==================== seu_stream
### src/rtl/seu_stream.sv
// seu_stream: per-operand sign-extension / conversion unit feeding a 2-entry
// output FIFO, with a saturating counter of sign-magnitude negative zeros.
module seu_stream #(
  parameter int IN_W  = 9,
  parameter int OUT_W = 16
) (
  input  logic             clk,
  input  logic             rst,
  input  logic             in_valid,
  output logic             in_ready,
  input  logic [IN_W-1:0]  in_data,
  input  logic [1:0]       in_mode,
  output logic             out_valid,
  input  logic             out_ready,
  output logic [OUT_W-1:0] out_data,
  output logic             out_negzero,
  output logic [7:0]       nz_count
);

  // Reject illegal width combinations at elaboration time.
  if (IN_W < 2 || IN_W > 31 || OUT_W <= IN_W) begin : g_bad_params
    $error("seu_stream: requires 2 <= IN_W <= 31 and OUT_W > IN_W");
  end

  typedef enum logic [1:0] {
    MODE_SM  = 2'b00,
    MODE_TC  = 2'b01,
    MODE_ZX  = 2'b10,
    MODE_ABS = 2'b11
  } mode_e;

  typedef struct packed {
    logic             negzero;
    logic [OUT_W-1:0] data;
  } entry_t;

  logic             sgn;
  logic [IN_W-2:0]  mag;
  logic [OUT_W-1:0] mag_ext, sx, zx;
  entry_t           conv;

  entry_t     mem [2];
  logic       rd_ptr, wr_ptr;
  logic [1:0] count;
  logic       push, pop;

  assign sgn     = in_data[IN_W-1];
  assign mag     = in_data[IN_W-2:0];
  assign mag_ext = {{(OUT_W-IN_W+1){1'b0}}, mag};
  assign sx      = {{(OUT_W-IN_W){sgn}}, in_data};
  assign zx      = {{(OUT_W-IN_W){1'b0}}, in_data};

  // Convert the offered operand; only its own in_mode matters.
  // ABS of the most negative input is exact since OUT_W > IN_W.
  always_comb begin
    conv = '0;
    case (mode_e'(in_mode))
      MODE_SM: begin
        if (!sgn)            conv.data    = mag_ext;
        else if (mag == '0)  conv.negzero = 1'b1;
        else                 conv.data    = -mag_ext;
      end
      MODE_TC:  conv.data = sx;
      MODE_ZX:  conv.data = zx;
      MODE_ABS: conv.data = sgn ? -sx : sx;
      default:  conv = '0;
    endcase
  end

  // Ready depends on registered occupancy only, so no path from out_ready.
  assign in_ready  = (count != 2'd2);
  assign out_valid = (count != 2'd0);
  assign push      = in_valid & in_ready;
  assign pop       = out_valid & out_ready;

  // Head is forced to zero when empty so idle outputs are clean.
  assign out_data    = out_valid ? mem[rd_ptr].data    : '0;
  assign out_negzero = out_valid ? mem[rd_ptr].negzero : 1'b0;

  // FIFO storage, pointers and occupancy; reset drops everything.
  always_ff @(posedge clk) begin
    if (rst) begin
      mem[0] <= '0;
      mem[1] <= '0;
      rd_ptr <= 1'b0;
      wr_ptr <= 1'b0;
      count  <= 2'd0;
    end else begin
      if (push) begin
        mem[wr_ptr] <= conv;
        wr_ptr      <= ~wr_ptr;
      end
      if (pop) rd_ptr <= ~rd_ptr;
      case ({push, pop})
        2'b10:   count <= count + 2'd1;
        2'b01:   count <= count - 2'd1;
        default: count <= count;
      endcase
    end
  end

  // Count accepted SM negative zeros, sticking at 255.
  always_ff @(posedge clk) begin
    if (rst)                                        nz_count <= 8'd0;
    else if (push && conv.negzero && nz_count != 8'hFF) nz_count <= nz_count + 8'd1;
  end

endmodule

### config.mk
export PLATFORM = sky130hd
export DESIGN_NAME = seu_stream
export DESIGN_NICKNAME = d
export VERILOG_FILES = /design/src/rtl/seu_stream.sv
export SDC_FILE = /design/constraint.sdc
export NUM_CORES = 1
export LEC_CHECK = 0
export CORE_UTILIZATION = 48
export CTS_CLUSTER_SIZE = 10
export DETAILED_ROUTE_END_ITERATION = 12
export GPL_TIMING_DRIVEN = 0
export PLACE_DENSITY = 0.77
export SLEW_MARGIN = 20
export SYNTH_ARGS = -nofsm -noshare
export SYNTH_HDL_FRONTEND = slang
export SYNTH_SLANG_ARGS = --single-unit
### constraint.sdc
create_clock -name clk -period 2.2 [get_ports clk]
set_clock_uncertainty 0.05 [all_clocks]
set_input_delay 0.44 -clock clk [delete_from_list [all_inputs] [get_ports clk]]
set_output_delay 0.44 -clock clk [all_outputs]
set_load 0.01 [all_outputs]
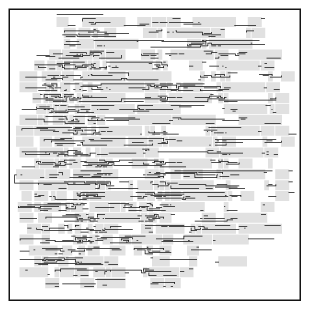
Fig. 1. Signal wires on met1 (seu_stream).
(4 px per um)
The layer holds 41% of the routed length. The layer carries 2170 um of wire. 271 nets have wire on it. The wires run mostly horizontal. The longest straight run is 24.4 um.
global-route track usage on met1: 0.250
wirelength, routed: 5.27 mm
total number of vias: 1882

==> notes.md <==
Update from the flow run.

Summing all flip-flop and latch instances after layout gives 1290 um2. Hold analysis lists the worst path endpoint as count[1]. The count of input and output buffers is 40.

The multiplexer fraction of the synthesized cell area is 0.0800. In this run, power in flip-flops and latches comes to 1.17 mW. Signal routing reaches up to met4.

The signed area change from the synthesized netlist to the final layout is 33.3%. Detailed routing placed a total of 224 um of wire on met3. The clock tree root driver cell is sky130_fd_sc_hd__clkbuf_8. The average detailed-routed wire length per instance is 15.0 um. Ranking logic cells in the layout by count gives the top entries 52 x sky130_fd_sc_hd__nor2_1, 34 x sky130_fd_sc_hd__edfxtp_1, 30 x sky130_fd_sc_hd__clkdlybuf4s50_1, 19 x sky130_fd_sc_hd__mux2i_1, 11 x sky130_fd_sc_hd__nand2_1. The start point of the worst hold path is rst. The synthesis report gives the async set-or-reset register share as 0. The most critical setup path has its startpoint at count[0]. The number of nets still failing antenna checks after routing is 0. The average cell area after synthesis is 10.4 um2. The number of flip-flops in the largest register is 34. The power per unit of standard cell area is 923 nW/um2. The most common cell after layout, fill and taps aside is sky130_fd_sc_hd__nor2_1. The total congestion overflow is 0. The worst pin sits at a relative slew slack of 0.425. Buffers inserted during clock tree synthesis total 5.

Setup repair after global routing left no endpoint under its margin. The sequential element share of the synthesized area is 0.539. In this run the most used layer during global routing was met2. After clock tree synthesis, the setup repair step added 7 buffers. Of the total standard cell area in the layout, the sequential portion is 0.407. The reg-to-reg setup timing slack is 0.23 ns. The cell-mix breakdown from Yosys lists the XOR/XNOR area share as 0.0405. Entering global routing, the biggest net connects 18 pins. The overall global routing resource usage is 0.216. Looking at the critical path, the single cell with the biggest stage delay is sky130_fd_sc_hd__clkdlybuf4s50_1. The run finished with clean final reports. Yosys reports a chip area of 2380 um2. The area after detailed placement is 2880 um2.

The total number of sequential cells is 47. The worst hold-check path type is primary input to register. The number of maximum-capacitance violations is 0. The die outline height is 72.4 um. The OpenROAD warning count is 26. The worst slack at placement is -0.573 ns. The final setup violation count is 0. The logic depth of the worst setup path including buffers is 4. The post-cts hold-fix buffer tally is 0. The worst setup path is launched from a register.

The first-pass GRT wire length is 8.41 mm. The number of tap instances is 67. For this design, the sink count on the clock tree is 47. The dominant register cell is sky130_fd_sc_hd__edfxtp_1.

STA puts the critical path data required time at 1.71 ns. The power report puts the net switching power at 0.866 mW. The power dissipated in the clock network is 0.758 mW. The cell count after placement is 336.
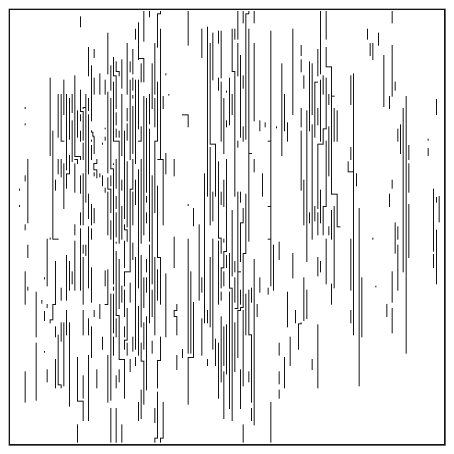
Fig. 2. The metal 2 layer (seu_stream).
(6 px per um)
The layer holds 52% of the routed length. 259 nets have wire on it.
met2 layer usage reported by global route: 0.396


==================== axi_addr_router
Fig. 3: axi_addr_router, signal wires on met1
(4 px per um)
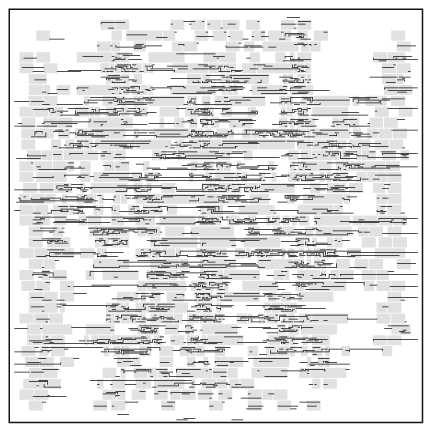
Fig. 4: axi_addr_router, the metal 2 layer
(4 px per um)
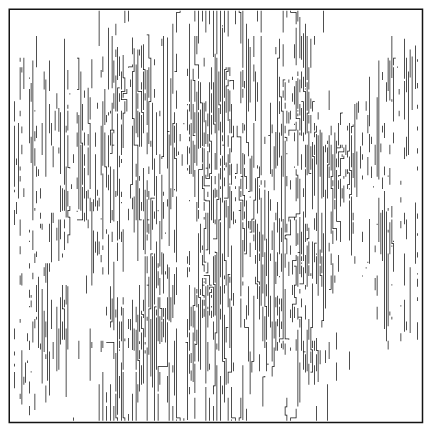
**src/rtl/axi_route_pkg.sv**
```systemverilog
// Address map, per-slave FSM state type and address decode shared by the address router.
package axi_route_pkg;

    localparam int unsigned NUM_S      = 6;
    localparam int unsigned MAP_ADDR_W = 32;
    localparam int unsigned SIDX_W     = $clog2(NUM_S + 1);

    // ROM, IM, DM, DMA, WDT, DRAM; bounds are inclusive.
    localparam logic [MAP_ADDR_W-1:0] S_BEGIN [NUM_S] = '{
        32'h0000_0000, 32'h0001_0000, 32'h0002_0000,
        32'h1002_0000, 32'h1001_0000, 32'h2000_0000
    };
    localparam logic [MAP_ADDR_W-1:0] S_END [NUM_S] = '{
        32'h0000_1FFF, 32'h0001_FFFF, 32'h0002_FFFF,
        32'h1002_0200, 32'h1001_03FF, 32'h201F_FFFF
    };

    typedef enum logic [1:0] {IDLE, ADDR, RESP} route_state_e;

    function automatic logic [SIDX_W-1:0] decode_slave(input logic [MAP_ADDR_W-1:0] addr);
        logic [SIDX_W-1:0] idx;
        idx = SIDX_W'(NUM_S);
        // Scan downwards so the lowest matching slave has the final say.
        for (int s = int'(NUM_S) - 1; s >= 0; s--) begin
            if (addr >= S_BEGIN[s] && addr <= S_END[s]) begin
                idx = SIDX_W'(s);
            end
        end
        return idx;
    endfunction

endpackage

```
**src/rtl/rr_arbiter.sv**
```systemverilog
// Combinational round-robin arbiter: one-hot grant to the first requester at or after ptr.
module rr_arbiter #(
    parameter int unsigned N = 3,
    localparam int unsigned PTR_W = (N > 1) ? $clog2(N) : 1
) (
    input  logic [N-1:0]     req,
    input  logic [PTR_W-1:0] ptr,
    output logic [N-1:0]     gnt
);

    logic found;

    always_comb begin
        gnt   = '0;
        found = 1'b0;
        // First pass covers ptr..N-1, second pass wraps round to 0..ptr-1.
        for (int i = 0; i < int'(N); i++) begin
            if (!found && req[i] && i >= int'(ptr)) begin
                gnt[i] = 1'b1;
                found  = 1'b1;
            end
        end
        for (int i = 0; i < int'(N); i++) begin
            if (!found && req[i]) begin
                gnt[i] = 1'b1;
                found  = 1'b1;
            end
        end
    end

endmodule

```
**src/rtl/axi_addr_router.sv**
```systemverilog
// Registered address-channel router: decode, per-slave round-robin grant, and slave lock
// held until the final response beat so the crossbar can steer R/B back to the owner.
module axi_addr_router
    import axi_route_pkg::*;
#(
    parameter int unsigned NUM_M  = 3,
    parameter int unsigned ADDR_W = 32
) (
    input  logic                         ACLK,
    input  logic                         ARESETn,
    input  logic [NUM_M-1:0]             AVALID_M,
    input  logic [NUM_M-1:0][ADDR_W-1:0] AADDR_M,
    output logic [NUM_M-1:0]             AREADY_M,
    output logic [NUM_S:0]               AVALID_S,
    input  logic [NUM_S:0]               AREADY_S,
    output logic [NUM_S:0][NUM_M-1:0]    SEL_S,
    input  logic [NUM_S:0]               RESP_LAST_S,
    output logic [NUM_S:0][NUM_M-1:0]    OWNER_S,
    output logic [NUM_S:0]               BUSY_S
);

    localparam int unsigned PTR_W = (NUM_M > 1) ? $clog2(NUM_M) : 1;

    route_state_e                   state_q [NUM_S+1];
    route_state_e                   state_d [NUM_S+1];
    logic [NUM_S:0][NUM_M-1:0]      owner_q, owner_d;
    logic [NUM_S:0][PTR_W-1:0]      ptr_q, ptr_d;
    logic [NUM_S:0][NUM_M-1:0]      req, gnt;
    logic [SIDX_W-1:0]              dec [NUM_M];
    logic [NUM_M-1:0]               busy_m;

    // A master holding any slave may not request another: one outstanding transaction each.
    always_comb begin
        busy_m = '0;
        req    = '0;
        for (int m = 0; m < int'(NUM_M); m++) begin
            dec[m] = decode_slave(MAP_ADDR_W'(AADDR_M[m]));
        end
        for (int s = 0; s <= int'(NUM_S); s++) begin
            busy_m = busy_m | owner_q[s];
        end
        for (int s = 0; s <= int'(NUM_S); s++) begin
            for (int m = 0; m < int'(NUM_M); m++) begin
                req[s][m] = AVALID_M[m] && (dec[m] == SIDX_W'(s)) && !busy_m[m];
            end
        end
    end

    for (genvar s = 0; s <= NUM_S; s++) begin : g_arb
        rr_arbiter #(
            .N (NUM_M)
        ) u_arb (
            .req (req[s]),
            .ptr (ptr_q[s]),
            .gnt (gnt[s])
        );
    end

    always_comb begin
        owner_d = owner_q;
        ptr_d   = ptr_q;
        for (int s = 0; s <= int'(NUM_S); s++) begin
            state_d[s] = state_q[s];
            unique case (state_q[s])
                IDLE: begin
                    if (|gnt[s]) begin
                        state_d[s] = ADDR;
                        owner_d[s] = gnt[s];
                    end
                end
                ADDR: begin
                    if (AREADY_S[s]) begin
                        state_d[s] = RESP;
                        for (int m = 0; m < int'(NUM_M); m++) begin
                            if (owner_q[s][m]) begin
                                ptr_d[s] = (m == int'(NUM_M) - 1) ? '0 : PTR_W'(m + 1);
                            end
                        end
                    end
                end
                RESP: begin
                    if (RESP_LAST_S[s]) begin
                        state_d[s] = IDLE;
                        owner_d[s] = '0;
                    end
                end
                default: state_d[s] = IDLE;
            endcase
        end
    end

    always_ff @(posedge ACLK or negedge ARESETn) begin
        if (!ARESETn) begin
            for (int s = 0; s <= int'(NUM_S); s++) begin
                state_q[s] <= IDLE;
            end
            owner_q <= '0;
            ptr_q   <= '0;
        end else begin
            state_q <= state_d;
            owner_q <= owner_d;
            ptr_q   <= ptr_d;
        end
    end

    always_comb begin
        AREADY_M = '0;
        for (int s = 0; s <= int'(NUM_S); s++) begin
            AVALID_S[s] = (state_q[s] == ADDR);
            BUSY_S[s]   = (state_q[s] != IDLE);
            AREADY_M    = AREADY_M
                        | (owner_q[s] & {NUM_M{(state_q[s] == ADDR) && AREADY_S[s]}});
        end
    end

    assign SEL_S   = owner_q;
    assign OWNER_S = owner_q;

endmodule

```
**config.mk**
```make
export PLATFORM = sky130hd
export DESIGN_NAME = axi_addr_router
export DESIGN_NICKNAME = d
export VERILOG_FILES = /design/src/rtl/axi_route_pkg.sv /design/src/rtl/rr_arbiter.sv /design/src/rtl/axi_addr_router.sv
export SDC_FILE = /design/constraint.sdc
export NUM_CORES = 1
export LEC_CHECK = 0
export CAP_MARGIN = 20
export CORE_MARGIN = 2
export CORE_UTILIZATION = 39
export DETAILED_ROUTE_END_ITERATION = 10
export GPL_TIMING_DRIVEN = 0
export PLACE_DENSITY = 0.76
export SYNTH_ARGS = -nofsm -noshare
export SYNTH_HDL_FRONTEND = slang
export SYNTH_SLANG_ARGS = --single-unit
```
**constraint.sdc**
```tcl
create_clock -name ACLK -period 2.7 [get_ports ACLK]
set_input_delay 0.405 -clock ACLK [delete_from_list [all_inputs] [get_ports ACLK]]
set_output_delay 0.405 -clock ACLK [all_outputs]
set_load 0.02 [all_outputs]
```
==> notes.md <==
Update from the flow run.

The number of global-route vias before repair is 4310. After clock tree synthesis, the repair step resized 12 gates. After global routing the overflow that remains totals 0. Per the post-route antenna check, the number of violating nets is 0. The top power consumer group is sequential cells.

CTS added clock buffers totalling 5. The sequential power is 0.866 mW. The switching power as a share of total power is 0.322.

The first global-routing pass estimated 19.9 mm of wire. The clock tree root driver cell is sky130_fd_sc_hd__clkbuf_8. Ranking logic cells in the layout by count gives the top entries 164 x sky130_fd_sc_hd__clkdlybuf4s50_1, 55 x sky130_fd_sc_hd__nand2_1, 48 x sky130_fd_sc_hd__dfrtp_1, 43 x sky130_fd_sc_hd__nor2_1, 40 x sky130_fd_sc_hd__buf_4.

The top-area cell type share of the netlist area is 0.321. The via-per-instance ratio is 5.62. After layout, the clock buffer instance count stands at 6.

The flow ran to the end, and the final reports show no timing, DRC or antenna violations. Counting only logic cells after layout, the most numerous master is sky130_fd_sc_hd__clkdlybuf4s50_1. Per the OpenROAD power report, leakage power amounts to 2.50 nW. Across the whole layout, storage elements account for 1230 um2. By area, the class that comes first in the final layout consists of multi-input combinational cells.

The share of final-layout standard cells stronger than drive strength 1 is 0.142. The highest attainable clock frequency is 374 MHz. Yosys attributes the largest share of cell area to sky130_fd_sc_hd__dfrtp_1 32%, sky130_fd_sc_hd__buf_4 5.5%, sky130_fd_sc_hd__nand2_1 5.5%. The final-layout setup total negative slack is 0 ns.

Counting distinct cell types in the post-synthesis netlist gives 64. The length of the first detailed-routing pass in iterations is 5. The area recorded from the Yosys report for this design is 3820 um2. The number of antenna violations at the first check in global routing came to 0.

The count of warnings emitted by yosys is 0. The total power draw is 2.19 mW. STA reports a reg2reg setup slack of 0.18 ns. For this design the top-level I/O count stands at 174. The final period demand of the worst path is 2.68 ns. The number of antenna cells inserted is 0.

The count of mapped cells out of synthesis is 471. The share of the core area taken by cells at floorplan is 0.396. The post-synthesis net count is 586. The yosys cell count is 471. Detailed-route iteration 0 reported a violation count of 333. The clock distribution area overhead in the final layout is 0.0182. The worst register-to-register path ends at OWNER_S[10]. Setup repair after global routing could not meet its margin everywhere. The slew at the pin with the worst max-slew slack is 0.720 ns. The critical-path cell with the highest stage delay is sky130_fd_sc_hd__or4_1. The origin of the critical flop-to-flop path is OWNER_S[11].

For the worst flop-to-flop path, the logic depth is 7. The number of standard-cell rows in the floorplan is 36. The critical path arrival is 2.86 ns. The internal power consumption is 1.49 mW. The count of library flops with an enable pin is 0. The sequential element share of the synthesized area is 0.321. The total length of routed met2 wires is 6.70 mm. Walking the critical path from launch to capture passes 9 cell instances.

Per the synthesis report, the simple-gate share of the synthesized area is 0.330. The post-layout worst setup margin is 0.0245 ns. In the final layout, excluding clock inverters the inverter count is 28. The area inside the core boundary is 9640 um2. The beginning of the critical path is AADDR_M[84]. STA puts the critical path data required time at 2.88 ns.

The average cell area after synthesis is 8.11 um2. Broken down by cell family, the worst path's largest delay share belongs to AND-OR/OR-AND gates. The synthesis run identifies the leading combinational cell family as simple AND/OR/NAND/NOR gates. The final max-slew violation count recorded for this run is 0. Per the synth stats, the proportion of register bits with asynchronous set or reset is 1.00.
## Picture notes: Fig. 3
667 nets have wire on it. The longest straight run is 29.4 um.
global-route track usage on met1: 0.277
total number of vias: 4473
wirelength, routed: 13.0 mm

## Picture notes: Fig. 4
The layer carries 6700 um of wire. The layer holds 52% of the routed length. The longest straight run is 39.9 um. The wires run mostly vertical. 679 nets have wire on it.
met2 layer usage reported by global route: 0.442


==================== draw_sequencer
Fig. 5: draw_sequencer, signal wires on met1
(2 px per um)
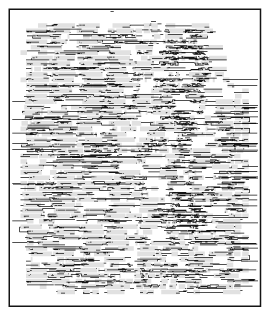
### src/rtl/draw_sequencer_pkg.sv
// Shared types for the draw sequencer: shape codes, the queued command record
// and default screen bounds.
package draw_pkg;

    typedef enum logic [1:0] {
        FILL     = 2'd0,
        CIRCLE   = 2'd1,
        REULEAUX = 2'd2,
        ILLEGAL  = 2'd3
    } shape_e;

    typedef struct packed {
        shape_e     shape;
        logic [2:0] colour;
        logic [7:0] cx;
        logic [6:0] cy;
        logic [7:0] radius;
    } draw_cmd_t;

    localparam int unsigned SCREEN_W_DEF = 160;
    localparam int unsigned SCREEN_H_DEF = 120;

    function automatic logic [2:0] shape_onehot(input shape_e s);
        return (s == ILLEGAL) ? 3'b000 : 3'(3'b001 << s);
    endfunction

endpackage

### src/rtl/draw_sequencer_cmd_fifo.sv
// Synchronous command FIFO. Full is derived from the occupancy count only, so a
// pop never frees a slot for a push in the same cycle.
module cmd_fifo
    import draw_pkg::*;
#(
    parameter int unsigned DEPTH = 4
) (
    input  logic      clk,
    input  logic      rst_n,
    input  logic      push_i,
    input  logic      pop_i,
    input  draw_cmd_t wdata_i,
    output draw_cmd_t rdata_o,
    output logic      full_o,
    output logic      empty_o
);

    localparam int unsigned AW = (DEPTH > 1) ? $clog2(DEPTH) : 1;

    draw_cmd_t       mem_q [DEPTH];
    logic [AW-1:0]   wr_ptr_q;
    logic [AW-1:0]   rd_ptr_q;
    logic [AW:0]     cnt_q;
    logic            push_ok;
    logic            pop_ok;

    assign full_o  = (cnt_q == (AW+1)'(DEPTH));
    assign empty_o = (cnt_q == '0);
    assign push_ok = push_i && !full_o;
    assign pop_ok  = pop_i && !empty_o;
    assign rdata_o = mem_q[rd_ptr_q];

    always_ff @(posedge clk) begin
        if (push_ok) begin
            mem_q[wr_ptr_q] <= wdata_i;
        end
    end

    always_ff @(posedge clk or negedge rst_n) begin
        if (!rst_n) begin
            wr_ptr_q <= '0;
            rd_ptr_q <= '0;
            cnt_q    <= '0;
        end else begin
            if (push_ok) begin
                wr_ptr_q <= wr_ptr_q + 1'b1;
            end
            if (pop_ok) begin
                rd_ptr_q <= rd_ptr_q + 1'b1;
            end
            case ({push_ok, pop_ok})
                2'b10:   cnt_q <= cnt_q + 1'b1;
                2'b01:   cnt_q <= cnt_q - 1'b1;
                default: cnt_q <= cnt_q;
            endcase
        end
    end

endmodule

### src/rtl/draw_sequencer.sv
// Queues host draw commands, launches one engine at a time over start/done and
// forwards only the active engine's on-screen pixels to the VGA adapter.
//
// state   | meaning
// IDLE    | waiting for a queued command; pops and latches it
// LAUNCH  | start high to the selected engine, waiting for done or timeout
// RELEASE | start low, waiting for the engine to drop done
module draw_sequencer
    import draw_pkg::*;
#(
    parameter int unsigned FIFO_DEPTH = 4,
    parameter int unsigned SCREEN_W   = SCREEN_W_DEF,
    parameter int unsigned SCREEN_H   = SCREEN_H_DEF,
    parameter int unsigned TIMEOUT    = 65535
) (
    input  logic        clk,
    input  logic        rst_n,
    input  logic        cmd_valid_i,
    output logic        cmd_ready_o,
    input  logic [1:0]  cmd_shape_i,
    input  logic [2:0]  cmd_colour_i,
    input  logic [7:0]  cmd_cx_i,
    input  logic [6:0]  cmd_cy_i,
    input  logic [7:0]  cmd_radius_i,
    output logic [2:0]  eng_start_o,
    output logic [2:0]  eng_colour_o,
    output logic [7:0]  eng_cx_o,
    output logic [6:0]  eng_cy_o,
    output logic [7:0]  eng_r_o,
    input  logic [2:0]  eng_done_i,
    input  logic [23:0] eng_x_i,
    input  logic [20:0] eng_y_i,
    input  logic [8:0]  eng_vcolour_i,
    input  logic [2:0]  eng_plot_i,
    output logic [7:0]  vga_x_o,
    output logic [6:0]  vga_y_o,
    output logic [2:0]  vga_colour_o,
    output logic        vga_plot_o,
    output logic        idle_o,
    output logic        err_o,
    output logic [15:0] plot_count_o
);

    localparam logic [1:0]  ST_IDLE    = 2'd0;
    localparam logic [1:0]  ST_LAUNCH  = 2'd1;
    localparam logic [1:0]  ST_RELEASE = 2'd2;
    localparam logic [15:0] TMR_LOAD   = 16'(TIMEOUT - 1);

    logic [1:0]  state_q, state_d;
    logic [15:0] tmr_q, tmr_d;
    draw_cmd_t   cmd_q, cmd_d;
    logic        err_q, err_d;
    logic        pop;
    draw_cmd_t   fifo_wdata, fifo_rdata;
    logic        fifo_full, fifo_empty;

    logic        act_done, act_plot, plot_fwd;
    logic [7:0]  act_x;
    logic [6:0]  act_y;
    logic [2:0]  act_col;

    logic [7:0]  vga_x_q;
    logic [6:0]  vga_y_q;
    logic [2:0]  vga_col_q;
    logic        vga_plot_q;
    logic [15:0] plot_cnt_q;

    assign fifo_wdata = '{shape:  shape_e'(cmd_shape_i),
                          colour: cmd_colour_i,
                          cx:     cmd_cx_i,
                          cy:     cmd_cy_i,
                          radius: cmd_radius_i};

    cmd_fifo #(.DEPTH(FIFO_DEPTH)) u_fifo (
        .clk     (clk),
        .rst_n   (rst_n),
        .push_i  (cmd_valid_i),
        .pop_i   (pop),
        .wdata_i (fifo_wdata),
        .rdata_o (fifo_rdata),
        .full_o  (fifo_full),
        .empty_o (fifo_empty)
    );

    always_comb begin
        act_done = 1'b0;
        act_plot = 1'b0;
        act_x    = '0;
        act_y    = '0;
        act_col  = '0;
        case (cmd_q.shape)
            FILL: begin
                act_done = eng_done_i[0];
                act_plot = eng_plot_i[0];
                act_x    = eng_x_i[7:0];
                act_y    = eng_y_i[6:0];
                act_col  = eng_vcolour_i[2:0];
            end
            CIRCLE: begin
                act_done = eng_done_i[1];
                act_plot = eng_plot_i[1];
                act_x    = eng_x_i[15:8];
                act_y    = eng_y_i[13:7];
                act_col  = eng_vcolour_i[5:3];
            end
            REULEAUX: begin
                act_done = eng_done_i[2];
                act_plot = eng_plot_i[2];
                act_x    = eng_x_i[23:16];
                act_y    = eng_y_i[20:14];
                act_col  = eng_vcolour_i[8:6];
            end
            default: ;
        endcase
    end

    // Timer is reloaded on every state entry and expires at zero, so start
    // stays high for exactly TIMEOUT cycles when done never arrives.
    always_comb begin
        state_d = state_q;
        tmr_d   = tmr_q;
        cmd_d   = cmd_q;
        err_d   = err_q;
        pop     = 1'b0;
        case (state_q)
            ST_IDLE: begin
                if (!fifo_empty) begin
                    pop   = 1'b1;
                    cmd_d = fifo_rdata;
                    tmr_d = TMR_LOAD;
                    if (fifo_rdata.shape == ILLEGAL) begin
                        err_d = 1'b1;
                    end else begin
                        state_d = ST_LAUNCH;
                    end
                end
            end
            ST_LAUNCH: begin
                if (act_done) begin
                    state_d = ST_RELEASE;
                    tmr_d   = TMR_LOAD;
                end else if (tmr_q == '0) begin
                    err_d   = 1'b1;
                    state_d = ST_RELEASE;
                    tmr_d   = TMR_LOAD;
                end else begin
                    tmr_d = tmr_q - 1'b1;
                end
            end
            ST_RELEASE: begin
                if (!act_done) begin
                    state_d = ST_IDLE;
                end else if (tmr_q == '0) begin
                    err_d   = 1'b1;
                    state_d = ST_IDLE;
                end else begin
                    tmr_d = tmr_q - 1'b1;
                end
            end
            default: state_d = ST_IDLE;
        endcase
    end

    assign plot_fwd = (state_q == ST_LAUNCH) && act_plot
                      && (32'(act_x) < SCREEN_W) && (32'(act_y) < SCREEN_H);

    always_ff @(posedge clk or negedge rst_n) begin
        if (!rst_n) begin
            state_q    <= ST_IDLE;
            tmr_q      <= '0;
            cmd_q      <= '0;
            err_q      <= 1'b0;
            vga_x_q    <= '0;
            vga_y_q    <= '0;
            vga_col_q  <= '0;
            vga_plot_q <= 1'b0;
            plot_cnt_q <= '0;
        end else begin
            state_q    <= state_d;
            tmr_q      <= tmr_d;
            cmd_q      <= cmd_d;
            err_q      <= err_d;
            vga_x_q    <= act_x;
            vga_y_q    <= act_y;
            vga_col_q  <= act_col;
            vga_plot_q <= plot_fwd;
            if (plot_fwd && (plot_cnt_q != 16'hFFFF)) begin
                plot_cnt_q <= plot_cnt_q + 1'b1;
            end
        end
    end

    assign cmd_ready_o  = !fifo_full;
    assign eng_start_o  = (state_q == ST_LAUNCH) ? shape_onehot(cmd_q.shape) : 3'b000;
    assign eng_colour_o = cmd_q.colour;
    assign eng_cx_o     = cmd_q.cx;
    assign eng_cy_o     = cmd_q.cy;
    assign eng_r_o      = cmd_q.radius;
    assign vga_x_o      = vga_x_q;
    assign vga_y_o      = vga_y_q;
    assign vga_colour_o = vga_col_q;
    assign vga_plot_o   = vga_plot_q;
    assign idle_o       = fifo_empty && (state_q == ST_IDLE);
    assign err_o        = err_q;
    assign plot_count_o = plot_cnt_q;

endmodule

### config.mk
export PLATFORM = sky130hd
export DESIGN_NAME = draw_sequencer
export DESIGN_NICKNAME = d
export VERILOG_FILES = /design/src/rtl/draw_sequencer_pkg.sv /design/src/rtl/draw_sequencer_cmd_fifo.sv /design/src/rtl/draw_sequencer.sv
export SDC_FILE = /design/constraint.sdc
export NUM_CORES = 1
export LEC_CHECK = 0
export CAP_MARGIN = 20
export CORE_ASPECT_RATIO = 1.2
export CORE_MARGIN = 5
export CORE_UTILIZATION = 55
export CTS_BUF_LIST = sky130_fd_sc_hd__clkbuf_8
export DETAILED_ROUTE_END_ITERATION = 8
export PLACE_DENSITY_LB_ADDON = 0.08
export SYNTH_ARGS = -nofsm -noshare
export SYNTH_HDL_FRONTEND = slang
export SYNTH_SLANG_ARGS = --single-unit
### constraint.sdc
create_clock -name clk -period 6 [get_ports clk]
set_input_delay 1.8 -clock clk [delete_from_list [all_inputs] [get_ports clk]]
set_output_delay 1.8 -clock clk [all_outputs]
set_load 0.1 [all_outputs]
==> notes.md <==
Update from the flow run.

The top cell class by occupied area is registers. The worst register-to-register path begins at cmd_q[26]. The core region is 15600 um2.

The signed area change from the synthesized netlist to the final layout is 24.2%. The clock distribution area overhead in the final layout is 0.0493. During I/O placement, the number of pins put on the boundary was 158. The register with the most flip-flops in the layout has 112 of them. In this run, the synthesized area fraction spent on xor and xnor cells is recorded as 0.0211. The CTS buffer count is 30. The post-synthesis net count is 742. The run finished with clean final reports. The synthesis area per yosys is 8700 um2.

The skew report gives the latency at the later pin of the worst-skew pair as 0.54 ns. The non-clock buffer instance count of the final layout is 168. The cell count after placement is 959. The beginning of the critical path is state_q[0].

The reg-to-reg endpoint is tmr_q[9]. The fraction of the core area occupied by cells at floorplan is 0.559. The met3 layer wire length in the routed design is 1.01 mm.

The cell with the most instances after synthesis is sky130_fd_sc_hd__nand2_1. The highest attainable clock frequency is 207 MHz. The start point of the worst hold path is eng_colour_o[2].

The total length of routed met2 wires is 9.87 mm. The smallest clock period supported by the final layout is computed as 4.84 ns.
## Picture notes: Fig. 5
The layer carries 7250 um of wire. The longest straight run is 34.0 um. 797 nets have wire on it. The layer holds 39% of the routed length. The wires run mostly horizontal.
global-route track usage on met1: 0.239
wirelength, routed: 18.5 mm
total number of vias: 5474


==================== ama_riscv_ctrl_unit
--- src/rtl/ama_riscv_ctrl_unit_pkg.sv ---
// Shared decode constants and the control bundle for the ama_riscv pipeline control unit.
package ama_riscv_defines;

    localparam logic [6:0] OPC7_R_TYPE = 7'b011_0011;
    localparam logic [6:0] OPC7_I_TYPE = 7'b001_0011;
    localparam logic [6:0] OPC7_LOAD   = 7'b000_0011;
    localparam logic [6:0] OPC7_STORE  = 7'b010_0011;
    localparam logic [6:0] OPC7_BRANCH = 7'b110_0011;
    localparam logic [6:0] OPC7_JALR   = 7'b110_0111;
    localparam logic [6:0] OPC7_JAL    = 7'b110_1111;
    localparam logic [6:0] OPC7_LUI    = 7'b011_0111;
    localparam logic [6:0] OPC7_AUIPC  = 7'b001_0111;

    localparam logic [1:0] PC_SEL_INC4       = 2'd0;
    localparam logic [1:0] PC_SEL_ALU        = 2'd1;
    localparam logic [1:0] PC_SEL_START_ADDR = 2'd3;

    localparam logic [3:0] ALU_ADD    = 4'b0000;
    localparam logic [3:0] ALU_PASS_B = 4'b1111;

    localparam logic ALU_A_SEL_RS1 = 1'b0;
    localparam logic ALU_A_SEL_PC  = 1'b1;
    localparam logic ALU_B_SEL_RS2 = 1'b0;
    localparam logic ALU_B_SEL_IMM = 1'b1;

    localparam logic [2:0] IG_DISABLED = 3'd0;
    localparam logic [2:0] IG_I_TYPE   = 3'd1;
    localparam logic [2:0] IG_S_TYPE   = 3'd2;
    localparam logic [2:0] IG_B_TYPE   = 3'd3;
    localparam logic [2:0] IG_J_TYPE   = 3'd4;
    localparam logic [2:0] IG_U_TYPE   = 3'd5;

    localparam logic [1:0] WB_SEL_DMEM = 2'd0;
    localparam logic [1:0] WB_SEL_ALU  = 2'd1;
    localparam logic [1:0] WB_SEL_INC4 = 2'd2;

    localparam logic [1:0] BR_SEL_BEQ = 2'd0;
    localparam logic [1:0] BR_SEL_BNE = 2'd1;
    localparam logic [1:0] BR_SEL_BLT = 2'd2;
    localparam logic [1:0] BR_SEL_BGE = 2'd3;

    typedef struct packed {
        logic       store_inst;
        logic       branch_inst;
        logic       jump_inst;
        logic [3:0] alu_op_sel;
        logic       alu_a_sel;
        logic       alu_b_sel;
        logic [2:0] ig_sel;
        logic       bc_uns;
        logic       dmem_en;
        logic       load_sm_en;
        logic [1:0] wb_sel;
        logic       reg_we;
    } ctrl_t;

    // Bubble: no architectural side effects, benign datapath selects
    localparam ctrl_t CTRL_NOP = '{
        store_inst:  1'b0,
        branch_inst: 1'b0,
        jump_inst:   1'b0,
        alu_op_sel:  ALU_ADD,
        alu_a_sel:   ALU_A_SEL_RS1,
        alu_b_sel:   ALU_B_SEL_RS2,
        ig_sel:      IG_DISABLED,
        bc_uns:      1'b0,
        dmem_en:     1'b0,
        load_sm_en:  1'b0,
        wb_sel:      WB_SEL_ALU,
        reg_we:      1'b0
    };

endpackage

--- src/rtl/ama_riscv_ctrl_unit_br_resolve.sv ---
// EX-stage branch condition: picks the compare outcome selected by funct3.
module ama_riscv_br_resolve
    import ama_riscv_defines::*;
(
    input  logic [2:0] funct3_ex,
    input  logic       eq,
    input  logic       lt,
    output logic       br_res
);

    logic [1:0] br_sel;
    logic       unused_f3;

    // funct3[1] only distinguishes signedness, already folded into lt
    assign br_sel    = {funct3_ex[2], funct3_ex[0]};
    assign unused_f3 = funct3_ex[1];

    always_comb begin
        br_res = 1'b0;
        case (br_sel)
            BR_SEL_BEQ: br_res = eq;
            BR_SEL_BNE: br_res = !eq;
            BR_SEL_BLT: br_res = lt;
            BR_SEL_BGE: br_res = eq | !lt;
            default:    br_res = 1'b0;
        endcase
    end

endmodule

--- src/rtl/ama_riscv_ctrl_unit.sv ---
// Pipeline control unit: ID decode, EX branch/jump redirect, stage clears, PC select,
// sticky illegal-opcode flag and a saturating redirect counter.
module ama_riscv_ctrl_unit
    import ama_riscv_defines::*;
#(
    parameter int unsigned BR_MODE     = 1,
    parameter int unsigned FLUSH_CNT_W = 16
)(
    input  logic                   clk,
    input  logic                   rst,
    input  logic [31:0]            inst_id,
    input  logic [31:0]            inst_ex,
    input  logic                   bc_a_eq_b,
    input  logic                   bc_a_lt_b,
    output logic                   stall_if,
    output logic                   clear_if,
    output logic                   clear_id,
    output logic                   clear_ex,
    output logic                   clear_mem,
    output logic [1:0]             pc_sel,
    output logic                   pc_we,
    output logic                   store_inst,
    output logic                   branch_inst,
    output logic                   jump_inst,
    output logic [3:0]             alu_op_sel,
    output logic                   alu_a_sel,
    output logic                   alu_b_sel,
    output logic [2:0]             ig_sel,
    output logic                   bc_uns,
    output logic                   dmem_en,
    output logic                   load_sm_en,
    output logic [1:0]             wb_sel,
    output logic                   reg_we,
    output logic                   illegal_inst,
    output logic [FLUSH_CNT_W-1:0] flush_cnt
);

    localparam logic MODE_PNT = (BR_MODE != 32'd0);

    logic [2:0]             seq_q, seq_d;
    logic                   rst_pc_q, rst_pc_d;
    logic                   branch_ex_q, branch_ex_d;
    logic                   jump_ex_q, jump_ex_d;
    logic                   illegal_q, illegal_d;
    logic [FLUSH_CNT_W-1:0] flush_cnt_q, flush_cnt_d;

    logic  br_res;
    logic  flow_change;
    logic  slot_live;
    logic  opc_legal;
    ctrl_t dec_c;
    ctrl_t ctrl_c;
    logic  unused_inst;

    assign unused_inst = ^{inst_ex[31:15], inst_ex[11:0], inst_id[31], inst_id[29:15], inst_id[11:7]};

    ama_riscv_br_resolve u_br_resolve (
        .funct3_ex (inst_ex[14:12]),
        .eq        (bc_a_eq_b),
        .lt        (bc_a_lt_b),
        .br_res    (br_res)
    );

    // Opcode decode; fields an opcode does not use stay at the bubble value
    always_comb begin
        dec_c     = CTRL_NOP;
        opc_legal = 1'b1;
        case (inst_id[6:0])
            OPC7_R_TYPE: begin
                dec_c.alu_op_sel = {inst_id[30], inst_id[14:12]};
                dec_c.reg_we     = 1'b1;
            end
            OPC7_I_TYPE: begin
                dec_c.alu_op_sel = (inst_id[14:12] == 3'b101) ? {inst_id[30], inst_id[14:12]}
                                                              : {1'b0, inst_id[14:12]};
                dec_c.alu_b_sel  = ALU_B_SEL_IMM;
                dec_c.ig_sel     = IG_I_TYPE;
                dec_c.reg_we     = 1'b1;
            end
            OPC7_LOAD: begin
                dec_c.alu_b_sel  = ALU_B_SEL_IMM;
                dec_c.ig_sel     = IG_I_TYPE;
                dec_c.dmem_en    = 1'b1;
                dec_c.load_sm_en = 1'b1;
                dec_c.wb_sel     = WB_SEL_DMEM;
                dec_c.reg_we     = 1'b1;
            end
            OPC7_STORE: begin
                dec_c.alu_b_sel  = ALU_B_SEL_IMM;
                dec_c.ig_sel     = IG_S_TYPE;
                dec_c.store_inst = 1'b1;
                dec_c.dmem_en    = 1'b1;
            end
            OPC7_BRANCH: begin
                dec_c.alu_a_sel   = ALU_A_SEL_PC;
                dec_c.alu_b_sel   = ALU_B_SEL_IMM;
                dec_c.ig_sel      = IG_B_TYPE;
                dec_c.branch_inst = 1'b1;
                dec_c.bc_uns      = inst_id[13];
            end
            OPC7_JALR: begin
                dec_c.alu_b_sel = ALU_B_SEL_IMM;
                dec_c.ig_sel    = IG_I_TYPE;
                dec_c.jump_inst = 1'b1;
                dec_c.wb_sel    = WB_SEL_INC4;
                dec_c.reg_we    = 1'b1;
            end
            OPC7_JAL: begin
                dec_c.alu_a_sel = ALU_A_SEL_PC;
                dec_c.alu_b_sel = ALU_B_SEL_IMM;
                dec_c.ig_sel    = IG_J_TYPE;
                dec_c.jump_inst = 1'b1;
                dec_c.wb_sel    = WB_SEL_INC4;
                dec_c.reg_we    = 1'b1;
            end
            OPC7_LUI: begin
                dec_c.alu_op_sel = ALU_PASS_B;
                dec_c.alu_b_sel  = ALU_B_SEL_IMM;
                dec_c.ig_sel     = IG_U_TYPE;
                dec_c.reg_we     = 1'b1;
            end
            OPC7_AUIPC: begin
                dec_c.alu_a_sel = ALU_A_SEL_PC;
                dec_c.alu_b_sel = ALU_B_SEL_IMM;
                dec_c.ig_sel    = IG_U_TYPE;
                dec_c.reg_we    = 1'b1;
            end
            default: opc_legal = 1'b0;
        endcase
    end

    assign flow_change = (branch_ex_q & br_res) | jump_ex_q;
    assign clear_id    = seq_q[0] | (MODE_PNT & flow_change);
    assign clear_ex    = seq_q[1];
    assign clear_mem   = seq_q[2];
    assign slot_live   = !clear_id && !flow_change;
    assign ctrl_c      = slot_live ? dec_c : CTRL_NOP;

    assign store_inst  = ctrl_c.store_inst;
    assign branch_inst = ctrl_c.branch_inst;
    assign jump_inst   = ctrl_c.jump_inst;
    assign alu_op_sel  = ctrl_c.alu_op_sel;
    assign alu_a_sel   = ctrl_c.alu_a_sel;
    assign alu_b_sel   = ctrl_c.alu_b_sel;
    assign ig_sel      = ctrl_c.ig_sel;
    assign bc_uns      = ctrl_c.bc_uns;
    assign dmem_en     = ctrl_c.dmem_en;
    assign load_sm_en  = ctrl_c.load_sm_en;
    assign wb_sel      = ctrl_c.wb_sel;
    assign reg_we      = ctrl_c.reg_we;

    // Stall mode holds IF until the control instruction resolves; PNT mode flushes instead
    assign stall_if = !MODE_PNT & (ctrl_c.branch_inst | ctrl_c.jump_inst);
    assign clear_if = MODE_PNT & flow_change;
    assign pc_we    = !stall_if;

    always_comb begin
        pc_sel = PC_SEL_INC4;
        if (rst_pc_q) begin
            pc_sel = PC_SEL_START_ADDR;
        end else if (flow_change) begin
            pc_sel = PC_SEL_ALU;
        end
    end

    assign illegal_inst = illegal_q;
    assign flush_cnt    = flush_cnt_q;

    always_comb begin
        seq_d       = {seq_q[1:0], 1'b0};
        rst_pc_d    = 1'b0;
        branch_ex_d = ctrl_c.branch_inst;
        jump_ex_d   = ctrl_c.jump_inst;
        illegal_d   = illegal_q | (slot_live & !opc_legal);
        flush_cnt_d = flush_cnt_q;
        if (flow_change && (flush_cnt_q != '1)) begin
            flush_cnt_d = flush_cnt_q + FLUSH_CNT_W'(1);
        end
    end

    always_ff @(posedge clk) begin
        if (rst) begin
            seq_q       <= 3'b111;
            rst_pc_q    <= 1'b1;
            branch_ex_q <= 1'b0;
            jump_ex_q   <= 1'b0;
            illegal_q   <= 1'b0;
            flush_cnt_q <= '0;
        end else begin
            seq_q       <= seq_d;
            rst_pc_q    <= rst_pc_d;
            branch_ex_q <= branch_ex_d;
            jump_ex_q   <= jump_ex_d;
            illegal_q   <= illegal_d;
            flush_cnt_q <= flush_cnt_d;
        end
    end

endmodule
--- config.mk ---
export PLATFORM = sky130hd
export DESIGN_NAME = ama_riscv_ctrl_unit
export DESIGN_NICKNAME = d
export VERILOG_FILES = /design/src/rtl/ama_riscv_ctrl_unit_pkg.sv /design/src/rtl/ama_riscv_ctrl_unit_br_resolve.sv /design/src/rtl/ama_riscv_ctrl_unit.sv
export SDC_FILE = /design/constraint.sdc
export NUM_CORES = 1
export LEC_CHECK = 0
export CAP_MARGIN = 25
export CORE_MARGIN = 1.5
export CORE_UTILIZATION = 33
export DETAILED_ROUTE_END_ITERATION = 12
export PLACE_DENSITY = 0.84
export SLEW_MARGIN = 15
export SYNTH_ARGS = -nofsm -noshare
export SYNTH_HDL_FRONTEND = slang
export SYNTH_SLANG_ARGS = --single-unit
export TNS_END_PERCENT = 30
--- constraint.sdc ---
create_clock -name clk -period 3.4 [get_ports clk]
set_input_delay 0.85 -clock clk [delete_from_list [all_inputs] [get_ports clk]]
set_output_delay 0.85 -clock clk [all_outputs]
set_load 0.01 [all_outputs]
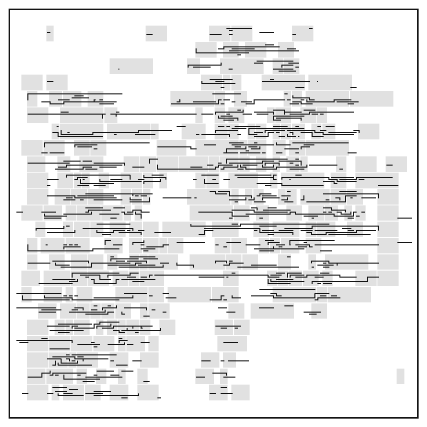
Fig. 6. Signal wires on met1 (ama_riscv_ctrl_unit).
(6 px per um)
The layer carries 1660 um of wire. The wires run mostly horizontal. The layer holds 41% of the routed length. The longest straight run is 18.9 um. 233 nets have wire on it.
wirelength, routed: 4.05 mm
total number of vias: 1655
global-route track usage on met1: 0.203

==> notes.md <==
Update from the flow run.

The flow ran to the end, and the final reports show no timing, DRC or antenna violations. Detailed routing placed a total of 323 um of wire on met3. The critical path capture point is wb_sel[0]. The power report lists cell-internal power as 0.414 mW. The top cell type by total area after synthesis is sky130_fd_sc_hd__dfxtp_1. Dividing the final minimum period by the clock period gives 0.970. After routing, the total negative slack on setup checks comes to 0 ns. For the pin with the worst max-slew slack, the measured transition is 0.862 ns. After detailed routing, no signal wire sits above met4. The peak-usage layer in the global routing report is met2. The clock distribution area overhead in the final layout is 0.0246. The layout report lists the multi-input gate area as 926 um2.

Counting both buffers and inverters, the worst setup path holds a total of 2. Excluding fillers, the count of instances in the completed layout stands at 310. The longest clock path from root to sink contains 2 buffers. The post-layout worst setup margin is 0.100 ns. The portion of synthesized area spent on multiplexers is 0.0379.

Wire segments on met2 add up to 2.04 mm in the final route. For this run, asynchronously set or reset flops after synthesis account for 0. Routability-driven placement finished with a final weighted congestion of 0.846. Summed over all nets, the half-perimeter wirelength after detailed placement is 3.08 mm. In the final report, the number of endpoints failing setup comes to 0.

For this run, the share of the core covered by cells in the final layout is 0.555. The yosys cell count is 183. The most common logic cells in the final layout are 33 x sky130_fd_sc_hd__clkdlybuf4s50_1, 30 x sky130_fd_sc_hd__buf_4, 22 x sky130_fd_sc_hd__dfxtp_1, 17 x sky130_fd_sc_hd__nor2_1, 16 x sky130_fd_sc_hd__a21oi_1. Power spread over the standard cell area amounts to 243 nW/um2. The post-CTS hold buffer count recorded in the log is 0. The commonest cells after synthesis are 22 x sky130_fd_sc_hd__dfxtp_1, 20 x sky130_fd_sc_hd__nor2_1, 17 x sky130_fd_sc_hd__a21oi_1. Grouping stages by cell kind, the critical path spends the most delay in simple AND/OR/NAND/NOR gates. The sum of routed wire segments on met1 is 1.66 mm.

The logic depth of the worst setup path including buffers is 5. TritonRoute output was used to compute an average wire per cell of 13.1 um. The clock slew seen by the registers of the worst setup and hold paths is 0.08 ns. The number of library cell types mapped by synthesis is 43.

The synthesis area per yosys is 1390 um2. The first global-routing pass estimated 6.58 mm of wire. The count of mapped cells out of synthesis is 183. The area share of and/or/nand/nor cells after synthesis is 0.355.

==================== mem_access_stage_flat
Fig. 7: mem_access_stage_flat, signal wires on met1
(3 px per um)
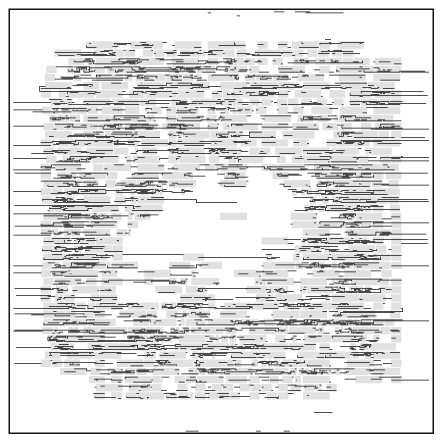
Fig. 8: mem_access_stage_flat, the metal 2 layer
(3 px per um)
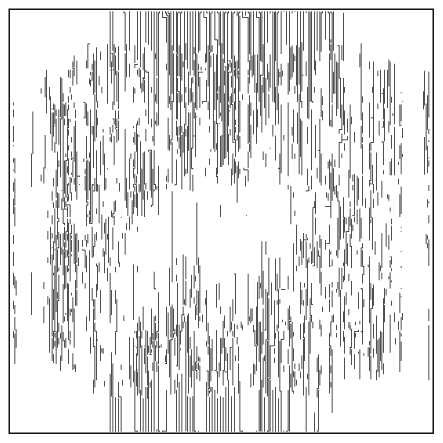
Fig. 9: mem_access_stage_flat, M3 wires
(2 px per um)
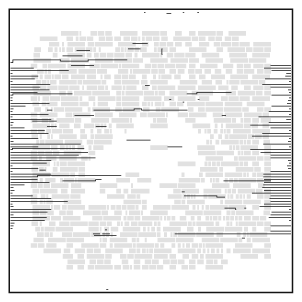
--- src/rtl/mem_access_stage_if.sv ---
// mem_access_stage_if
// Data-memory request/acknowledge bus between the MEM stage and data memory.
//   req   : request, held high until the access completes or is aborted
//   we    : 1 = store, 0 = load
//   addr  : byte address of the access
//   wdata : store data
//   ack   : one-cycle completion strobe from memory
//   rdata : load data, valid only while ack is high
// master = MEM stage, slave = memory.
interface mem_access_stage_if;
   logic        req;
   logic        we;
   logic [31:0] addr;
   logic [31:0] wdata;
   logic        ack;
   logic [31:0] rdata;

   modport master (output req, we, addr, wdata, input ack, rdata);
   modport slave  (input req, we, addr, wdata, output ack, rdata);
endinterface

--- src/rtl/mem_access_stage.sv ---
// mem_access_stage
// MEM pipeline stage. It consumes the EX/MEM register outputs, runs a
// multi-cycle req/ack access to data memory for loads and stores, and
// drives the MEM/WB register. While an access is outstanding, stall
// freezes PC, IF/ID, ID/EX and EX/MEM.
//
// Ports:
//   clk, rst_n        clock, asynchronous active-low reset
//   ctrl_wb_in        WB control from EX/MEM
//   ctrl_m_mem_read   load request
//   ctrl_m_mem_write  store request (wins if both are set)
//   alu_result_in     access address, or pass-through value
//   mux7_in           store data
//   mux8_in           destination register
//   dmem              data-memory bus (master side)
//   stall             combinational upstream freeze
//   ctrl_wb_out, read_data_out, alu_result_out, rd_out   MEM/WB register
//   mem_err           sticky access-timeout flag
//
// Optional build macro MEM_TIMEOUT_EN: abort a BUSY access after
// TIMEOUT_CYCLES cycles without ack. A timed-out load returns BAD_DATA,
// and mem_err is set until reset. Without the macro, BUSY waits forever
// and mem_err is constant 0.
module mem_access_stage #(
   parameter int          TIMEOUT_CYCLES = 16,
   parameter logic [31:0] BAD_DATA       = 32'hDEAD_BEEF
) (
   input  logic                       clk,
   input  logic                       rst_n,
   input  logic [1:0]                 ctrl_wb_in,
   input  logic                       ctrl_m_mem_read,
   input  logic                       ctrl_m_mem_write,
   input  logic [31:0]                alu_result_in,
   input  logic [31:0]                mux7_in,
   input  logic [4:0]                 mux8_in,
   mem_access_stage_if.master         dmem,
   output logic                       stall,
   output logic [1:0]                 ctrl_wb_out,
   output logic [31:0]                read_data_out,
   output logic [31:0]                alu_result_out,
   output logic [4:0]                 rd_out,
   output logic                       mem_err
);

   typedef enum logic [1:0] {IDLE, BUSY, DONE} state_t;

   state_t      state_q, state_d;
   logic        req_q, req_d;
   logic        we_q, we_d;
   logic [31:0] addr_q, addr_d;
   logic [31:0] wdata_q, wdata_d;
   // Instruction latched at access start, replayed into MEM/WB in DONE
   logic [1:0]  wb_lat_q, wb_lat_d;
   logic [31:0] alu_lat_q, alu_lat_d;
   logic [4:0]  rd_lat_q, rd_lat_d;
   logic [31:0] rdat_lat_q, rdat_lat_d;
   // MEM/WB register
   logic [1:0]  wb_out_q, wb_out_d;
   logic [31:0] rdat_out_q, rdat_out_d;
   logic [31:0] alu_out_q, alu_out_d;
   logic [4:0]  rd_out_q, rd_out_d;
   logic        mem_err_q, mem_err_d;

   logic acc;
   logic tmo_hit;
   logic stall_raw;

   assign acc = ctrl_m_mem_read | ctrl_m_mem_write;

`ifdef MEM_TIMEOUT_EN
   localparam int CNT_W = $clog2(TIMEOUT_CYCLES + 1);
   logic [CNT_W-1:0] cnt_q, cnt_d;

   // cnt_q counts completed BUSY cycles; the abort happens at the edge that
   // ends the TIMEOUT_CYCLES-th BUSY cycle without ack.
   assign tmo_hit = (state_q == BUSY) && !dmem.ack &&
                    (cnt_q == CNT_W'(TIMEOUT_CYCLES - 1));

   always_comb begin
      cnt_d = cnt_q;
      if (state_q == IDLE)      cnt_d = '0;
      else if (state_q == BUSY) cnt_d = cnt_q + 1'b1;
   end

   always_ff @(posedge clk or negedge rst_n) begin
      if (!rst_n) cnt_q <= '0;
      else        cnt_q <= cnt_d;
   end
`else
   assign tmo_hit = 1'b0;
`endif

   always_comb begin
      state_d    = state_q;
      req_d      = req_q;
      we_d       = we_q;
      addr_d     = addr_q;
      wdata_d    = wdata_q;
      wb_lat_d   = wb_lat_q;
      alu_lat_d  = alu_lat_q;
      rd_lat_d   = rd_lat_q;
      rdat_lat_d = rdat_lat_q;
      mem_err_d  = mem_err_q;
      // MEM/WB defaults to a bubble
      wb_out_d   = '0;
      rdat_out_d = '0;
      alu_out_d  = '0;
      rd_out_d   = '0;
      stall_raw  = 1'b0;
      case (state_q)
         IDLE: begin
            if (acc) begin
               stall_raw = 1'b1;
               req_d     = 1'b1;
               we_d      = ctrl_m_mem_write;
               addr_d    = alu_result_in;
               wdata_d   = mux7_in;
               wb_lat_d  = ctrl_wb_in;
               alu_lat_d = alu_result_in;
               rd_lat_d  = mux8_in;
               state_d   = BUSY;
            end else begin
               wb_out_d  = ctrl_wb_in;
               alu_out_d = alu_result_in;
               rd_out_d  = mux8_in;
            end
         end
         BUSY: begin
            stall_raw = 1'b1;
            if (dmem.ack) begin
               rdat_lat_d = we_q ? 32'h0 : dmem.rdata;
               req_d      = 1'b0;
               state_d    = DONE;
            end else if (tmo_hit) begin
               rdat_lat_d = we_q ? 32'h0 : BAD_DATA;
               req_d      = 1'b0;
               mem_err_d  = 1'b1;
               state_d    = DONE;
            end
         end
         DONE: begin
            // EX/MEM advances on this edge; the inputs still showing the
            // completed instruction are deliberately not re-examined.
            wb_out_d   = wb_lat_q;
            rdat_out_d = rdat_lat_q;
            alu_out_d  = alu_lat_q;
            rd_out_d   = rd_lat_q;
            state_d    = IDLE;
         end
         default: state_d = IDLE;
      endcase
   end

   always_ff @(posedge clk or negedge rst_n) begin
      if (!rst_n) begin
         state_q    <= IDLE;
         req_q      <= 1'b0;
         we_q       <= 1'b0;
         addr_q     <= '0;
         wdata_q    <= '0;
         wb_lat_q   <= '0;
         alu_lat_q  <= '0;
         rd_lat_q   <= '0;
         rdat_lat_q <= '0;
         wb_out_q   <= '0;
         rdat_out_q <= '0;
         alu_out_q  <= '0;
         rd_out_q   <= '0;
         mem_err_q  <= 1'b0;
      end else begin
         state_q    <= state_d;
         req_q      <= req_d;
         we_q       <= we_d;
         addr_q     <= addr_d;
         wdata_q    <= wdata_d;
         wb_lat_q   <= wb_lat_d;
         alu_lat_q  <= alu_lat_d;
         rd_lat_q   <= rd_lat_d;
         rdat_lat_q <= rdat_lat_d;
         wb_out_q   <= wb_out_d;
         rdat_out_q <= rdat_out_d;
         alu_out_q  <= alu_out_d;
         rd_out_q   <= rd_out_d;
         mem_err_q  <= mem_err_d;
      end
   end

   // Gated by rst_n so upstream unfreezes the moment reset is asserted,
   // even if EX/MEM still presents an access.
   assign stall          = stall_raw & rst_n;
   assign dmem.req       = req_q;
   assign dmem.we        = we_q;
   assign dmem.addr      = addr_q;
   assign dmem.wdata     = wdata_q;
   assign ctrl_wb_out    = wb_out_q;
   assign read_data_out  = rdat_out_q;
   assign alu_result_out = alu_out_q;
   assign rd_out         = rd_out_q;
`ifdef MEM_TIMEOUT_EN
   assign mem_err        = mem_err_q;
`else
   assign mem_err        = 1'b0;
`endif

endmodule

--- src/flat_wrapper.sv ---
// flat-port wrapper written by rule: the top's interface ports become plain ports
module mem_access_stage_flat 
#(
   parameter int          TIMEOUT_CYCLES = 16,
   parameter logic [31:0] BAD_DATA       = 32'hDEAD_BEEF
)
  (clk, rst_n, ctrl_wb_in, ctrl_m_mem_read, ctrl_m_mem_write, alu_result_in, mux7_in, mux8_in, stall, ctrl_wb_out, read_data_out, alu_result_out, rd_out, mem_err, dmem_req, dmem_we, dmem_addr, dmem_wdata, dmem_ack, dmem_rdata);
  mem_access_stage_if dmem_i ();
  input  logic clk;
  input  logic rst_n;
  input  logic [1:0] ctrl_wb_in;
  input  logic ctrl_m_mem_read;
  input  logic ctrl_m_mem_write;
  input  logic [31:0] alu_result_in;
  input  logic [31:0] mux7_in;
  input  logic [4:0] mux8_in;
  output logic stall;
  output logic [1:0] ctrl_wb_out;
  output logic [31:0] read_data_out;
  output logic [31:0] alu_result_out;
  output logic [4:0] rd_out;
  output logic mem_err;
  output wire logic [$bits(dmem_i.req)-1:0] dmem_req;
  output wire logic [$bits(dmem_i.we)-1:0] dmem_we;
  output wire logic [$bits(dmem_i.addr)-1:0] dmem_addr;
  output wire logic [$bits(dmem_i.wdata)-1:0] dmem_wdata;
  input wire logic [$bits(dmem_i.ack)-1:0] dmem_ack;
  input wire logic [$bits(dmem_i.rdata)-1:0] dmem_rdata;
  assign dmem_req = dmem_i.req;
  assign dmem_we = dmem_i.we;
  assign dmem_addr = dmem_i.addr;
  assign dmem_wdata = dmem_i.wdata;
  assign dmem_i.ack = dmem_ack;
  assign dmem_i.rdata = dmem_rdata;
  mem_access_stage #(.TIMEOUT_CYCLES(TIMEOUT_CYCLES), .BAD_DATA(BAD_DATA)) u_core (.clk(clk), .rst_n(rst_n), .ctrl_wb_in(ctrl_wb_in), .ctrl_m_mem_read(ctrl_m_mem_read), .ctrl_m_mem_write(ctrl_m_mem_write), .alu_result_in(alu_result_in), .mux7_in(mux7_in), .mux8_in(mux8_in), .dmem(dmem_i), .stall(stall), .ctrl_wb_out(ctrl_wb_out), .read_data_out(read_data_out), .alu_result_out(alu_result_out), .rd_out(rd_out), .mem_err(mem_err));
endmodule
--- config.mk ---
export PLATFORM = sky130hd
export DESIGN_NAME = mem_access_stage_flat
export DESIGN_NICKNAME = d
export VERILOG_FILES = /design/src/rtl/mem_access_stage_if.sv /design/src/rtl/mem_access_stage.sv /design/src/flat_wrapper.sv
export SDC_FILE = /design/constraint.sdc
export NUM_CORES = 1
export LEC_CHECK = 0
export CAP_MARGIN = 20
export CORE_MARGIN = 10
export CORE_UTILIZATION = 49
export DETAILED_ROUTE_END_ITERATION = 6
export PLACE_DENSITY = 0.86
export SYNTH_ARGS = -nofsm -noshare
export SYNTH_HDL_FRONTEND = slang
export SYNTH_SLANG_ARGS = --single-unit
export TNS_END_PERCENT = 100
--- constraint.sdc ---
create_clock -name clk -period 2.3 [get_ports clk]
set_input_delay 0.46 -clock clk [delete_from_list [all_inputs] [get_ports clk]]
set_output_delay 0.46 -clock clk [all_outputs]
set_load 0.05 [all_outputs]
==> notes.md <==
Update from the flow run.

The highest attainable clock frequency is 470 MHz. In the final layout, the share of cells above drive strength 1 is 0.150. The number of standard-cell rows in the floorplan is 44. In this run the cell area of the synthesized design comes to 7160 um2. The clock distribution area overhead in the final layout is 0.0550.

Once iteration 0 of detailed routing completed, the report listed 282 DRC markers. CTS built an H-tree with a depth of 4. Per the layout report, the design carries 258 non-clock buffers. In this run, post-CTS repair resized a total of 0 instances. The most frequently used library cell after synthesis is sky130_fd_sc_hd__dfrtp_1. The root buffer cell chosen for the clock tree is sky130_fd_sc_hd__clkbuf_16. The sum of routed wire segments on met1 is 7.34 mm. The leakage power is 4.65 nW. Note, the detailed placer reported a final HPWL of 13.6 mm. The number of antenna violations at the first check in global routing is 0.

The run finished with clean final reports. The number of tap instances is 184. The largest single stage delay on the critical path is 0.85 ns. The worst setup path is captured at an output pin. Of the total standard cell area in the layout, the multi-input combinational portion is 0.238.
Notes on Fig. 7 above:
The layer holds 38% of the routed length. The wires run mostly horizontal. The longest straight run is 39.6 um. 803 nets have wire on it.
wirelength, routed: 19.1 mm
global-route track usage on met1: 0.211
total number of vias: 4971

Notes on Fig. 8 above:
The wires run mostly vertical. The longest straight run is 47.9 um. The layer carries 9750 um of wire.
met2 layer usage reported by global route: 0.321

Notes on Fig. 9 above:
The layer holds 8.9% of the routed length. The wires run mostly horizontal. The layer carries 1700 um of wire. 141 nets have wire on it. The longest straight run is 57.7 um.
met3 demand-to-capacity share in global routing: 0.0887


==================== fir_mac_scheduler_flat
## src/rtl/fir_mac_scheduler_if.sv

```systemverilog
// fir_mac_scheduler_if: sample input, coefficient write and band-result handshakes of the shared-MAC FIR scheduler.
interface fir_mac_scheduler_if #(parameter int NTAPS = 8, parameter int NBANDS = 4);
  localparam int CAW = $clog2(NBANDS * NTAPS);
  localparam int BW = NBANDS > 1 ? $clog2(NBANDS) : 1;
  logic in_valid;
  logic in_ready;
  logic [9:0] in_data;
  logic cfg_we;
  logic [CAW-1:0] cfg_addr;
  logic [9:0] cfg_data;
  logic cfg_ready;
  logic out_valid;
  logic out_ready;
  logic [BW-1:0] out_band;
  logic [18:0] out_data;
  modport master (
    output in_valid, in_data, cfg_we, cfg_addr, cfg_data, out_ready,
    input in_ready, cfg_ready, out_valid, out_band, out_data
  );
  modport slave (
    input in_valid, in_data, cfg_we, cfg_addr, cfg_data, out_ready,
    output in_ready, cfg_ready, out_valid, out_band, out_data
  );
endinterface

```

## src/rtl/fir_mac_scheduler.sv

```systemverilog
// fir_mac_scheduler: one shared sign-magnitude multiplier and adder sequenced over all taps and bands.
// FIR_COEF_SHADOW_EN adds a shadow coefficient bank copied to the active bank on each sample accept.
module Fx_10bit_Multiplier (
  input  logic [9:0]  a,
  input  logic [9:0]  b,
  output logic [18:0] p
);
  assign p = {a[9] ^ b[9], 18'(a[8:0]) * 18'(b[8:0])};
endmodule

module Fx_19bit_adder (
  input  logic [18:0] a,
  input  logic [18:0] b,
  output logic [18:0] s
);
  logic same, a_ge;
  assign same = a[18] == b[18];
  assign a_ge = a[17:0] >= b[17:0];
  assign s[17:0] = same ? a[17:0] + b[17:0] : a_ge ? a[17:0] - b[17:0] : b[17:0] - a[17:0];
  assign s[18] = same | a_ge ? a[18] : b[18];
endmodule

module fir_mac_scheduler #(
  parameter int NTAPS = 8,
  parameter int NBANDS = 4
) (
  input logic clk,
  input logic rst,
  fir_mac_scheduler_if.slave bus
);
  localparam int CAW = $clog2(NBANDS * NTAPS);
  localparam int TW = $clog2(NTAPS);
  localparam int BW = NBANDS > 1 ? $clog2(NBANDS) : 1;
`ifdef FIR_COEF_SHADOW_EN
  localparam logic SHADOW = 1'b1;
`else
  localparam logic SHADOW = 1'b0;
`endif
  typedef enum logic [1:0] {S_IDLE, S_MAC, S_DRAIN, S_OUT} state_t;
  state_t state;
  logic [TW-1:0] wp, k;
  logic [BW-1:0] band;
  logic [9:0] dl [NTAPS];
  logic [9:0] coef [NBANDS*NTAPS];
  logic [CAW-1:0] rd_addr;
  logic [9:0] c_rd, x_rd;
  logic [18:0] prod, prod_reg, acc, sum, acc_next;
  logic mac_v, mac_first, accept, wr_ok;
  assign accept = bus.in_valid & bus.in_ready;
  assign wr_ok = bus.cfg_we & bus.cfg_ready & (int'(bus.cfg_addr) < NBANDS * NTAPS);
  assign rd_addr = CAW'(int'(band) * NTAPS + int'(k));
  assign x_rd = dl[wp - k];
  Fx_10bit_Multiplier u_mul (.a(c_rd), .b(x_rd), .p(prod));
  Fx_19bit_adder u_add (.a(acc), .b(prod_reg), .s(sum));
  always_comb begin
    acc_next = mac_v ? (mac_first ? prod_reg : sum) : acc;
  end
`ifdef FIR_COEF_SHADOW_EN
  logic [9:0] shadow [NBANDS*NTAPS];
  logic dirty, copy_cyc, copy;
  assign copy = copy_cyc & dirty;
  // During the copy cycle the active bank is stale, so tap 0 reads straight from the shadow.
  always_comb begin
    c_rd = copy ? shadow[rd_addr] : coef[rd_addr];
  end
  always_ff @(posedge clk or posedge rst) begin
    if (rst) begin
      for (int i = 0; i < NBANDS * NTAPS; i++) begin
        coef[i] <= '0;
        shadow[i] <= '0;
      end
      dirty <= 1'b0;
      copy_cyc <= 1'b0;
    end else begin
      copy_cyc <= accept;
      dirty <= wr_ok | (dirty & ~copy);
      if (wr_ok) shadow[bus.cfg_addr] <= bus.cfg_data;
      if (copy) for (int i = 0; i < NBANDS * NTAPS; i++) coef[i] <= shadow[i];
    end
  end
`else
  always_comb begin
    c_rd = coef[rd_addr];
  end
  always_ff @(posedge clk or posedge rst) begin
    if (rst) begin
      for (int i = 0; i < NBANDS * NTAPS; i++) coef[i] <= '0;
    end else if (wr_ok) begin
      coef[bus.cfg_addr] <= bus.cfg_data;
    end
  end
`endif
  always_ff @(posedge clk or posedge rst) begin
    if (rst) begin
      state <= S_IDLE;
      bus.in_ready <= 1'b1;
      bus.cfg_ready <= 1'b1;
      bus.out_valid <= 1'b0;
      bus.out_band <= '0;
      bus.out_data <= '0;
      wp <= '0;
      k <= '0;
      band <= '0;
      for (int i = 0; i < NTAPS; i++) dl[i] <= '0;
      prod_reg <= '0;
      acc <= '0;
      mac_v <= 1'b0;
      mac_first <= 1'b0;
    end else begin
      prod_reg <= prod;
      mac_v <= state == S_MAC;
      mac_first <= state == S_MAC && k == '0;
      acc <= acc_next;
      case (state)
        S_IDLE: if (accept) begin
          dl[wp + TW'(1)] <= bus.in_data;
          wp <= wp + TW'(1);
          k <= '0;
          band <= '0;
          bus.in_ready <= 1'b0;
          bus.cfg_ready <= SHADOW;
          state <= S_MAC;
        end
        S_MAC: begin
          k <= k + TW'(1);
          if (k == TW'(NTAPS - 1)) state <= S_DRAIN;
        end
        S_DRAIN: begin
          bus.out_valid <= 1'b1;
          bus.out_band <= band;
          bus.out_data <= {acc_next[18] & |acc_next[17:0], acc_next[17:0]};
          state <= S_OUT;
        end
        S_OUT: if (bus.out_ready) begin
          bus.out_valid <= 1'b0;
          k <= '0;
          if (band == BW'(NBANDS - 1)) begin
            bus.in_ready <= 1'b1;
            bus.cfg_ready <= 1'b1;
            state <= S_IDLE;
          end else begin
            band <= band + BW'(1);
            state <= S_MAC;
          end
        end
        default: state <= S_IDLE;
      endcase
    end
  end
endmodule

```

## src/flat_wrapper.sv

```systemverilog
// flat-port wrapper written by rule: the top's interface ports become plain ports
module fir_mac_scheduler_flat 
#(
  parameter int NTAPS = 8,
  parameter int NBANDS = 4
)
  (clk, rst, bus_in_valid, bus_in_data, bus_cfg_we, bus_cfg_addr, bus_cfg_data, bus_out_ready, bus_in_ready, bus_cfg_ready, bus_out_valid, bus_out_band, bus_out_data);
  fir_mac_scheduler_if #(.NTAPS(NTAPS), .NBANDS(NBANDS)) bus_i ();
  input logic clk;
  input logic rst;
  input wire logic [$bits(bus_i.in_valid)-1:0] bus_in_valid;
  input wire logic [$bits(bus_i.in_data)-1:0] bus_in_data;
  input wire logic [$bits(bus_i.cfg_we)-1:0] bus_cfg_we;
  input wire logic [$bits(bus_i.cfg_addr)-1:0] bus_cfg_addr;
  input wire logic [$bits(bus_i.cfg_data)-1:0] bus_cfg_data;
  input wire logic [$bits(bus_i.out_ready)-1:0] bus_out_ready;
  output wire logic [$bits(bus_i.in_ready)-1:0] bus_in_ready;
  output wire logic [$bits(bus_i.cfg_ready)-1:0] bus_cfg_ready;
  output wire logic [$bits(bus_i.out_valid)-1:0] bus_out_valid;
  output wire logic [$bits(bus_i.out_band)-1:0] bus_out_band;
  output wire logic [$bits(bus_i.out_data)-1:0] bus_out_data;
  assign bus_i.in_valid = bus_in_valid;
  assign bus_i.in_data = bus_in_data;
  assign bus_i.cfg_we = bus_cfg_we;
  assign bus_i.cfg_addr = bus_cfg_addr;
  assign bus_i.cfg_data = bus_cfg_data;
  assign bus_i.out_ready = bus_out_ready;
  assign bus_in_ready = bus_i.in_ready;
  assign bus_cfg_ready = bus_i.cfg_ready;
  assign bus_out_valid = bus_i.out_valid;
  assign bus_out_band = bus_i.out_band;
  assign bus_out_data = bus_i.out_data;
  fir_mac_scheduler #(.NTAPS(NTAPS), .NBANDS(NBANDS)) u_core (.clk(clk), .rst(rst), .bus(bus_i));
endmodule
```

## config.mk

```make
export PLATFORM = sky130hd
export DESIGN_NAME = fir_mac_scheduler_flat
export DESIGN_NICKNAME = d
export VERILOG_FILES = /design/src/rtl/fir_mac_scheduler_if.sv /design/src/rtl/fir_mac_scheduler.sv /design/src/flat_wrapper.sv
export SDC_FILE = /design/constraint.sdc
export NUM_CORES = 1
export LEC_CHECK = 0
export CAP_MARGIN = 10
export CORE_MARGIN = 1.5
export CORE_UTILIZATION = 25
export DETAILED_ROUTE_END_ITERATION = 6
export GPL_ROUTABILITY_DRIVEN = 0
export PLACE_DENSITY_LB_ADDON = 0.25
export SETUP_SLACK_MARGIN = 0.3
export SYNTH_ARGS = -nofsm -noshare
export SYNTH_HDL_FRONTEND = slang
export SYNTH_SLANG_ARGS = --single-unit
```

## constraint.sdc

```tcl
create_clock -name clk -period 18.3 [get_ports clk]
set_input_delay 1.83 -clock clk [delete_from_list [all_inputs] [get_ports clk]]
set_output_delay 1.83 -clock clk [all_outputs]
set_load 0.05 [all_outputs]
```

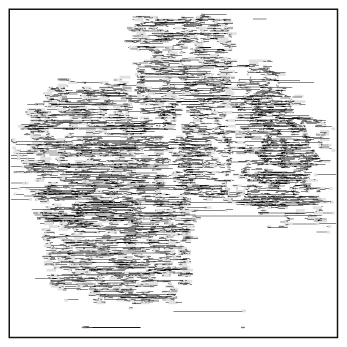
Fig. 10. Signal wires on met1 (fir_mac_scheduler_flat).
(1 px per um)
The wires run mostly horizontal. The layer holds 46% of the routed length. The layer carries 32.2 mm of wire. 2117 nets have wire on it.
global-route track usage on met1: 0.181
wirelength, routed: 70.1 mm
total number of vias: 16500

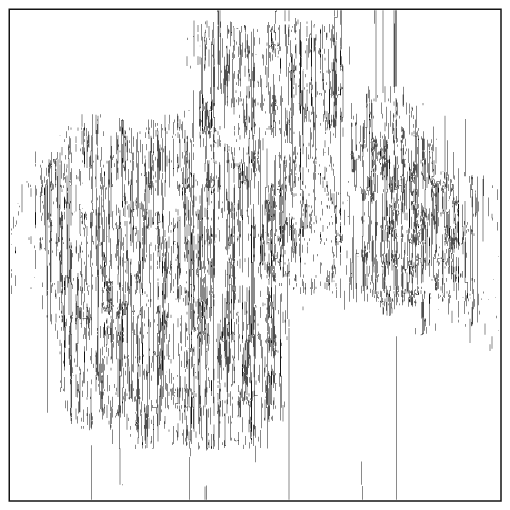
Fig. 11. The metal 2 layer (fir_mac_scheduler_flat).
(1.5 px per um)
1987 nets have wire on it. The layer carries 33.1 mm of wire. The longest straight run is 129 um. The wires run mostly vertical. The layer holds 47% of the routed length.
met2 layer usage reported by global route: 0.215

==> notes.md <==
Update from the flow run.

The run finished with clean final reports. The gate-level netlist out of Yosys references 82 unique cell types. The post-cts hold-fix buffer tally is 0. Looking at the area split, the leading class of cells is multi-input combinational cells.

The part of the power in registers is 0.372. The yosys cell count is 2038. The number of logic inverters in the finished layout is 140.

The critical path required time is 18.88 ns. The fraction of the core area occupied by cells at floorplan is 0.253. For the worst reg-to-reg path, the startpoint reported by OpenROAD is u_core.k[0]. The length of the first detailed-routing pass in iterations is 5. The switching power as a share of total power is 0.323. The top cell type by total area after synthesis is sky130_fd_sc_hd__dfrtp_1.

After global routing, the most crowded layer is met2. The cell count after placement is 3402. The prevailing logic family in the synthesized netlist is multiplexers.

The total number of sequential cells is 473. The endpoint kind of the worst setup timing path is a register. Signal nets in the final route climb as high as met4.

Entering global routing, the biggest net connects 189 pins. The share of the cycle needed by the critical path after routing is 0.464. For reference, the final report shows the hold violation count at 0. After detailed routing, the average wire length per cell comes to 20.0 um. Measured along the y axis, the die boundary spans 327 um. The reg-to-reg endpoint is u_core.prod_reg[17].

The number of buffers added for setup after CTS is 0. The endpoint of the worst hold path is u_core.bus.out_data[9]. The fraction of standard cell area that is sequential is 0.389.

The share of total power in combinational logic is 0.232. The tightest slew margin relative to the limit is 0.183. The logic depth of the worst setup path including buffers is 25. The critical path in the final layout is reported with a setup slack of 9.81 ns. The layout summary lists the proportion of cells stronger than drive strength 1 as 0.343. The critical path arrival is 9.07 ns.

Per STA, the library cell used most along the worst path is sky130_fd_sc_hd__a21oi_1. The beginning of the critical path is u_core.k[0]. The synthesis area per yosys is 26200 um2.

The count of mapped cells out of synthesis is 2038. Detailed-route iteration 0 reported a violation count of 875. Measured against the total synthesized area, the mux share comes to 0.292.

==================== bs_add_const_flat
Fig. 12: bs_add_const_flat, signal wires on met1
(6 px per um)
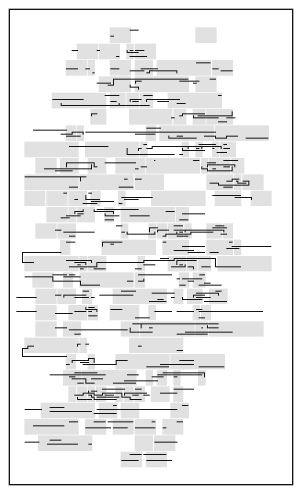
Fig. 13: bs_add_const_flat, the metal 2 layer
(8 px per um)
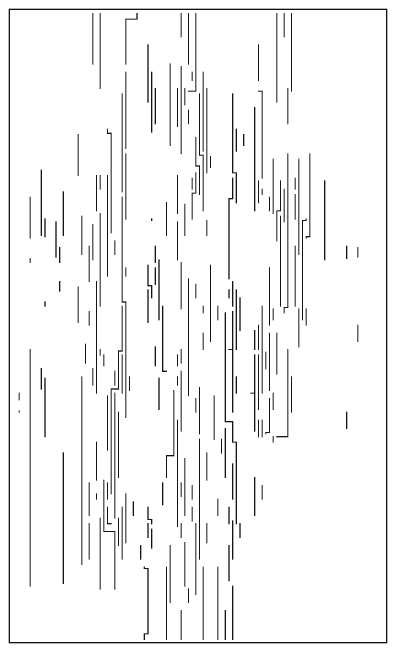
Fig. 14: bs_add_const_flat, ports around the boundary
(8 px per um) Pins as bars across the die edge, other pins in gray.
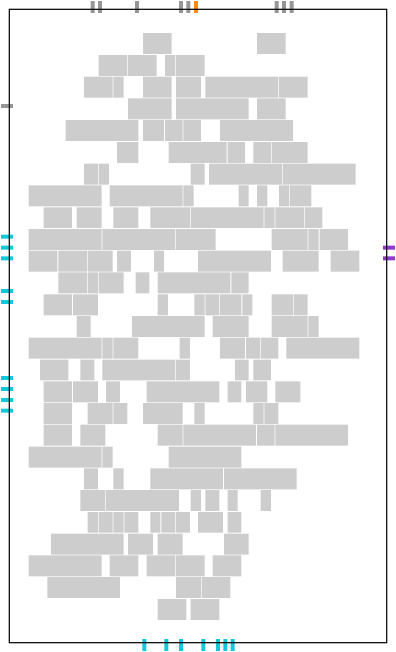
**src/rtl/bs_add_const_pkg.sv**
```systemverilog
// Shared definitions for the bit-serial blocks of the modmul_bs datapath:
// the frame FSM state encoding, the serial add/sub mode values and a small
// full-adder helper.
package bs_pkg;

    typedef logic [1:0] state_t;

    // Frame FSM states
    localparam state_t ST_IDLE = 2'd0;  // no frame seen since reset
    localparam state_t ST_RUN  = 2'd1;  // inside a word, bits 0..WIDTH-1
    localparam state_t ST_TAIL = 2'd2;  // past bit WIDTH-1, sign-extended stream

    // Serial add/sub mode values carried on the 'sub' input
    localparam logic MODE_ADD = 1'b0;
    localparam logic MODE_SUB = 1'b1;

    // Carry out of a 1-bit full adder
    function automatic logic fa_carry(input logic x, input logic y, input logic z);
        return (x & y) | (x & z) | (y & z);
    endfunction

endpackage

```
**src/rtl/bs_add_const_if.sv**
```systemverilog
// Serial operand / result bundle of bs_add_const.
// Inputs a, isync, kval and sub are sampled on every rising clock edge and
// carry no backpressure; kval/sub matter only in a cycle where isync=1.
// All result signals (q, osync, ocarry, odone, ovf) are registered and
// describe the input bit presented one cycle earlier. dbg_state exposes the
// frame FSM.
interface bs_add_const_if #(
    parameter int WIDTH = 16
);
    import bs_pkg::*;

    logic             a;
    logic             isync;
    logic [WIDTH-1:0] kval;
    logic             sub;
    logic             q;
    logic             osync;
    logic             ocarry;
    logic             odone;
    logic             ovf;
    state_t           dbg_state;

    modport master (
        output a, isync, kval, sub,
        input  q, osync, ocarry, odone, ovf, dbg_state
    );

    modport slave (
        input  a, isync, kval, sub,
        output q, osync, ocarry, odone, ovf, dbg_state
    );

endinterface

```
**src/rtl/bs_add_const_fa_cell.sv**
```systemverilog
// Registered 1-bit full adder. On a frame-start cycle the carry-in is forced
// to the subtract flag (the "+1" of a two's complement negate); otherwise it
// comes from the carry register. When disabled both registers clear.
module bs_fa_cell
    import bs_pkg::*;
(
    input  logic clk,
    input  logic reset,
    input  logic en_i,      // add this cycle; 0 forces q/carry to 0
    input  logic load_i,    // frame start: take carry-in from sub_i
    input  logic a_i,
    input  logic kb_i,
    input  logic sub_i,
    output logic q_o,
    output logic carry_o,
    output logic cin_o,     // carry into the current bit (combinational)
    output logic cout_o     // carry out of the current bit (combinational)
);

    logic q_q, q_d;
    logic carry_q, carry_d;

    assign cin_o  = load_i ? sub_i : carry_q;
    assign cout_o = fa_carry(a_i, kb_i, cin_o);

    // Next sum bit and carry, or zeros while no frame is active
    always_comb begin
        q_d     = 1'b0;
        carry_d = 1'b0;
        if (en_i) begin
            q_d     = a_i ^ kb_i ^ cin_o;
            carry_d = cout_o;
        end
    end

    // Sum and carry registers
    always_ff @(posedge clk or posedge reset) begin
        if (reset) begin
            q_q     <= 1'b0;
            carry_q <= 1'b0;
        end else begin
            q_q     <= q_d;
            carry_q <= carry_d;
        end
    end

    assign q_o     = q_q;
    assign carry_o = carry_q;

endmodule

```
**src/rtl/bs_add_const.sv**
```systemverilog
// Bit-serial, LSB-first adder/subtractor of a per-frame constant K.
// The constant (already complemented for subtraction) is held in a shift
// register that sign-fills, so streams longer than WIDTH keep producing the
// sign-extended sum. odone/ovf flag the result bit WIDTH-1 of each complete
// word; a new isync aborts any word in progress.
module bs_add_const
    import bs_pkg::*;
#(
    parameter  int WIDTH = 16,
    localparam int CNT_W = $clog2(WIDTH + 1)
) (
    input  logic clk,
    input  logic reset,
    bs_add_const_if.slave bus
);

    localparam logic [CNT_W-1:0] LAST_IDX = CNT_W'(WIDTH - 1);
    localparam logic [CNT_W-1:0] SAT_CNT  = CNT_W'(WIDTH);

    state_t           state_q, state_d;
    logic [CNT_W-1:0] cnt_q, cnt_d;
    logic [WIDTH-1:0] kreg_q, kreg_d;
    logic [WIDTH-1:0] keff;
    logic             kb;
    logic             fa_en, last_bit;
    logic             fa_cin, fa_cout;
    logic             q_w, carry_w;
    logic             osync_q;
    logic             odone_q, odone_d;
    logic             ovf_q, ovf_d;

    // Constant as it enters the adder: complemented for subtraction
    assign keff = (bus.sub == MODE_SUB) ? ~bus.kval : bus.kval;
    assign kb   = bus.isync ? keff[0] : kreg_q[0];

    // FSM state register
    always_ff @(posedge clk or posedge reset) begin
        if (reset) state_q <= ST_IDLE;
        else       state_q <= state_d;
    end

    // FSM next state: isync always (re)starts a word
    always_comb begin
        state_d = state_q;
        if (bus.isync) begin
            state_d = ST_RUN;
        end else begin
            case (state_q)
                ST_RUN:  if (cnt_q == LAST_IDX) state_d = ST_TAIL;
                ST_TAIL: state_d = ST_TAIL;
                default: state_d = ST_IDLE;
            endcase
        end
    end

    // FSM outputs: adder enable and "MSB of the word processed now"
    always_comb begin
        fa_en    = bus.isync || (state_q != ST_IDLE);
        last_bit = !bus.isync && (state_q == ST_RUN) && (cnt_q == LAST_IDX);
    end

    // Bit counter and constant shifter next values
    always_comb begin
        cnt_d  = cnt_q;
        kreg_d = {kreg_q[WIDTH-1], kreg_q[WIDTH-1:1]};
        if (bus.isync) begin
            cnt_d  = CNT_W'(1);
            kreg_d = {keff[WIDTH-1], keff[WIDTH-1:1]};
        end else if (state_q == ST_RUN) begin
            cnt_d = cnt_q + CNT_W'(1);
        end else if (state_q == ST_TAIL) begin
            cnt_d = SAT_CNT;
        end
        odone_d = last_bit;
        ovf_d   = last_bit & (fa_cin ^ fa_cout);
    end

    // Counter, constant shifter and frame flag registers
    always_ff @(posedge clk or posedge reset) begin
        if (reset) begin
            cnt_q   <= '0;
            kreg_q  <= '0;
            osync_q <= 1'b0;
            odone_q <= 1'b0;
            ovf_q   <= 1'b0;
        end else begin
            cnt_q   <= cnt_d;
            kreg_q  <= kreg_d;
            osync_q <= bus.isync;
            odone_q <= odone_d;
            ovf_q   <= ovf_d;
        end
    end

    bs_fa_cell u_fa (
        .clk     (clk),
        .reset   (reset),
        .en_i    (fa_en),
        .load_i  (bus.isync),
        .a_i     (bus.a),
        .kb_i    (kb),
        .sub_i   (bus.sub),
        .q_o     (q_w),
        .carry_o (carry_w),
        .cin_o   (fa_cin),
        .cout_o  (fa_cout)
    );

    assign bus.q         = q_w;
    assign bus.ocarry    = carry_w;
    assign bus.osync     = osync_q;
    assign bus.odone     = odone_q;
    assign bus.ovf       = ovf_q;
    assign bus.dbg_state = state_q;

endmodule

```
**src/flat_wrapper.sv**
```systemverilog
// flat-port wrapper written by rule: the top's interface ports become plain ports
module bs_add_const_flat import bs_pkg::*;
#(
    parameter  int WIDTH = 16,
    localparam int CNT_W = $clog2(WIDTH + 1)
)
  (clk, reset, bus_a, bus_isync, bus_kval, bus_sub, bus_q, bus_osync, bus_ocarry, bus_odone, bus_ovf, bus_dbg_state);
  bs_add_const_if #(.WIDTH(WIDTH)) bus_i ();
  input  logic clk;
  input  logic reset;
  input wire logic [$bits(bus_i.a)-1:0] bus_a;
  input wire logic [$bits(bus_i.isync)-1:0] bus_isync;
  input wire logic [$bits(bus_i.kval)-1:0] bus_kval;
  input wire logic [$bits(bus_i.sub)-1:0] bus_sub;
  output wire logic [$bits(bus_i.q)-1:0] bus_q;
  output wire logic [$bits(bus_i.osync)-1:0] bus_osync;
  output wire logic [$bits(bus_i.ocarry)-1:0] bus_ocarry;
  output wire logic [$bits(bus_i.odone)-1:0] bus_odone;
  output wire logic [$bits(bus_i.ovf)-1:0] bus_ovf;
  output wire logic [$bits(bus_i.dbg_state)-1:0] bus_dbg_state;
  assign bus_i.a = bus_a;
  assign bus_i.isync = bus_isync;
  assign bus_i.kval = bus_kval;
  assign bus_i.sub = bus_sub;
  assign bus_q = bus_i.q;
  assign bus_osync = bus_i.osync;
  assign bus_ocarry = bus_i.ocarry;
  assign bus_odone = bus_i.odone;
  assign bus_ovf = bus_i.ovf;
  assign bus_dbg_state = bus_i.dbg_state;
  bs_add_const #(.WIDTH(WIDTH)) u_core (.clk(clk), .reset(reset), .bus(bus_i));
endmodule
```
**config.mk**
```make
export PLATFORM = sky130hd
export DESIGN_NAME = bs_add_const_flat
export DESIGN_NICKNAME = d
export VERILOG_FILES = /design/src/rtl/bs_add_const_pkg.sv /design/src/rtl/bs_add_const_if.sv /design/src/rtl/bs_add_const_fa_cell.sv /design/src/rtl/bs_add_const.sv /design/src/flat_wrapper.sv
export SDC_FILE = /design/constraint.sdc
export NUM_CORES = 1
export LEC_CHECK = 0
export CORE_AREA = 2 2 45 77
export DETAILED_ROUTE_END_ITERATION = 7
export DIE_AREA = 0 0 47 79
export PLACE_DENSITY = 0.69
export SYNTH_ARGS = -nofsm -noshare
export SYNTH_HDL_FRONTEND = slang
export SYNTH_SLANG_ARGS = --single-unit
```
**constraint.sdc**
```tcl
create_clock -name clk -period 3.4 [get_ports clk]
set_clock_uncertainty 0.2 [all_clocks]
set_input_delay 0.51 -clock clk [delete_from_list [all_inputs] [get_ports clk]]
set_output_delay 0.51 -clock clk [all_outputs]
set_load 0.01 [all_outputs]
```
==> notes.md <==
Update from the flow run.

The final setup violation count is 0. Listed in order, past its start point the critical path passes clkdlybuf4s50_1 -> buf_4 -> xnor2_1 -> a21oi_1 -> fa_1 -> nor2_2 -> and3b_1. There are 28 flip-flops and latches. The post-route cell area is 1650 um2. The prevailing logic family in the synthesized netlist is simple AND/OR/NAND/NOR gates.

The leakage power in the latest report is 0.688 nW. The logic depth of the worst setup path including buffers is 7. The post-synthesis net count is 152. The multiplexer fraction of the synthesized cell area is 0.0189. The top-area cell type share of the netlist area is 0.528. The share of synthesized registers carrying an async set or reset is 1.00. The origin of the critical flop-to-flop path is u_core.cnt_q[0]. The clock network power share is 0.197. The share of the core filled with cells is 0.532.

The number of gates given a new drive strength after cts is 0. The type of the setup path with the least slack is primary input to register. The sum of routed wire segments on met1 is 854 um. Clock network power for this build is 0.170 mW. The tightest slew margin relative to the limit is 0.318. The area share of and/or/nand/nor cells after synthesis is 0.139. The part of the power in registers is 0.491. The register bank with the most flops is u_core.kreg_q. The largest stage delay on the critical path is 0.48 ns. The CTS buffer count is 3. The dominant register cell is sky130_fd_sc_hd__dfrtp_1. The number of buffers added for setup after CTS is 0. The first global-routing pass estimated 3.96 mm of wire. Total power normalized to cell area comes to 521 nW/um2. Along the critical path, the tally of buffer and inverter instances is 2. The clock tree root driver cell is sky130_fd_sc_hd__clkbuf_8. CTS saw 28 sinks. In the finished layout, the clock tree contains a buffer count of 3. In the hold report, the worst path ends at u_core.kreg_q[10]. The flow ran to the end, and the final reports show no timing, DRC or antenna violations.

The count of warnings emitted by yosys is 0. The top cell type by total area after synthesis is sky130_fd_sc_hd__dfrtp_1. The number of flip-flops in the largest register is 16. In the global route stage, overall resource usage came out at 0.144. The non-clock buffer instance count of the final layout is 29. The sequential power is 0.423 mW. Clock latency on the worst-skew pair, taken at its later pin, is 0.26 ns. For reference, the top cells by count after synthesis are 28 x sky130_fd_sc_hd__dfrtp_1, 20 x sky130_fd_sc_hd__nor2_1, 18 x sky130_fd_sc_hd__a21oi_1. In the detailed route, the total length drawn on met3 is 76 um.

The share of total power in combinational logic is 0.312. In this run, the synthesized area fraction spent on AND-OR/OR-AND gates is recorded as 0.0943. The estimated wirelength of the detail-placed design is 1.62 mm. In the finished design, the share of the clock period the worst path needs comes to 0.672. The number of antenna violations at the first check in global routing was 0.
Notes on Fig. 12 above:
The longest straight run is 21.6 um. 153 nets have wire on it. The layer holds 40% of the routed length. The wires run mostly horizontal. The layer carries 855 um of wire.
total number of vias: 912
wirelength, routed: 2.14 mm
global-route track usage on met1: 0.167

Notes on Fig. 13 above:
The layer carries 1180 um of wire. The longest straight run is 29.6 um.
met2 layer usage reported by global route: 0.255

Notes on Fig. 14 above:
Key: purple = bus_dbg_state [pins 2, direction output, edge right]; cyan = bus_kval [pins 16, direction input, edge 9 left, 7 bottom]; orange = bus_osync [pins 1, direction output, edge top]
All pins by edge: 10 left, 9 top, 7 bottom, 2 right.
Die X-Extent: 47 um
port buffer count: 27
height of the die: 79 um


==================== code_patch_loader_flat
Fig. 15: code_patch_loader_flat, M3 wires
(2 px per um)
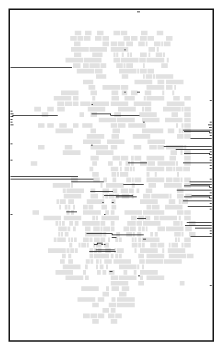
Fig. 16: code_patch_loader_flat, the metal 2 layer
(4 px per um)
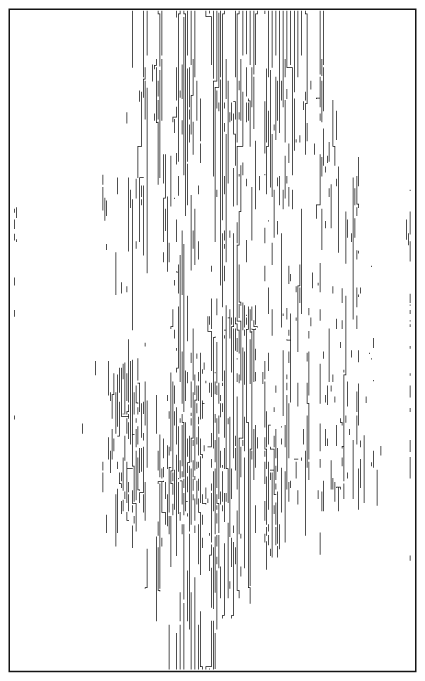
Fig. 17: code_patch_loader_flat, routing congestion map
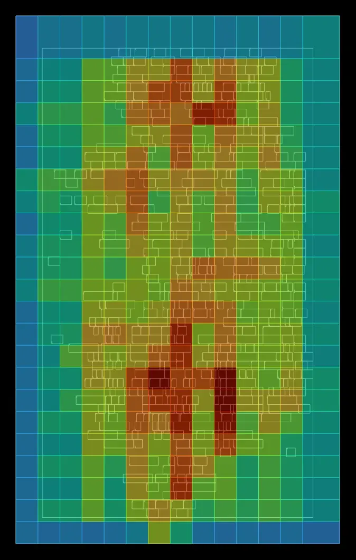
--- src/rtl/code_patch_loader_if.sv ---
// Bus bundle between the host sequencer, the patch loader and the patch core.
// The loader takes the master modport; the host/core side takes the slave modport.
interface code_patch_loader_if #(
    parameter int ADDR_WIDTH = 32,
    parameter int DATA_WIDTH = 12,
    parameter int NUM_REGS   = 21
);
    localparam int SUB_REGS_DATA_WIDTH = (ADDR_WIDTH > DATA_WIDTH) ? ADDR_WIDTH : DATA_WIDTH;
    localparam int IDX_W               = $clog2(NUM_REGS);

    // host sequencer side
    logic                           start_i;
    logic [IDX_W-1:0]               num_entries_i;
    logic                           entry_valid_i;
    logic [ADDR_WIDTH-1:0]          entry_addr_i;
    logic [DATA_WIDTH-1:0]          entry_data_i;
    logic                           entry_ready_o;
    // patch core side
    logic                           ctl_pat_we_o;
    logic [IDX_W-1:0]               ctl_pat_idx_o;
    logic [SUB_REGS_DATA_WIDTH-1:0] ctl_pat_data_o;
    logic                           ctl_pat_ack_i;
    logic                           cfg_pat_gen_o;
    // status
    logic                           busy_o;
    logic                           done_o;
    logic                           err_o;

    modport master (
        input  start_i, num_entries_i, entry_valid_i, entry_addr_i, entry_data_i, ctl_pat_ack_i,
        output entry_ready_o, ctl_pat_we_o, ctl_pat_idx_o, ctl_pat_data_o, cfg_pat_gen_o,
               busy_o, done_o, err_o
    );

    modport slave (
        output start_i, num_entries_i, entry_valid_i, entry_addr_i, entry_data_i, ctl_pat_ack_i,
        input  entry_ready_o, ctl_pat_we_o, ctl_pat_idx_o, ctl_pat_data_o, cfg_pat_gen_o,
               busy_o, done_o, err_o
    );
endinterface

--- src/rtl/code_patch_loader.sv ---
// Code patch loader: takes (address, data) patch entries from the host,
// writes them as sub-register pairs into the patch core, writes the entry
// count into the last sub-register, then pulses the regenerate strobe.
// Every core write waits for an ack; a missing ack aborts the load with err.
module code_patch_loader #(
    parameter int ADDR_WIDTH  = 32,
    parameter int DATA_WIDTH  = 12,
    parameter int NUM_REGS    = 21,
    parameter int ACK_TIMEOUT = 255
) (
    input  logic                clk_i,
    input  logic                rst_ni,
    code_patch_loader_if.master bus
);
    localparam int SUB_W       = (ADDR_WIDTH > DATA_WIDTH) ? ADDR_WIDTH : DATA_WIDTH;
    localparam int IDX_W       = $clog2(NUM_REGS);
    localparam int MAX_ENTRIES = (NUM_REGS - 1) / 2;

    localparam logic [IDX_W-1:0] IDX_ONE  = IDX_W'(1);
    localparam logic [IDX_W-1:0] IDX_ZERO = IDX_W'(0);
    localparam logic [IDX_W-1:0] IDX_CTRL = IDX_W'(NUM_REGS - 1);
    localparam logic [IDX_W-1:0] IDX_MAXN = IDX_W'(MAX_ENTRIES);
    // Abort fires on the edge that closes the ACK_TIMEOUT-th unacked cycle.
    localparam logic [7:0]       TMO_LAST = 8'(ACK_TIMEOUT - 1);

    typedef enum logic [2:0] {
        IDLE    = 3'd0,
        FETCH   = 3'd1,
        WR_ADDR = 3'd2,
        WR_DATA = 3'd3,
        WR_CTRL = 3'd4,
        GEN     = 3'd5
    } state_t;

    state_t              state_r;
    logic [IDX_W-1:0]    count_r;
    logic [IDX_W-1:0]    k_r;
    logic [ADDR_WIDTH-1:0] addr_r;
    logic [DATA_WIDTH-1:0] data_r;
    logic [7:0]          tmo_r;

    logic                ready_r;
    logic                we_r;
    logic [IDX_W-1:0]    idx_r;
    logic [SUB_W-1:0]    wdata_r;
    logic                gen_r;
    logic                busy_r;
    logic                done_r;
    logic                err_r;

    logic [IDX_W-1:0]    k_next_s;
    logic                acked_s;
    logic                tmo_hit_s;

    assign k_next_s  = k_r + IDX_ONE;
    assign acked_s   = we_r & bus.ctl_pat_ack_i;
    assign tmo_hit_s = (tmo_r == TMO_LAST);

    // Load sequencer: state, captured entry, and all registered outputs.
    always_ff @(posedge clk_i or negedge rst_ni) begin
        if (!rst_ni) begin
            state_r <= IDLE;
            count_r <= IDX_ZERO;
            k_r     <= IDX_ZERO;
            addr_r  <= '0;
            data_r  <= '0;
            tmo_r   <= 8'd0;
            ready_r <= 1'b0;
            we_r    <= 1'b0;
            idx_r   <= IDX_ZERO;
            wdata_r <= '0;
            gen_r   <= 1'b0;
            busy_r  <= 1'b0;
            done_r  <= 1'b0;
            err_r   <= 1'b0;
        end else begin
            gen_r  <= 1'b0;
            done_r <= 1'b0;
            err_r  <= 1'b0;
            case (state_r)
                IDLE: begin
                    if (bus.start_i) begin
                        if (bus.num_entries_i > IDX_MAXN) begin
                            err_r <= 1'b1;
                        end else if (bus.num_entries_i == IDX_ZERO) begin
                            count_r <= IDX_ZERO;
                            state_r <= WR_CTRL;
                            busy_r  <= 1'b1;
                            we_r    <= 1'b1;
                            idx_r   <= IDX_CTRL;
                            wdata_r <= '0;
                            tmo_r   <= 8'd0;
                        end else begin
                            count_r <= bus.num_entries_i;
                            k_r     <= IDX_ZERO;
                            state_r <= FETCH;
                            busy_r  <= 1'b1;
                            ready_r <= 1'b1;
                        end
                    end else begin
                        state_r <= IDLE;
                    end
                end
                FETCH: begin
                    if (bus.entry_valid_i && ready_r) begin
                        addr_r  <= bus.entry_addr_i;
                        data_r  <= bus.entry_data_i;
                        ready_r <= 1'b0;
                        state_r <= WR_ADDR;
                        we_r    <= 1'b1;
                        idx_r   <= k_r << 1;
                        wdata_r <= SUB_W'(bus.entry_addr_i);
                        tmo_r   <= 8'd0;
                    end else begin
                        state_r <= FETCH;
                    end
                end
                WR_ADDR, WR_DATA, WR_CTRL: begin
                    if (acked_s) begin
                        tmo_r <= 8'd0;
                        if (state_r == WR_ADDR) begin
                            // back-to-back: we stays high, idx/data move on
                            state_r <= WR_DATA;
                            idx_r   <= (k_r << 1) | IDX_ONE;
                            wdata_r <= SUB_W'(data_r);
                        end else if (state_r == WR_DATA) begin
                            k_r <= k_next_s;
                            if (k_next_s == count_r) begin
                                state_r <= WR_CTRL;
                                idx_r   <= IDX_CTRL;
                                wdata_r <= SUB_W'(count_r);
                            end else begin
                                state_r <= FETCH;
                                we_r    <= 1'b0;
                                ready_r <= 1'b1;
                            end
                        end else begin
                            state_r <= GEN;
                            we_r    <= 1'b0;
                            gen_r   <= 1'b1;
                            done_r  <= 1'b1;
                        end
                    end else if (tmo_hit_s) begin
                        // core never answered: abandon the load, no regenerate
                        state_r <= IDLE;
                        we_r    <= 1'b0;
                        ready_r <= 1'b0;
                        busy_r  <= 1'b0;
                        err_r   <= 1'b1;
                        tmo_r   <= 8'd0;
                    end else begin
                        tmo_r <= tmo_r + 8'd1;
                    end
                end
                GEN: begin
                    state_r <= IDLE;
                    busy_r  <= 1'b0;
                end
                default: begin
                    state_r <= IDLE;
                    ready_r <= 1'b0;
                    we_r    <= 1'b0;
                    busy_r  <= 1'b0;
                end
            endcase
        end
    end

    assign bus.entry_ready_o  = ready_r;
    assign bus.ctl_pat_we_o   = we_r;
    assign bus.ctl_pat_idx_o  = idx_r;
    assign bus.ctl_pat_data_o = wdata_r;
    assign bus.cfg_pat_gen_o  = gen_r;
    assign bus.busy_o         = busy_r;
    assign bus.done_o         = done_r;
    assign bus.err_o          = err_r;
endmodule

--- src/flat_wrapper.sv ---
// flat-port wrapper written by rule: the top's interface ports become plain ports
module code_patch_loader_flat 
#(
    parameter int ADDR_WIDTH  = 32,
    parameter int DATA_WIDTH  = 12,
    parameter int NUM_REGS    = 21,
    parameter int ACK_TIMEOUT = 255
)
  (clk_i, rst_ni, bus_start_i, bus_num_entries_i, bus_entry_valid_i, bus_entry_addr_i, bus_entry_data_i, bus_ctl_pat_ack_i, bus_entry_ready_o, bus_ctl_pat_we_o, bus_ctl_pat_idx_o, bus_ctl_pat_data_o, bus_cfg_pat_gen_o, bus_busy_o, bus_done_o, bus_err_o);
  code_patch_loader_if #(.ADDR_WIDTH(ADDR_WIDTH), .DATA_WIDTH(DATA_WIDTH), .NUM_REGS(NUM_REGS)) bus_i ();
  input  logic clk_i;
  input  logic rst_ni;
  input wire logic [$bits(bus_i.start_i)-1:0] bus_start_i;
  input wire logic [$bits(bus_i.num_entries_i)-1:0] bus_num_entries_i;
  input wire logic [$bits(bus_i.entry_valid_i)-1:0] bus_entry_valid_i;
  input wire logic [$bits(bus_i.entry_addr_i)-1:0] bus_entry_addr_i;
  input wire logic [$bits(bus_i.entry_data_i)-1:0] bus_entry_data_i;
  input wire logic [$bits(bus_i.ctl_pat_ack_i)-1:0] bus_ctl_pat_ack_i;
  output wire logic [$bits(bus_i.entry_ready_o)-1:0] bus_entry_ready_o;
  output wire logic [$bits(bus_i.ctl_pat_we_o)-1:0] bus_ctl_pat_we_o;
  output wire logic [$bits(bus_i.ctl_pat_idx_o)-1:0] bus_ctl_pat_idx_o;
  output wire logic [$bits(bus_i.ctl_pat_data_o)-1:0] bus_ctl_pat_data_o;
  output wire logic [$bits(bus_i.cfg_pat_gen_o)-1:0] bus_cfg_pat_gen_o;
  output wire logic [$bits(bus_i.busy_o)-1:0] bus_busy_o;
  output wire logic [$bits(bus_i.done_o)-1:0] bus_done_o;
  output wire logic [$bits(bus_i.err_o)-1:0] bus_err_o;
  assign bus_i.start_i = bus_start_i;
  assign bus_i.num_entries_i = bus_num_entries_i;
  assign bus_i.entry_valid_i = bus_entry_valid_i;
  assign bus_i.entry_addr_i = bus_entry_addr_i;
  assign bus_i.entry_data_i = bus_entry_data_i;
  assign bus_i.ctl_pat_ack_i = bus_ctl_pat_ack_i;
  assign bus_entry_ready_o = bus_i.entry_ready_o;
  assign bus_ctl_pat_we_o = bus_i.ctl_pat_we_o;
  assign bus_ctl_pat_idx_o = bus_i.ctl_pat_idx_o;
  assign bus_ctl_pat_data_o = bus_i.ctl_pat_data_o;
  assign bus_cfg_pat_gen_o = bus_i.cfg_pat_gen_o;
  assign bus_busy_o = bus_i.busy_o;
  assign bus_done_o = bus_i.done_o;
  assign bus_err_o = bus_i.err_o;
  code_patch_loader #(.ADDR_WIDTH(ADDR_WIDTH), .DATA_WIDTH(DATA_WIDTH), .NUM_REGS(NUM_REGS), .ACK_TIMEOUT(ACK_TIMEOUT)) u_core (.clk_i(clk_i), .rst_ni(rst_ni), .bus(bus_i));
endmodule
--- config.mk ---
export PLATFORM = sky130hd
export DESIGN_NAME = code_patch_loader_flat
export DESIGN_NICKNAME = d
export VERILOG_FILES = /design/src/rtl/code_patch_loader_if.sv /design/src/rtl/code_patch_loader.sv /design/src/flat_wrapper.sv
export SDC_FILE = /design/constraint.sdc
export NUM_CORES = 1
export LEC_CHECK = 0
export CAP_MARGIN = 15
export CORE_ASPECT_RATIO = 1.75
export CORE_MARGIN = 8
export CORE_UTILIZATION = 30
export DETAILED_ROUTE_END_ITERATION = 16
export HOLD_SLACK_MARGIN = 0.15
export MAX_ROUTING_LAYER = met4
export PLACE_DENSITY = 0.63
export SKIP_CTS_REPAIR_TIMING = 1
export SYNTH_ARGS = -nofsm -noshare
export SYNTH_HDL_FRONTEND = slang
export SYNTH_SLANG_ARGS = --single-unit
--- constraint.sdc ---
create_clock -name clk_i -period 4 [get_ports clk_i]
set_input_delay 0.4 -clock clk_i [delete_from_list [all_inputs] [get_ports clk_i]]
set_output_delay 0.4 -clock clk_i [all_outputs]
set_load 0.005 [all_outputs]
==> notes.md <==
Update from the flow run.

For this run, the number of Yosys warnings is 0. In this run, power in combinational logic comes to 1.62 mW. Among the non-sequential cells, multiplexers take the most area. Setup repair after global routing left no endpoint under its margin. In the synthesized netlist the dominant register cell turns out to be sky130_fd_sc_hd__dfrtp_1. At the later pin of the worst-skew pair, clock insertion delay measures 0.33 ns. The count of mapped cells out of synthesis is 355.

The run finished with clean final reports. The number of multi-input combinational cells in the layout is 235. The finished cells cover 5240 um2.

The top-area cell type share of the netlist area is 0.492. The clock tree from TritonCTS is yes. Per the finish-stage timing summary, setup violations number 0.

For reference, the critical path is captured by u_core.bus.ctl_pat_data_o[0]. The non-clock inverters instantiated in the layout total 26. The tightest slew margin relative to the limit is 0.221. The proportion of final cell area spent on non-clock buffers is 0.190. The switching portion of total power comes to 0.347. Max fanout on the critical path was recorded as 37.

From synthesis to final layout, the design area changed by 37.4%. The critical path arrival is 3.13 ns. By count the netlist is led by 75 x sky130_fd_sc_hd__dfrtp_1, 41 x sky130_fd_sc_hd__nand2_1, 29 x sky130_fd_sc_hd__mux2_2, 29 x sky130_fd_sc_hd__o21ai_0, 26 x sky130_fd_sc_hd__inv_1.

Sequential cells placed in the final layout were counted as 75. STA classifies the critical path startpoint as a register. The area of the multi-input gates is 1740 um2. Looking at the max-slew report, the worst-margin pin has a slew of 1.17 ns.

Looking at the area split, the leading class of cells is registers. Leaving out fill and tap cells, the most frequent cell in the layout is sky130_fd_sc_hd__clkdlybuf4s50_1. The top cell type by total area after synthesis is sky130_fd_sc_hd__dfrtp_1. The internal power consumption is 2.43 mW. The placed instances occupy a cell area of 4920 um2. The fraction of standard cell area that is sequential is 0.358. Yosys reports a chip area of 3810 um2. The average cell area after synthesis is 10.7 um2. After synthesis, the cell types taking the most area are sky130_fd_sc_hd__dfrtp_1 49%, sky130_fd_sc_hd__mux2_2 8.6%, sky130_fd_sc_hd__mux2i_1 6.0%.

Counting distinct cell types in the post-synthesis netlist gives 52. The area share of and/or/nand/nor cells after synthesis is 0.110. The share of total power in combinational logic is 0.434. STA lists the endpoint of the worst register-to-register path as u_core.bus.ctl_pat_data_o[0]. TritonCTS created 9 clock buffers. The leakage power is 2.15 nW. The logic gate fraction of the total cell area is 0.332. The net switching component of the power is 1.29 mW. In this run, the number of DRC markers left after iteration 0 of detailed routing was 157.

The highest attainable clock frequency is 342 MHz. The routed wirelength on the met1 layer is recorded as 4.00 mm. The final period demand of the worst path is 2.92 ns. The analysis reports a worst IR drop on VDD of 0.000326 V.
Notes on Fig. 15 above:
The layer carries 573 um of wire. The layer holds 5.5% of the routed length. The wires run mostly horizontal.
wirelength, routed: 10.5 mm
met3 demand-to-capacity share in global routing: 0.0315
total number of vias: 3032

Notes on Fig. 16 above:
The wires run mostly vertical. The layer holds 53% of the routed length.
met2 layer usage reported by global route: 0.221

Notes on Fig. 17 above:
global routing's busiest layer: met2
final cell utilization of the core: 0.421
global-route track usage on met1: 0.139


==================== pipe_sequencer_flat
Fig. 18: pipe_sequencer_flat, signal wires on met1
(6 px per um)
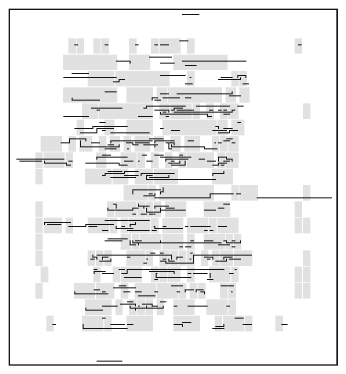
Fig. 19: pipe_sequencer_flat, the metal 2 layer
(8 px per um)
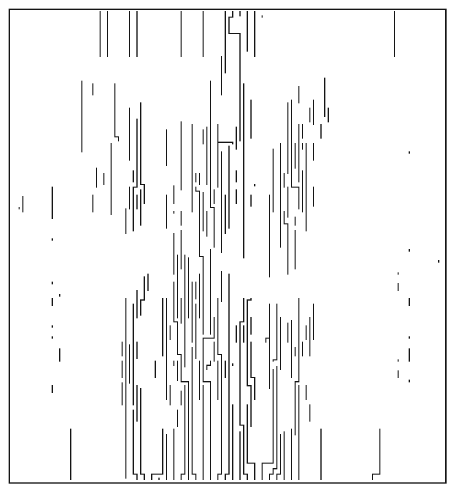
Fig. 20: pipe_sequencer_flat, M3 wires
(4 px per um)
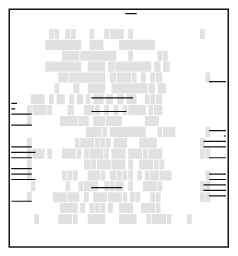
[config.mk]
export PLATFORM = sky130hd
export DESIGN_NAME = pipe_sequencer_flat
export DESIGN_NICKNAME = d
export VERILOG_FILES = /design/src/rtl/pipe_sequencer_if.sv /design/src/rtl/pipe_sequencer.sv /design/src/flat_wrapper.sv
export SDC_FILE = /design/constraint.sdc
export NUM_CORES = 1
export LEC_CHECK = 0
export ABC_AREA = 1
export CAP_MARGIN = 5
export CORE_ASPECT_RATIO = 1.1
export CORE_MARGIN = 4
export CORE_UTILIZATION = 39
export CTS_CLUSTER_DIAMETER = 80
export DETAILED_ROUTE_END_ITERATION = 16
export PLACE_DENSITY = 0.91
export SYNTH_ARGS = -nofsm -noshare
export SYNTH_HDL_FRONTEND = slang
export SYNTH_SLANG_ARGS = --single-unit
[constraint.sdc]
create_clock -name clk -period 2.5 [get_ports clk]
set_input_delay 0.5 -clock clk [delete_from_list [all_inputs] [get_ports clk]]
set_output_delay 0.5 -clock clk [all_outputs]
set_load 0.01 [all_outputs]
[src/rtl/pipe_sequencer_if.sv]
`default_nettype none
// ============================================================================
// Module      : pipe_sequencer_if
// Description : Decode/EX hazard inputs and pipeline control/status bundle
//               for pipe_sequencer.
// Revision    : 1.0 - initial release
// ============================================================================
interface pipe_sequencer_if #(
    parameter int CNT_W = 16
);
    logic             go;
    logic [3:0]       id_readReg0;
    logic [3:0]       id_readReg1;
    logic             id_uses_r0;
    logic             id_uses_r1;
    logic             id_halt;
    logic             ex_write;
    logic             ex_MemtoReg;
    logic [3:0]       ex_write_reg;
    logic             ex_branch_taken;
    logic             pc_clr;
    logic             pc_en;
    logic             if_id_en;
    logic             if_id_flush;
    logic             id_ex_flush;
    logic             busy;
    logic             done;
    logic [CNT_W-1:0] cycle_cnt;
    logic [CNT_W-1:0] stall_cnt;

    // Pipeline side: supplies stage information, consumes controls.
    modport master (
        output go, id_readReg0, id_readReg1, id_uses_r0, id_uses_r1, id_halt,
               ex_write, ex_MemtoReg, ex_write_reg, ex_branch_taken,
        input  pc_clr, pc_en, if_id_en, if_id_flush, id_ex_flush,
               busy, done, cycle_cnt, stall_cnt
    );

    // Sequencer side.
    modport slave (
        input  go, id_readReg0, id_readReg1, id_uses_r0, id_uses_r1, id_halt,
               ex_write, ex_MemtoReg, ex_write_reg, ex_branch_taken,
        output pc_clr, pc_en, if_id_en, if_id_flush, id_ex_flush,
               busy, done, cycle_cnt, stall_cnt
    );
endinterface
`default_nettype wire

[src/rtl/pipe_sequencer.sv]
`default_nettype none
// ============================================================================
// Module      : pipe_sequencer
// Description : Run/stall/flush/halt sequencer for the 9-bit pipelined CPU.
//               Optional performance counters: PIPE_SEQ_PERF_CNT_EN.
// Revision    : 1.0 - initial release
// ============================================================================
module pipe_sequencer #(
    parameter int DRAIN_CYCLES = 3,
    parameter int CNT_W        = 16
) (
    input  wire logic       clk,
    input  wire logic       reset,
    pipe_sequencer_if.slave seq
);

    localparam logic [1:0] S_IDLE   = 2'd0;
    localparam logic [1:0] S_RUN    = 2'd1;
    localparam logic [1:0] S_DRAIN  = 2'd2;
    localparam logic [1:0] S_HALTED = 2'd3;

    localparam logic [3:0] c_DRAIN_LOAD = 4'(DRAIN_CYCLES - 1);

    logic [1:0] r_state;
    logic [1:0] w_state_nxt;
    logic [3:0] r_drain_cnt;
    logic [3:0] w_drain_nxt;
    logic       r_busy;
    logic       r_done;

    logic       w_hazard;
    logic       w_stall;
    logic       w_active;
    logic       w_pc_clr;
    logic       w_pc_en;
    logic       w_if_id_en;
    logic       w_if_id_flush;
    logic       w_id_ex_flush;

    assign w_hazard = seq.ex_write && seq.ex_MemtoReg &&
                      ((seq.id_uses_r0 && (seq.ex_write_reg == seq.id_readReg0)) ||
                       (seq.id_uses_r1 && (seq.ex_write_reg == seq.id_readReg1)));

    always_comb begin
        w_state_nxt   = r_state;
        w_drain_nxt   = r_drain_cnt;
        w_pc_clr      = 1'b0;
        w_pc_en       = 1'b0;
        w_if_id_en    = 1'b0;
        w_if_id_flush = 1'b1;
        w_id_ex_flush = 1'b1;
        w_stall       = 1'b0;
        w_active      = 1'b0;
        case (r_state)
            S_IDLE, S_HALTED: begin
                if (seq.go) begin
                    w_pc_clr    = 1'b1;
                    w_state_nxt = S_RUN;
                end
            end
            S_RUN: begin
                w_active = 1'b1;
                if (seq.ex_branch_taken) begin
                    // Squash both younger slots; halt/hazard in decode are wrong-path.
                    w_pc_en    = 1'b1;
                    w_if_id_en = 1'b1;
                end else if (seq.id_halt) begin
                    w_if_id_en  = 1'b1;
                    w_state_nxt = S_DRAIN;
                    w_drain_nxt = c_DRAIN_LOAD;
                end else if (w_hazard) begin
                    w_if_id_flush = 1'b0;
                    w_stall       = 1'b1;
                end else begin
                    w_pc_en       = 1'b1;
                    w_if_id_en    = 1'b1;
                    w_if_id_flush = 1'b0;
                    w_id_ex_flush = 1'b0;
                end
            end
            S_DRAIN: begin
                w_active = 1'b1;
                if (r_drain_cnt == 4'd0) begin
                    w_state_nxt = S_HALTED;
                end else begin
                    w_drain_nxt = r_drain_cnt - 4'd1;
                end
            end
            default: begin
                w_state_nxt = S_IDLE;
            end
        endcase
    end

    always_ff @(posedge clk or posedge reset) begin
        if (reset) begin
            r_state     <= S_IDLE;
            r_drain_cnt <= 4'd0;
            r_busy      <= 1'b0;
            r_done      <= 1'b0;
        end else begin
            r_state     <= w_state_nxt;
            r_drain_cnt <= w_drain_nxt;
            r_busy      <= (w_state_nxt == S_RUN) || (w_state_nxt == S_DRAIN);
            r_done      <= (w_state_nxt == S_HALTED);
        end
    end

`ifdef PIPE_SEQ_PERF_CNT_EN
    logic [CNT_W-1:0] r_cycle_cnt;
    logic [CNT_W-1:0] r_stall_cnt;

    always_ff @(posedge clk or posedge reset) begin
        if (reset) begin
            r_cycle_cnt <= '0;
            r_stall_cnt <= '0;
        end else if (w_pc_clr) begin
            r_cycle_cnt <= '0;
            r_stall_cnt <= '0;
        end else begin
            if (w_active && (r_cycle_cnt != {CNT_W{1'b1}})) begin
                r_cycle_cnt <= r_cycle_cnt + 1'b1;
            end
            if (w_stall && (r_stall_cnt != {CNT_W{1'b1}})) begin
                r_stall_cnt <= r_stall_cnt + 1'b1;
            end
        end
    end

    assign seq.cycle_cnt = r_cycle_cnt;
    assign seq.stall_cnt = r_stall_cnt;
`else
    logic w_unused;
    assign w_unused      = w_active ^ w_stall;
    assign seq.cycle_cnt = {CNT_W{1'b0}};
    assign seq.stall_cnt = {CNT_W{1'b0}};
`endif

    assign seq.pc_clr      = w_pc_clr;
    assign seq.pc_en       = w_pc_en;
    assign seq.if_id_en    = w_if_id_en;
    assign seq.if_id_flush = w_if_id_flush;
    assign seq.id_ex_flush = w_id_ex_flush;
    assign seq.busy        = r_busy;
    assign seq.done        = r_done;

endmodule
`default_nettype wire

[src/flat_wrapper.sv]
// flat-port wrapper written by rule: the top's interface ports become plain ports
module pipe_sequencer_flat 
#(
    parameter int DRAIN_CYCLES = 3,
    parameter int CNT_W        = 16
)
  (clk, reset, seq_go, seq_id_readReg0, seq_id_readReg1, seq_id_uses_r0, seq_id_uses_r1, seq_id_halt, seq_ex_write, seq_ex_MemtoReg, seq_ex_write_reg, seq_ex_branch_taken, seq_pc_clr, seq_pc_en, seq_if_id_en, seq_if_id_flush, seq_id_ex_flush, seq_busy, seq_done, seq_cycle_cnt, seq_stall_cnt);
  pipe_sequencer_if #(.CNT_W(CNT_W)) seq_i ();
  input  wire logic clk;
  input  wire logic reset;
  input wire logic [$bits(seq_i.go)-1:0] seq_go;
  input wire logic [$bits(seq_i.id_readReg0)-1:0] seq_id_readReg0;
  input wire logic [$bits(seq_i.id_readReg1)-1:0] seq_id_readReg1;
  input wire logic [$bits(seq_i.id_uses_r0)-1:0] seq_id_uses_r0;
  input wire logic [$bits(seq_i.id_uses_r1)-1:0] seq_id_uses_r1;
  input wire logic [$bits(seq_i.id_halt)-1:0] seq_id_halt;
  input wire logic [$bits(seq_i.ex_write)-1:0] seq_ex_write;
  input wire logic [$bits(seq_i.ex_MemtoReg)-1:0] seq_ex_MemtoReg;
  input wire logic [$bits(seq_i.ex_write_reg)-1:0] seq_ex_write_reg;
  input wire logic [$bits(seq_i.ex_branch_taken)-1:0] seq_ex_branch_taken;
  output wire logic [$bits(seq_i.pc_clr)-1:0] seq_pc_clr;
  output wire logic [$bits(seq_i.pc_en)-1:0] seq_pc_en;
  output wire logic [$bits(seq_i.if_id_en)-1:0] seq_if_id_en;
  output wire logic [$bits(seq_i.if_id_flush)-1:0] seq_if_id_flush;
  output wire logic [$bits(seq_i.id_ex_flush)-1:0] seq_id_ex_flush;
  output wire logic [$bits(seq_i.busy)-1:0] seq_busy;
  output wire logic [$bits(seq_i.done)-1:0] seq_done;
  output wire logic [$bits(seq_i.cycle_cnt)-1:0] seq_cycle_cnt;
  output wire logic [$bits(seq_i.stall_cnt)-1:0] seq_stall_cnt;
  assign seq_i.go = seq_go;
  assign seq_i.id_readReg0 = seq_id_readReg0;
  assign seq_i.id_readReg1 = seq_id_readReg1;
  assign seq_i.id_uses_r0 = seq_id_uses_r0;
  assign seq_i.id_uses_r1 = seq_id_uses_r1;
  assign seq_i.id_halt = seq_id_halt;
  assign seq_i.ex_write = seq_ex_write;
  assign seq_i.ex_MemtoReg = seq_ex_MemtoReg;
  assign seq_i.ex_write_reg = seq_ex_write_reg;
  assign seq_i.ex_branch_taken = seq_ex_branch_taken;
  assign seq_pc_clr = seq_i.pc_clr;
  assign seq_pc_en = seq_i.pc_en;
  assign seq_if_id_en = seq_i.if_id_en;
  assign seq_if_id_flush = seq_i.if_id_flush;
  assign seq_id_ex_flush = seq_i.id_ex_flush;
  assign seq_busy = seq_i.busy;
  assign seq_done = seq_i.done;
  assign seq_cycle_cnt = seq_i.cycle_cnt;
  assign seq_stall_cnt = seq_i.stall_cnt;
  pipe_sequencer #(.DRAIN_CYCLES(DRAIN_CYCLES), .CNT_W(CNT_W)) u_core (.clk(clk), .reset(reset), .seq(seq_i));
endmodule
==> notes.md <==
Update from the flow run.

The flow ran to the end, and the final reports show no timing, DRC or antenna violations. The register bit count reported by yosys is 8. The number of library cell types mapped by synthesis is 20. The script computed a power per unit cell area of 670 nW/um2. The number of antenna violations at the first check in global routing is 0. For this run, the detailed router's first-pass iteration total came to 4. The beginning of the critical path is seq_id_readReg0[0]. During tapcell insertion the tool placed 30 well taps. The number of nets still failing antenna checks after routing is 0. The clock distribution area overhead in the final layout is 0.0195.

The AND-OR/OR-AND share of the synthesized area is 0.0610. STA lists the maximum fanout along the critical path as 3. The share of the cycle needed by the critical path after routing is 0.952.

The cell count after placement is 192. The topmost layer with routed signal wires is met4. Data on the critical path arrives at its endpoint at 1.88 ns. On the worst path, the slowest cell contributes a delay of 0.49 ns.

Hold timing on the final database bottoms out at a slack of 0.494 ns. Yosys instantiated no cell more often than sky130_fd_sc_hd__buf_4. The number of cells on the worst reg-to-reg path is 6. The overall global routing resource usage is 0.122. The origin of the critical flop-to-flop path is u_core.r_state[0]. The share of total power dissipated in sequential elements is 0.263. The peak-usage layer in the global routing report is met2. The logic depth of the worst setup path including buffers is 11. The detailed router's first-iteration violation count is 4. The switching power as a share of total power is 0.426.
About Fig. 18:
160 nets have wire on it. The wires run mostly horizontal. The layer carries 637 um of wire.
global-route track usage on met1: 0.116
wirelength, routed: 1.84 mm

About Fig. 19:
156 nets have wire on it. The layer holds 58% of the routed length. The longest straight run is 25.0 um.
met2 layer usage reported by global route: 0.229
total number of vias: 782

About Fig. 20:
The wires run mostly horizontal. The longest straight run is 10.1 um. The layer carries 121 um of wire. The layer holds 6.5% of the routed length. 25 nets have wire on it.
met3 demand-to-capacity share in global routing: 0.0378


==================== xor_skew_meas_ctrl
## config.mk

```make
export PLATFORM = sky130hd
export DESIGN_NAME = xor_skew_meas_ctrl
export DESIGN_NICKNAME = d
export VERILOG_FILES = /design/src/rtl/xor_skew_meas_ctrl.sv
export SDC_FILE = /design/constraint.sdc
export NUM_CORES = 1
export LEC_CHECK = 0
export CAP_MARGIN = 20
export CORE_MARGIN = 2
export CORE_UTILIZATION = 50
export CTS_CLUSTER_SIZE = 40
export DETAILED_ROUTE_END_ITERATION = 10
export PLACE_DENSITY = 0.76
export SYNTH_ARGS = -nofsm -noshare
export SYNTH_HDL_FRONTEND = slang
export SYNTH_SLANG_ARGS = --single-unit
```

## constraint.sdc

```tcl
create_clock -name sys_clk -period 2.5 [get_ports sys_clk]
set_clock_uncertainty 0.1 [all_clocks]
set_input_delay 0.5 -clock sys_clk [delete_from_list [all_inputs] [get_ports sys_clk]]
set_output_delay 0.5 -clock sys_clk [all_outputs]
set_load 0.1 [all_outputs]
```

## src/rtl/xor_skew_meas_ctrl.sv

```systemverilog
// xor_skew_meas_ctrl: sequences chain enable, settle and gated XOR mismatch counting
module xor_skew_meas_ctrl #(
  parameter int CNT_W       = 16,
  parameter int WIN_W       = 16,
  parameter int SETTLE_CYC  = 8,
  parameter int SYNC_STAGES = 2
) (
  input  logic             sys_clk,
  input  logic             sys_rst_n,
  input  logic             start,
  input  logic             abort,
  input  logic [WIN_W-1:0] win_len,
  input  logic             xor_in,
  output logic             chain_en,
  output logic             busy,
  output logic             done,
  output logic [CNT_W-1:0] pulse_cnt,
  output logic [CNT_W-1:0] high_cnt,
  output logic             overflow
);
  localparam int SET_W = SETTLE_CYC > 1 ? $clog2(SETTLE_CYC) : 1;
  typedef enum logic [1:0] {IDLE, SETTLE, MEASURE, DONE} state_t;
  state_t                 r_state;
  logic [SYNC_STAGES-1:0] r_sync;
  logic                   r_prev;
  logic [SET_W-1:0]       r_settle;
  logic [WIN_W-1:0]       r_win;
  logic [WIN_W-1:0]       r_mcnt;
  logic                   r_chain_en;
  logic                   r_busy;
  logic                   r_done;
  logic                   r_overflow;
  logic [CNT_W-1:0]       r_pulse;
  logic [CNT_W-1:0]       r_high;
  logic                   w_xs;
  logic                   w_rise;
  assign w_xs      = r_sync[SYNC_STAGES-1];
  assign w_rise    = w_xs & ~r_prev;
  assign chain_en  = r_chain_en;
  assign busy      = r_busy;
  assign done      = r_done;
  assign pulse_cnt = r_pulse;
  assign high_cnt  = r_high;
  assign overflow  = r_overflow;
  // bring the asynchronous mismatch level into sys_clk
  always_ff @(posedge sys_clk)
    if (!sys_rst_n) r_sync <= '0;
    else r_sync <= {r_sync[SYNC_STAGES-2:0], xor_in};
  // run sequencer: settle count, window count, saturating result counters
  always_ff @(posedge sys_clk) begin
    if (!sys_rst_n) begin
      r_state    <= IDLE;
      r_prev     <= 1'b0;
      r_settle   <= '0;
      r_win      <= '0;
      r_mcnt     <= '0;
      r_chain_en <= 1'b0;
      r_busy     <= 1'b0;
      r_done     <= 1'b0;
      r_overflow <= 1'b0;
      r_pulse    <= '0;
      r_high     <= '0;
    end else if (abort) begin
      r_state    <= IDLE;
      r_chain_en <= 1'b0;
      r_busy     <= 1'b0;
      r_done     <= 1'b0;
    end else begin
      case (r_state)
        IDLE: if (start) begin
          r_state    <= SETTLE;
          r_win      <= win_len;
          r_pulse    <= '0;
          r_high     <= '0;
          r_overflow <= 1'b0;
          r_settle   <= SET_W'(SETTLE_CYC - 1);
          r_chain_en <= 1'b1;
          r_busy     <= 1'b1;
        end
        SETTLE: if (r_settle == '0) begin
          r_prev <= w_xs;
          r_mcnt <= r_win - WIN_W'(1);
          if (r_win == '0) begin
            r_state    <= DONE;
            r_chain_en <= 1'b0;
            r_done     <= 1'b1;
          end else r_state <= MEASURE;
        end else r_settle <= r_settle - SET_W'(1);
        MEASURE: begin
          r_prev <= w_xs;
          if (w_xs) begin
            if (&r_high) r_overflow <= 1'b1;
            else r_high <= r_high + CNT_W'(1);
          end
          if (w_rise) begin
            if (&r_pulse) r_overflow <= 1'b1;
            else r_pulse <= r_pulse + CNT_W'(1);
          end
          if (r_mcnt == '0) begin
            r_state    <= DONE;
            r_chain_en <= 1'b0;
            r_done     <= 1'b1;
          end else r_mcnt <= r_mcnt - WIN_W'(1);
        end
        DONE: begin
          r_state <= IDLE;
          r_done  <= 1'b0;
          r_busy  <= 1'b0;
        end
        default: r_state <= IDLE;
      endcase
    end
  end
endmodule
```

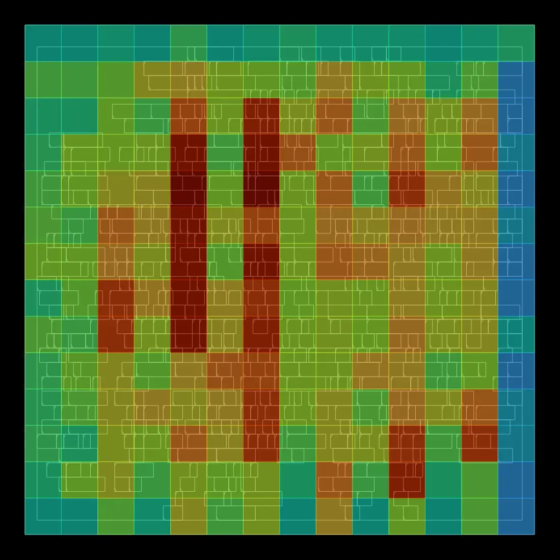
Fig. 21. Routing congestion map (xor_skew_meas_ctrl).
met3 demand-to-capacity share in global routing: 0.0390
global routing's busiest layer: met2
final cell utilization of the core: 0.637

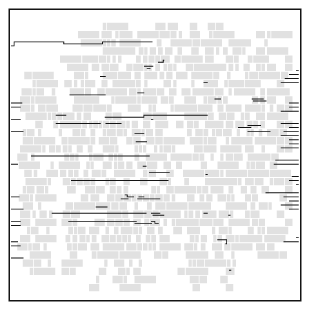
Fig. 22. M3 wires (xor_skew_meas_ctrl).
(3 px per um)
67 nets have wire on it. The longest straight run is 39.3 um.
wirelength, routed: 10.2 mm
total number of vias: 4029

==> notes.md <==
Update from the flow run.

The final layout reports a setup TNS of 0 ns. The largest stage delay on the critical path is 0.41 ns. The average detailed-routed wire length per instance is 14.5 um. The origin of the critical flop-to-flop path is r_state[1]. Setup repair after global routing left no endpoint under its margin. By instance count after routing, the leading logic cell types are 71 x sky130_fd_sc_hd__nand2_1, 65 x sky130_fd_sc_hd__dfxtp_1, 61 x sky130_fd_sc_hd__buf_4, 57 x sky130_fd_sc_hd__nor2_1, 28 x sky130_fd_sc_hd__a21oi_1.

In the detailed route, the total length drawn on met3 is 481 um. Counting flops with a built-in enable in the synthesized netlist gives 0. The internal portion of the total power is 2.16 mW. The die boundary width is 96.6 um. The clock buffers instantiated in the layout total 9. The highest clock rate this design can be run at is 421 MHz.

Yosys reports the multiplexer fraction of the synthesized area as 0.0385. After clock tree synthesis, the flow added hold-fix buffers numbering 0. The post-route cell area is 5260 um2.

The start point of the worst hold path is r_sync[0]. The run finished with clean final reports. The type of the setup path with the least slack is register to register. The tightest hold margin is 0.353 ns. In this run the tools logged warnings totalling 31. The pin count of the biggest net entering global routing is 30.

The worst hold-check path type is register to register. Per the synthesis report, the adder-cell share of the synthesized area is 0.0262. Summing all flip-flop and latch instances after layout gives 1540 um2. Of all the cell area in the finished design, the clock network holds 0.0471. TritonCTS built the clock tree. The share of synthesized registers carrying an async set or reset is 0.

The AND-OR/OR-AND share of the synthesized area is 0.202. The number of antenna cells inserted is 0. The post-layout worst setup margin is 0.124 ns. Per the final layout report, the fraction of cells sized above drive strength 1 comes to 0.203.

The number of cells on the worst reg-to-reg path is 7. The reg-to-reg endpoint is r_mcnt[12]. The number of global-route vias before repair came to 3831. The overall global routing resource usage is 0.219. The number of setup buffers added after CTS is 0. The prevailing logic family in the synthesized netlist is simple AND/OR/NAND/NOR gates. The switching power as a share of total power is 0.284.

The average cell area after synthesis is 8.11 um2.
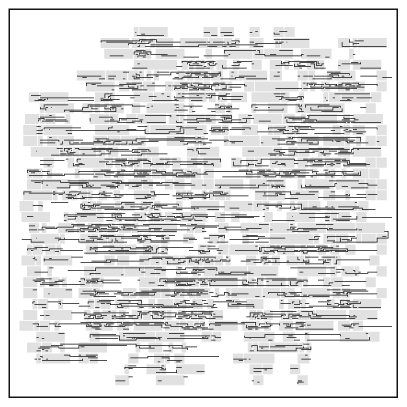
Fig. 23. Signal wires on met1 (xor_skew_meas_ctrl).
(4 px per um)
The longest straight run is 19.8 um. The wires run mostly horizontal. 555 nets have wire on it.
global-route track usage on met1: 0.286



==> notes/layouts.md <==
Pictures saved along the way, in no particular order.

Routing congestion map.
shot_01.png
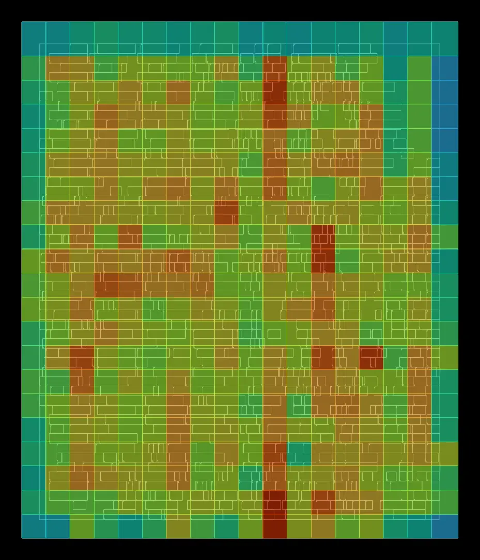
shot_02.png
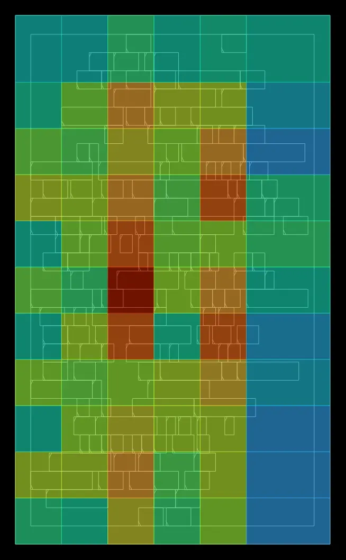
shot_03.png
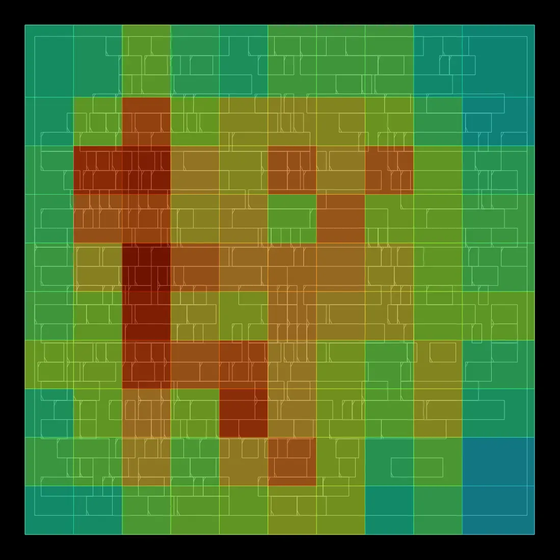
shot_04.png
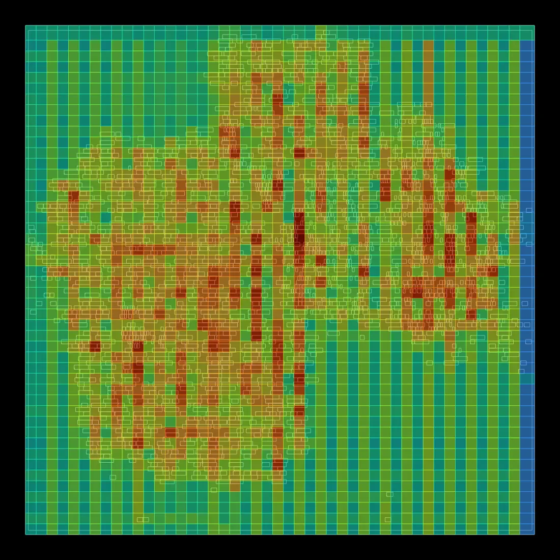
shot_05.png
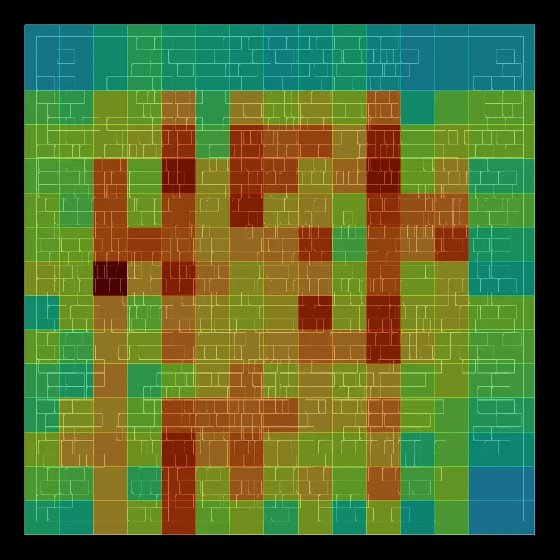
shot_06.png
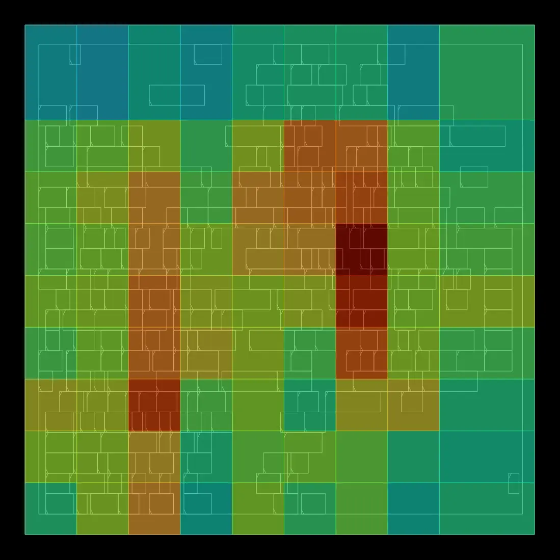
| picture | from |
|---|---|
| shot_05.png | axi_addr_router |
| shot_04.png | fir_mac_scheduler_flat |
| shot_01.png | draw_sequencer |
| shot_03.png | seu_stream |
| shot_06.png | ama_riscv_ctrl_unit |
| shot_02.png | bs_add_const_flat |
Of these, least wire per cell: shot_02.png


## Gallery

Signal wires on met4.
image #1
(1 px per um)
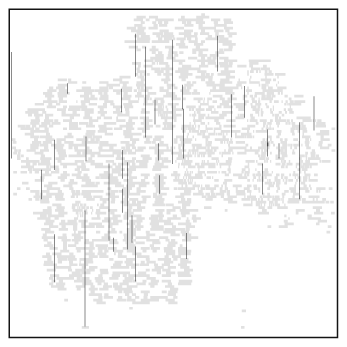
image #2
(2 px per um)
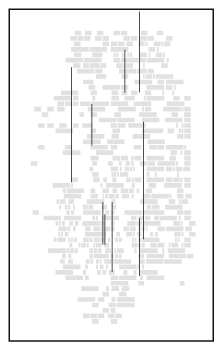
image #3
(2 px per um)
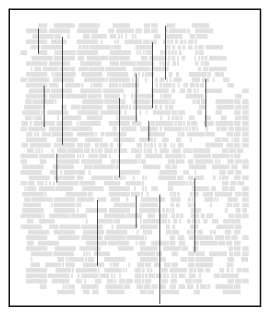
image #4
(3 px per um)
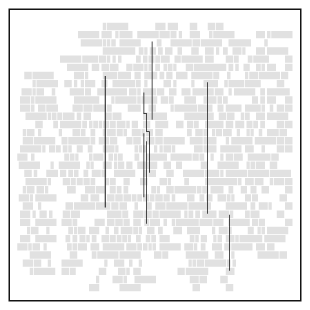
image #5
(3 px per um)
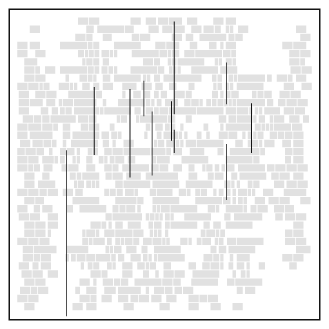
image #6
(2 px per um)
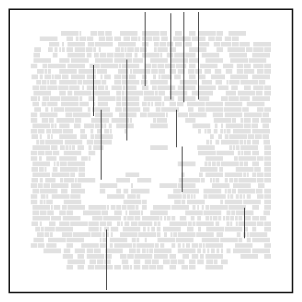
code_patch_loader_flat is image #2.
axi_addr_router is image #5.
xor_skew_meas_ctrl is image #4.
mem_access_stage_flat is image #6.
fir_mac_scheduler_flat is image #1.
draw_sequencer is image #3.
- largest die: image #1

Key to image #5:
11 nets have wire on it. The layer carries 239 um of wire. The longest straight run is 55.1 um. The wires run mostly vertical. The layer holds 1.8% of the routed length.

Power is estimated from default activity; no workload was simulated.
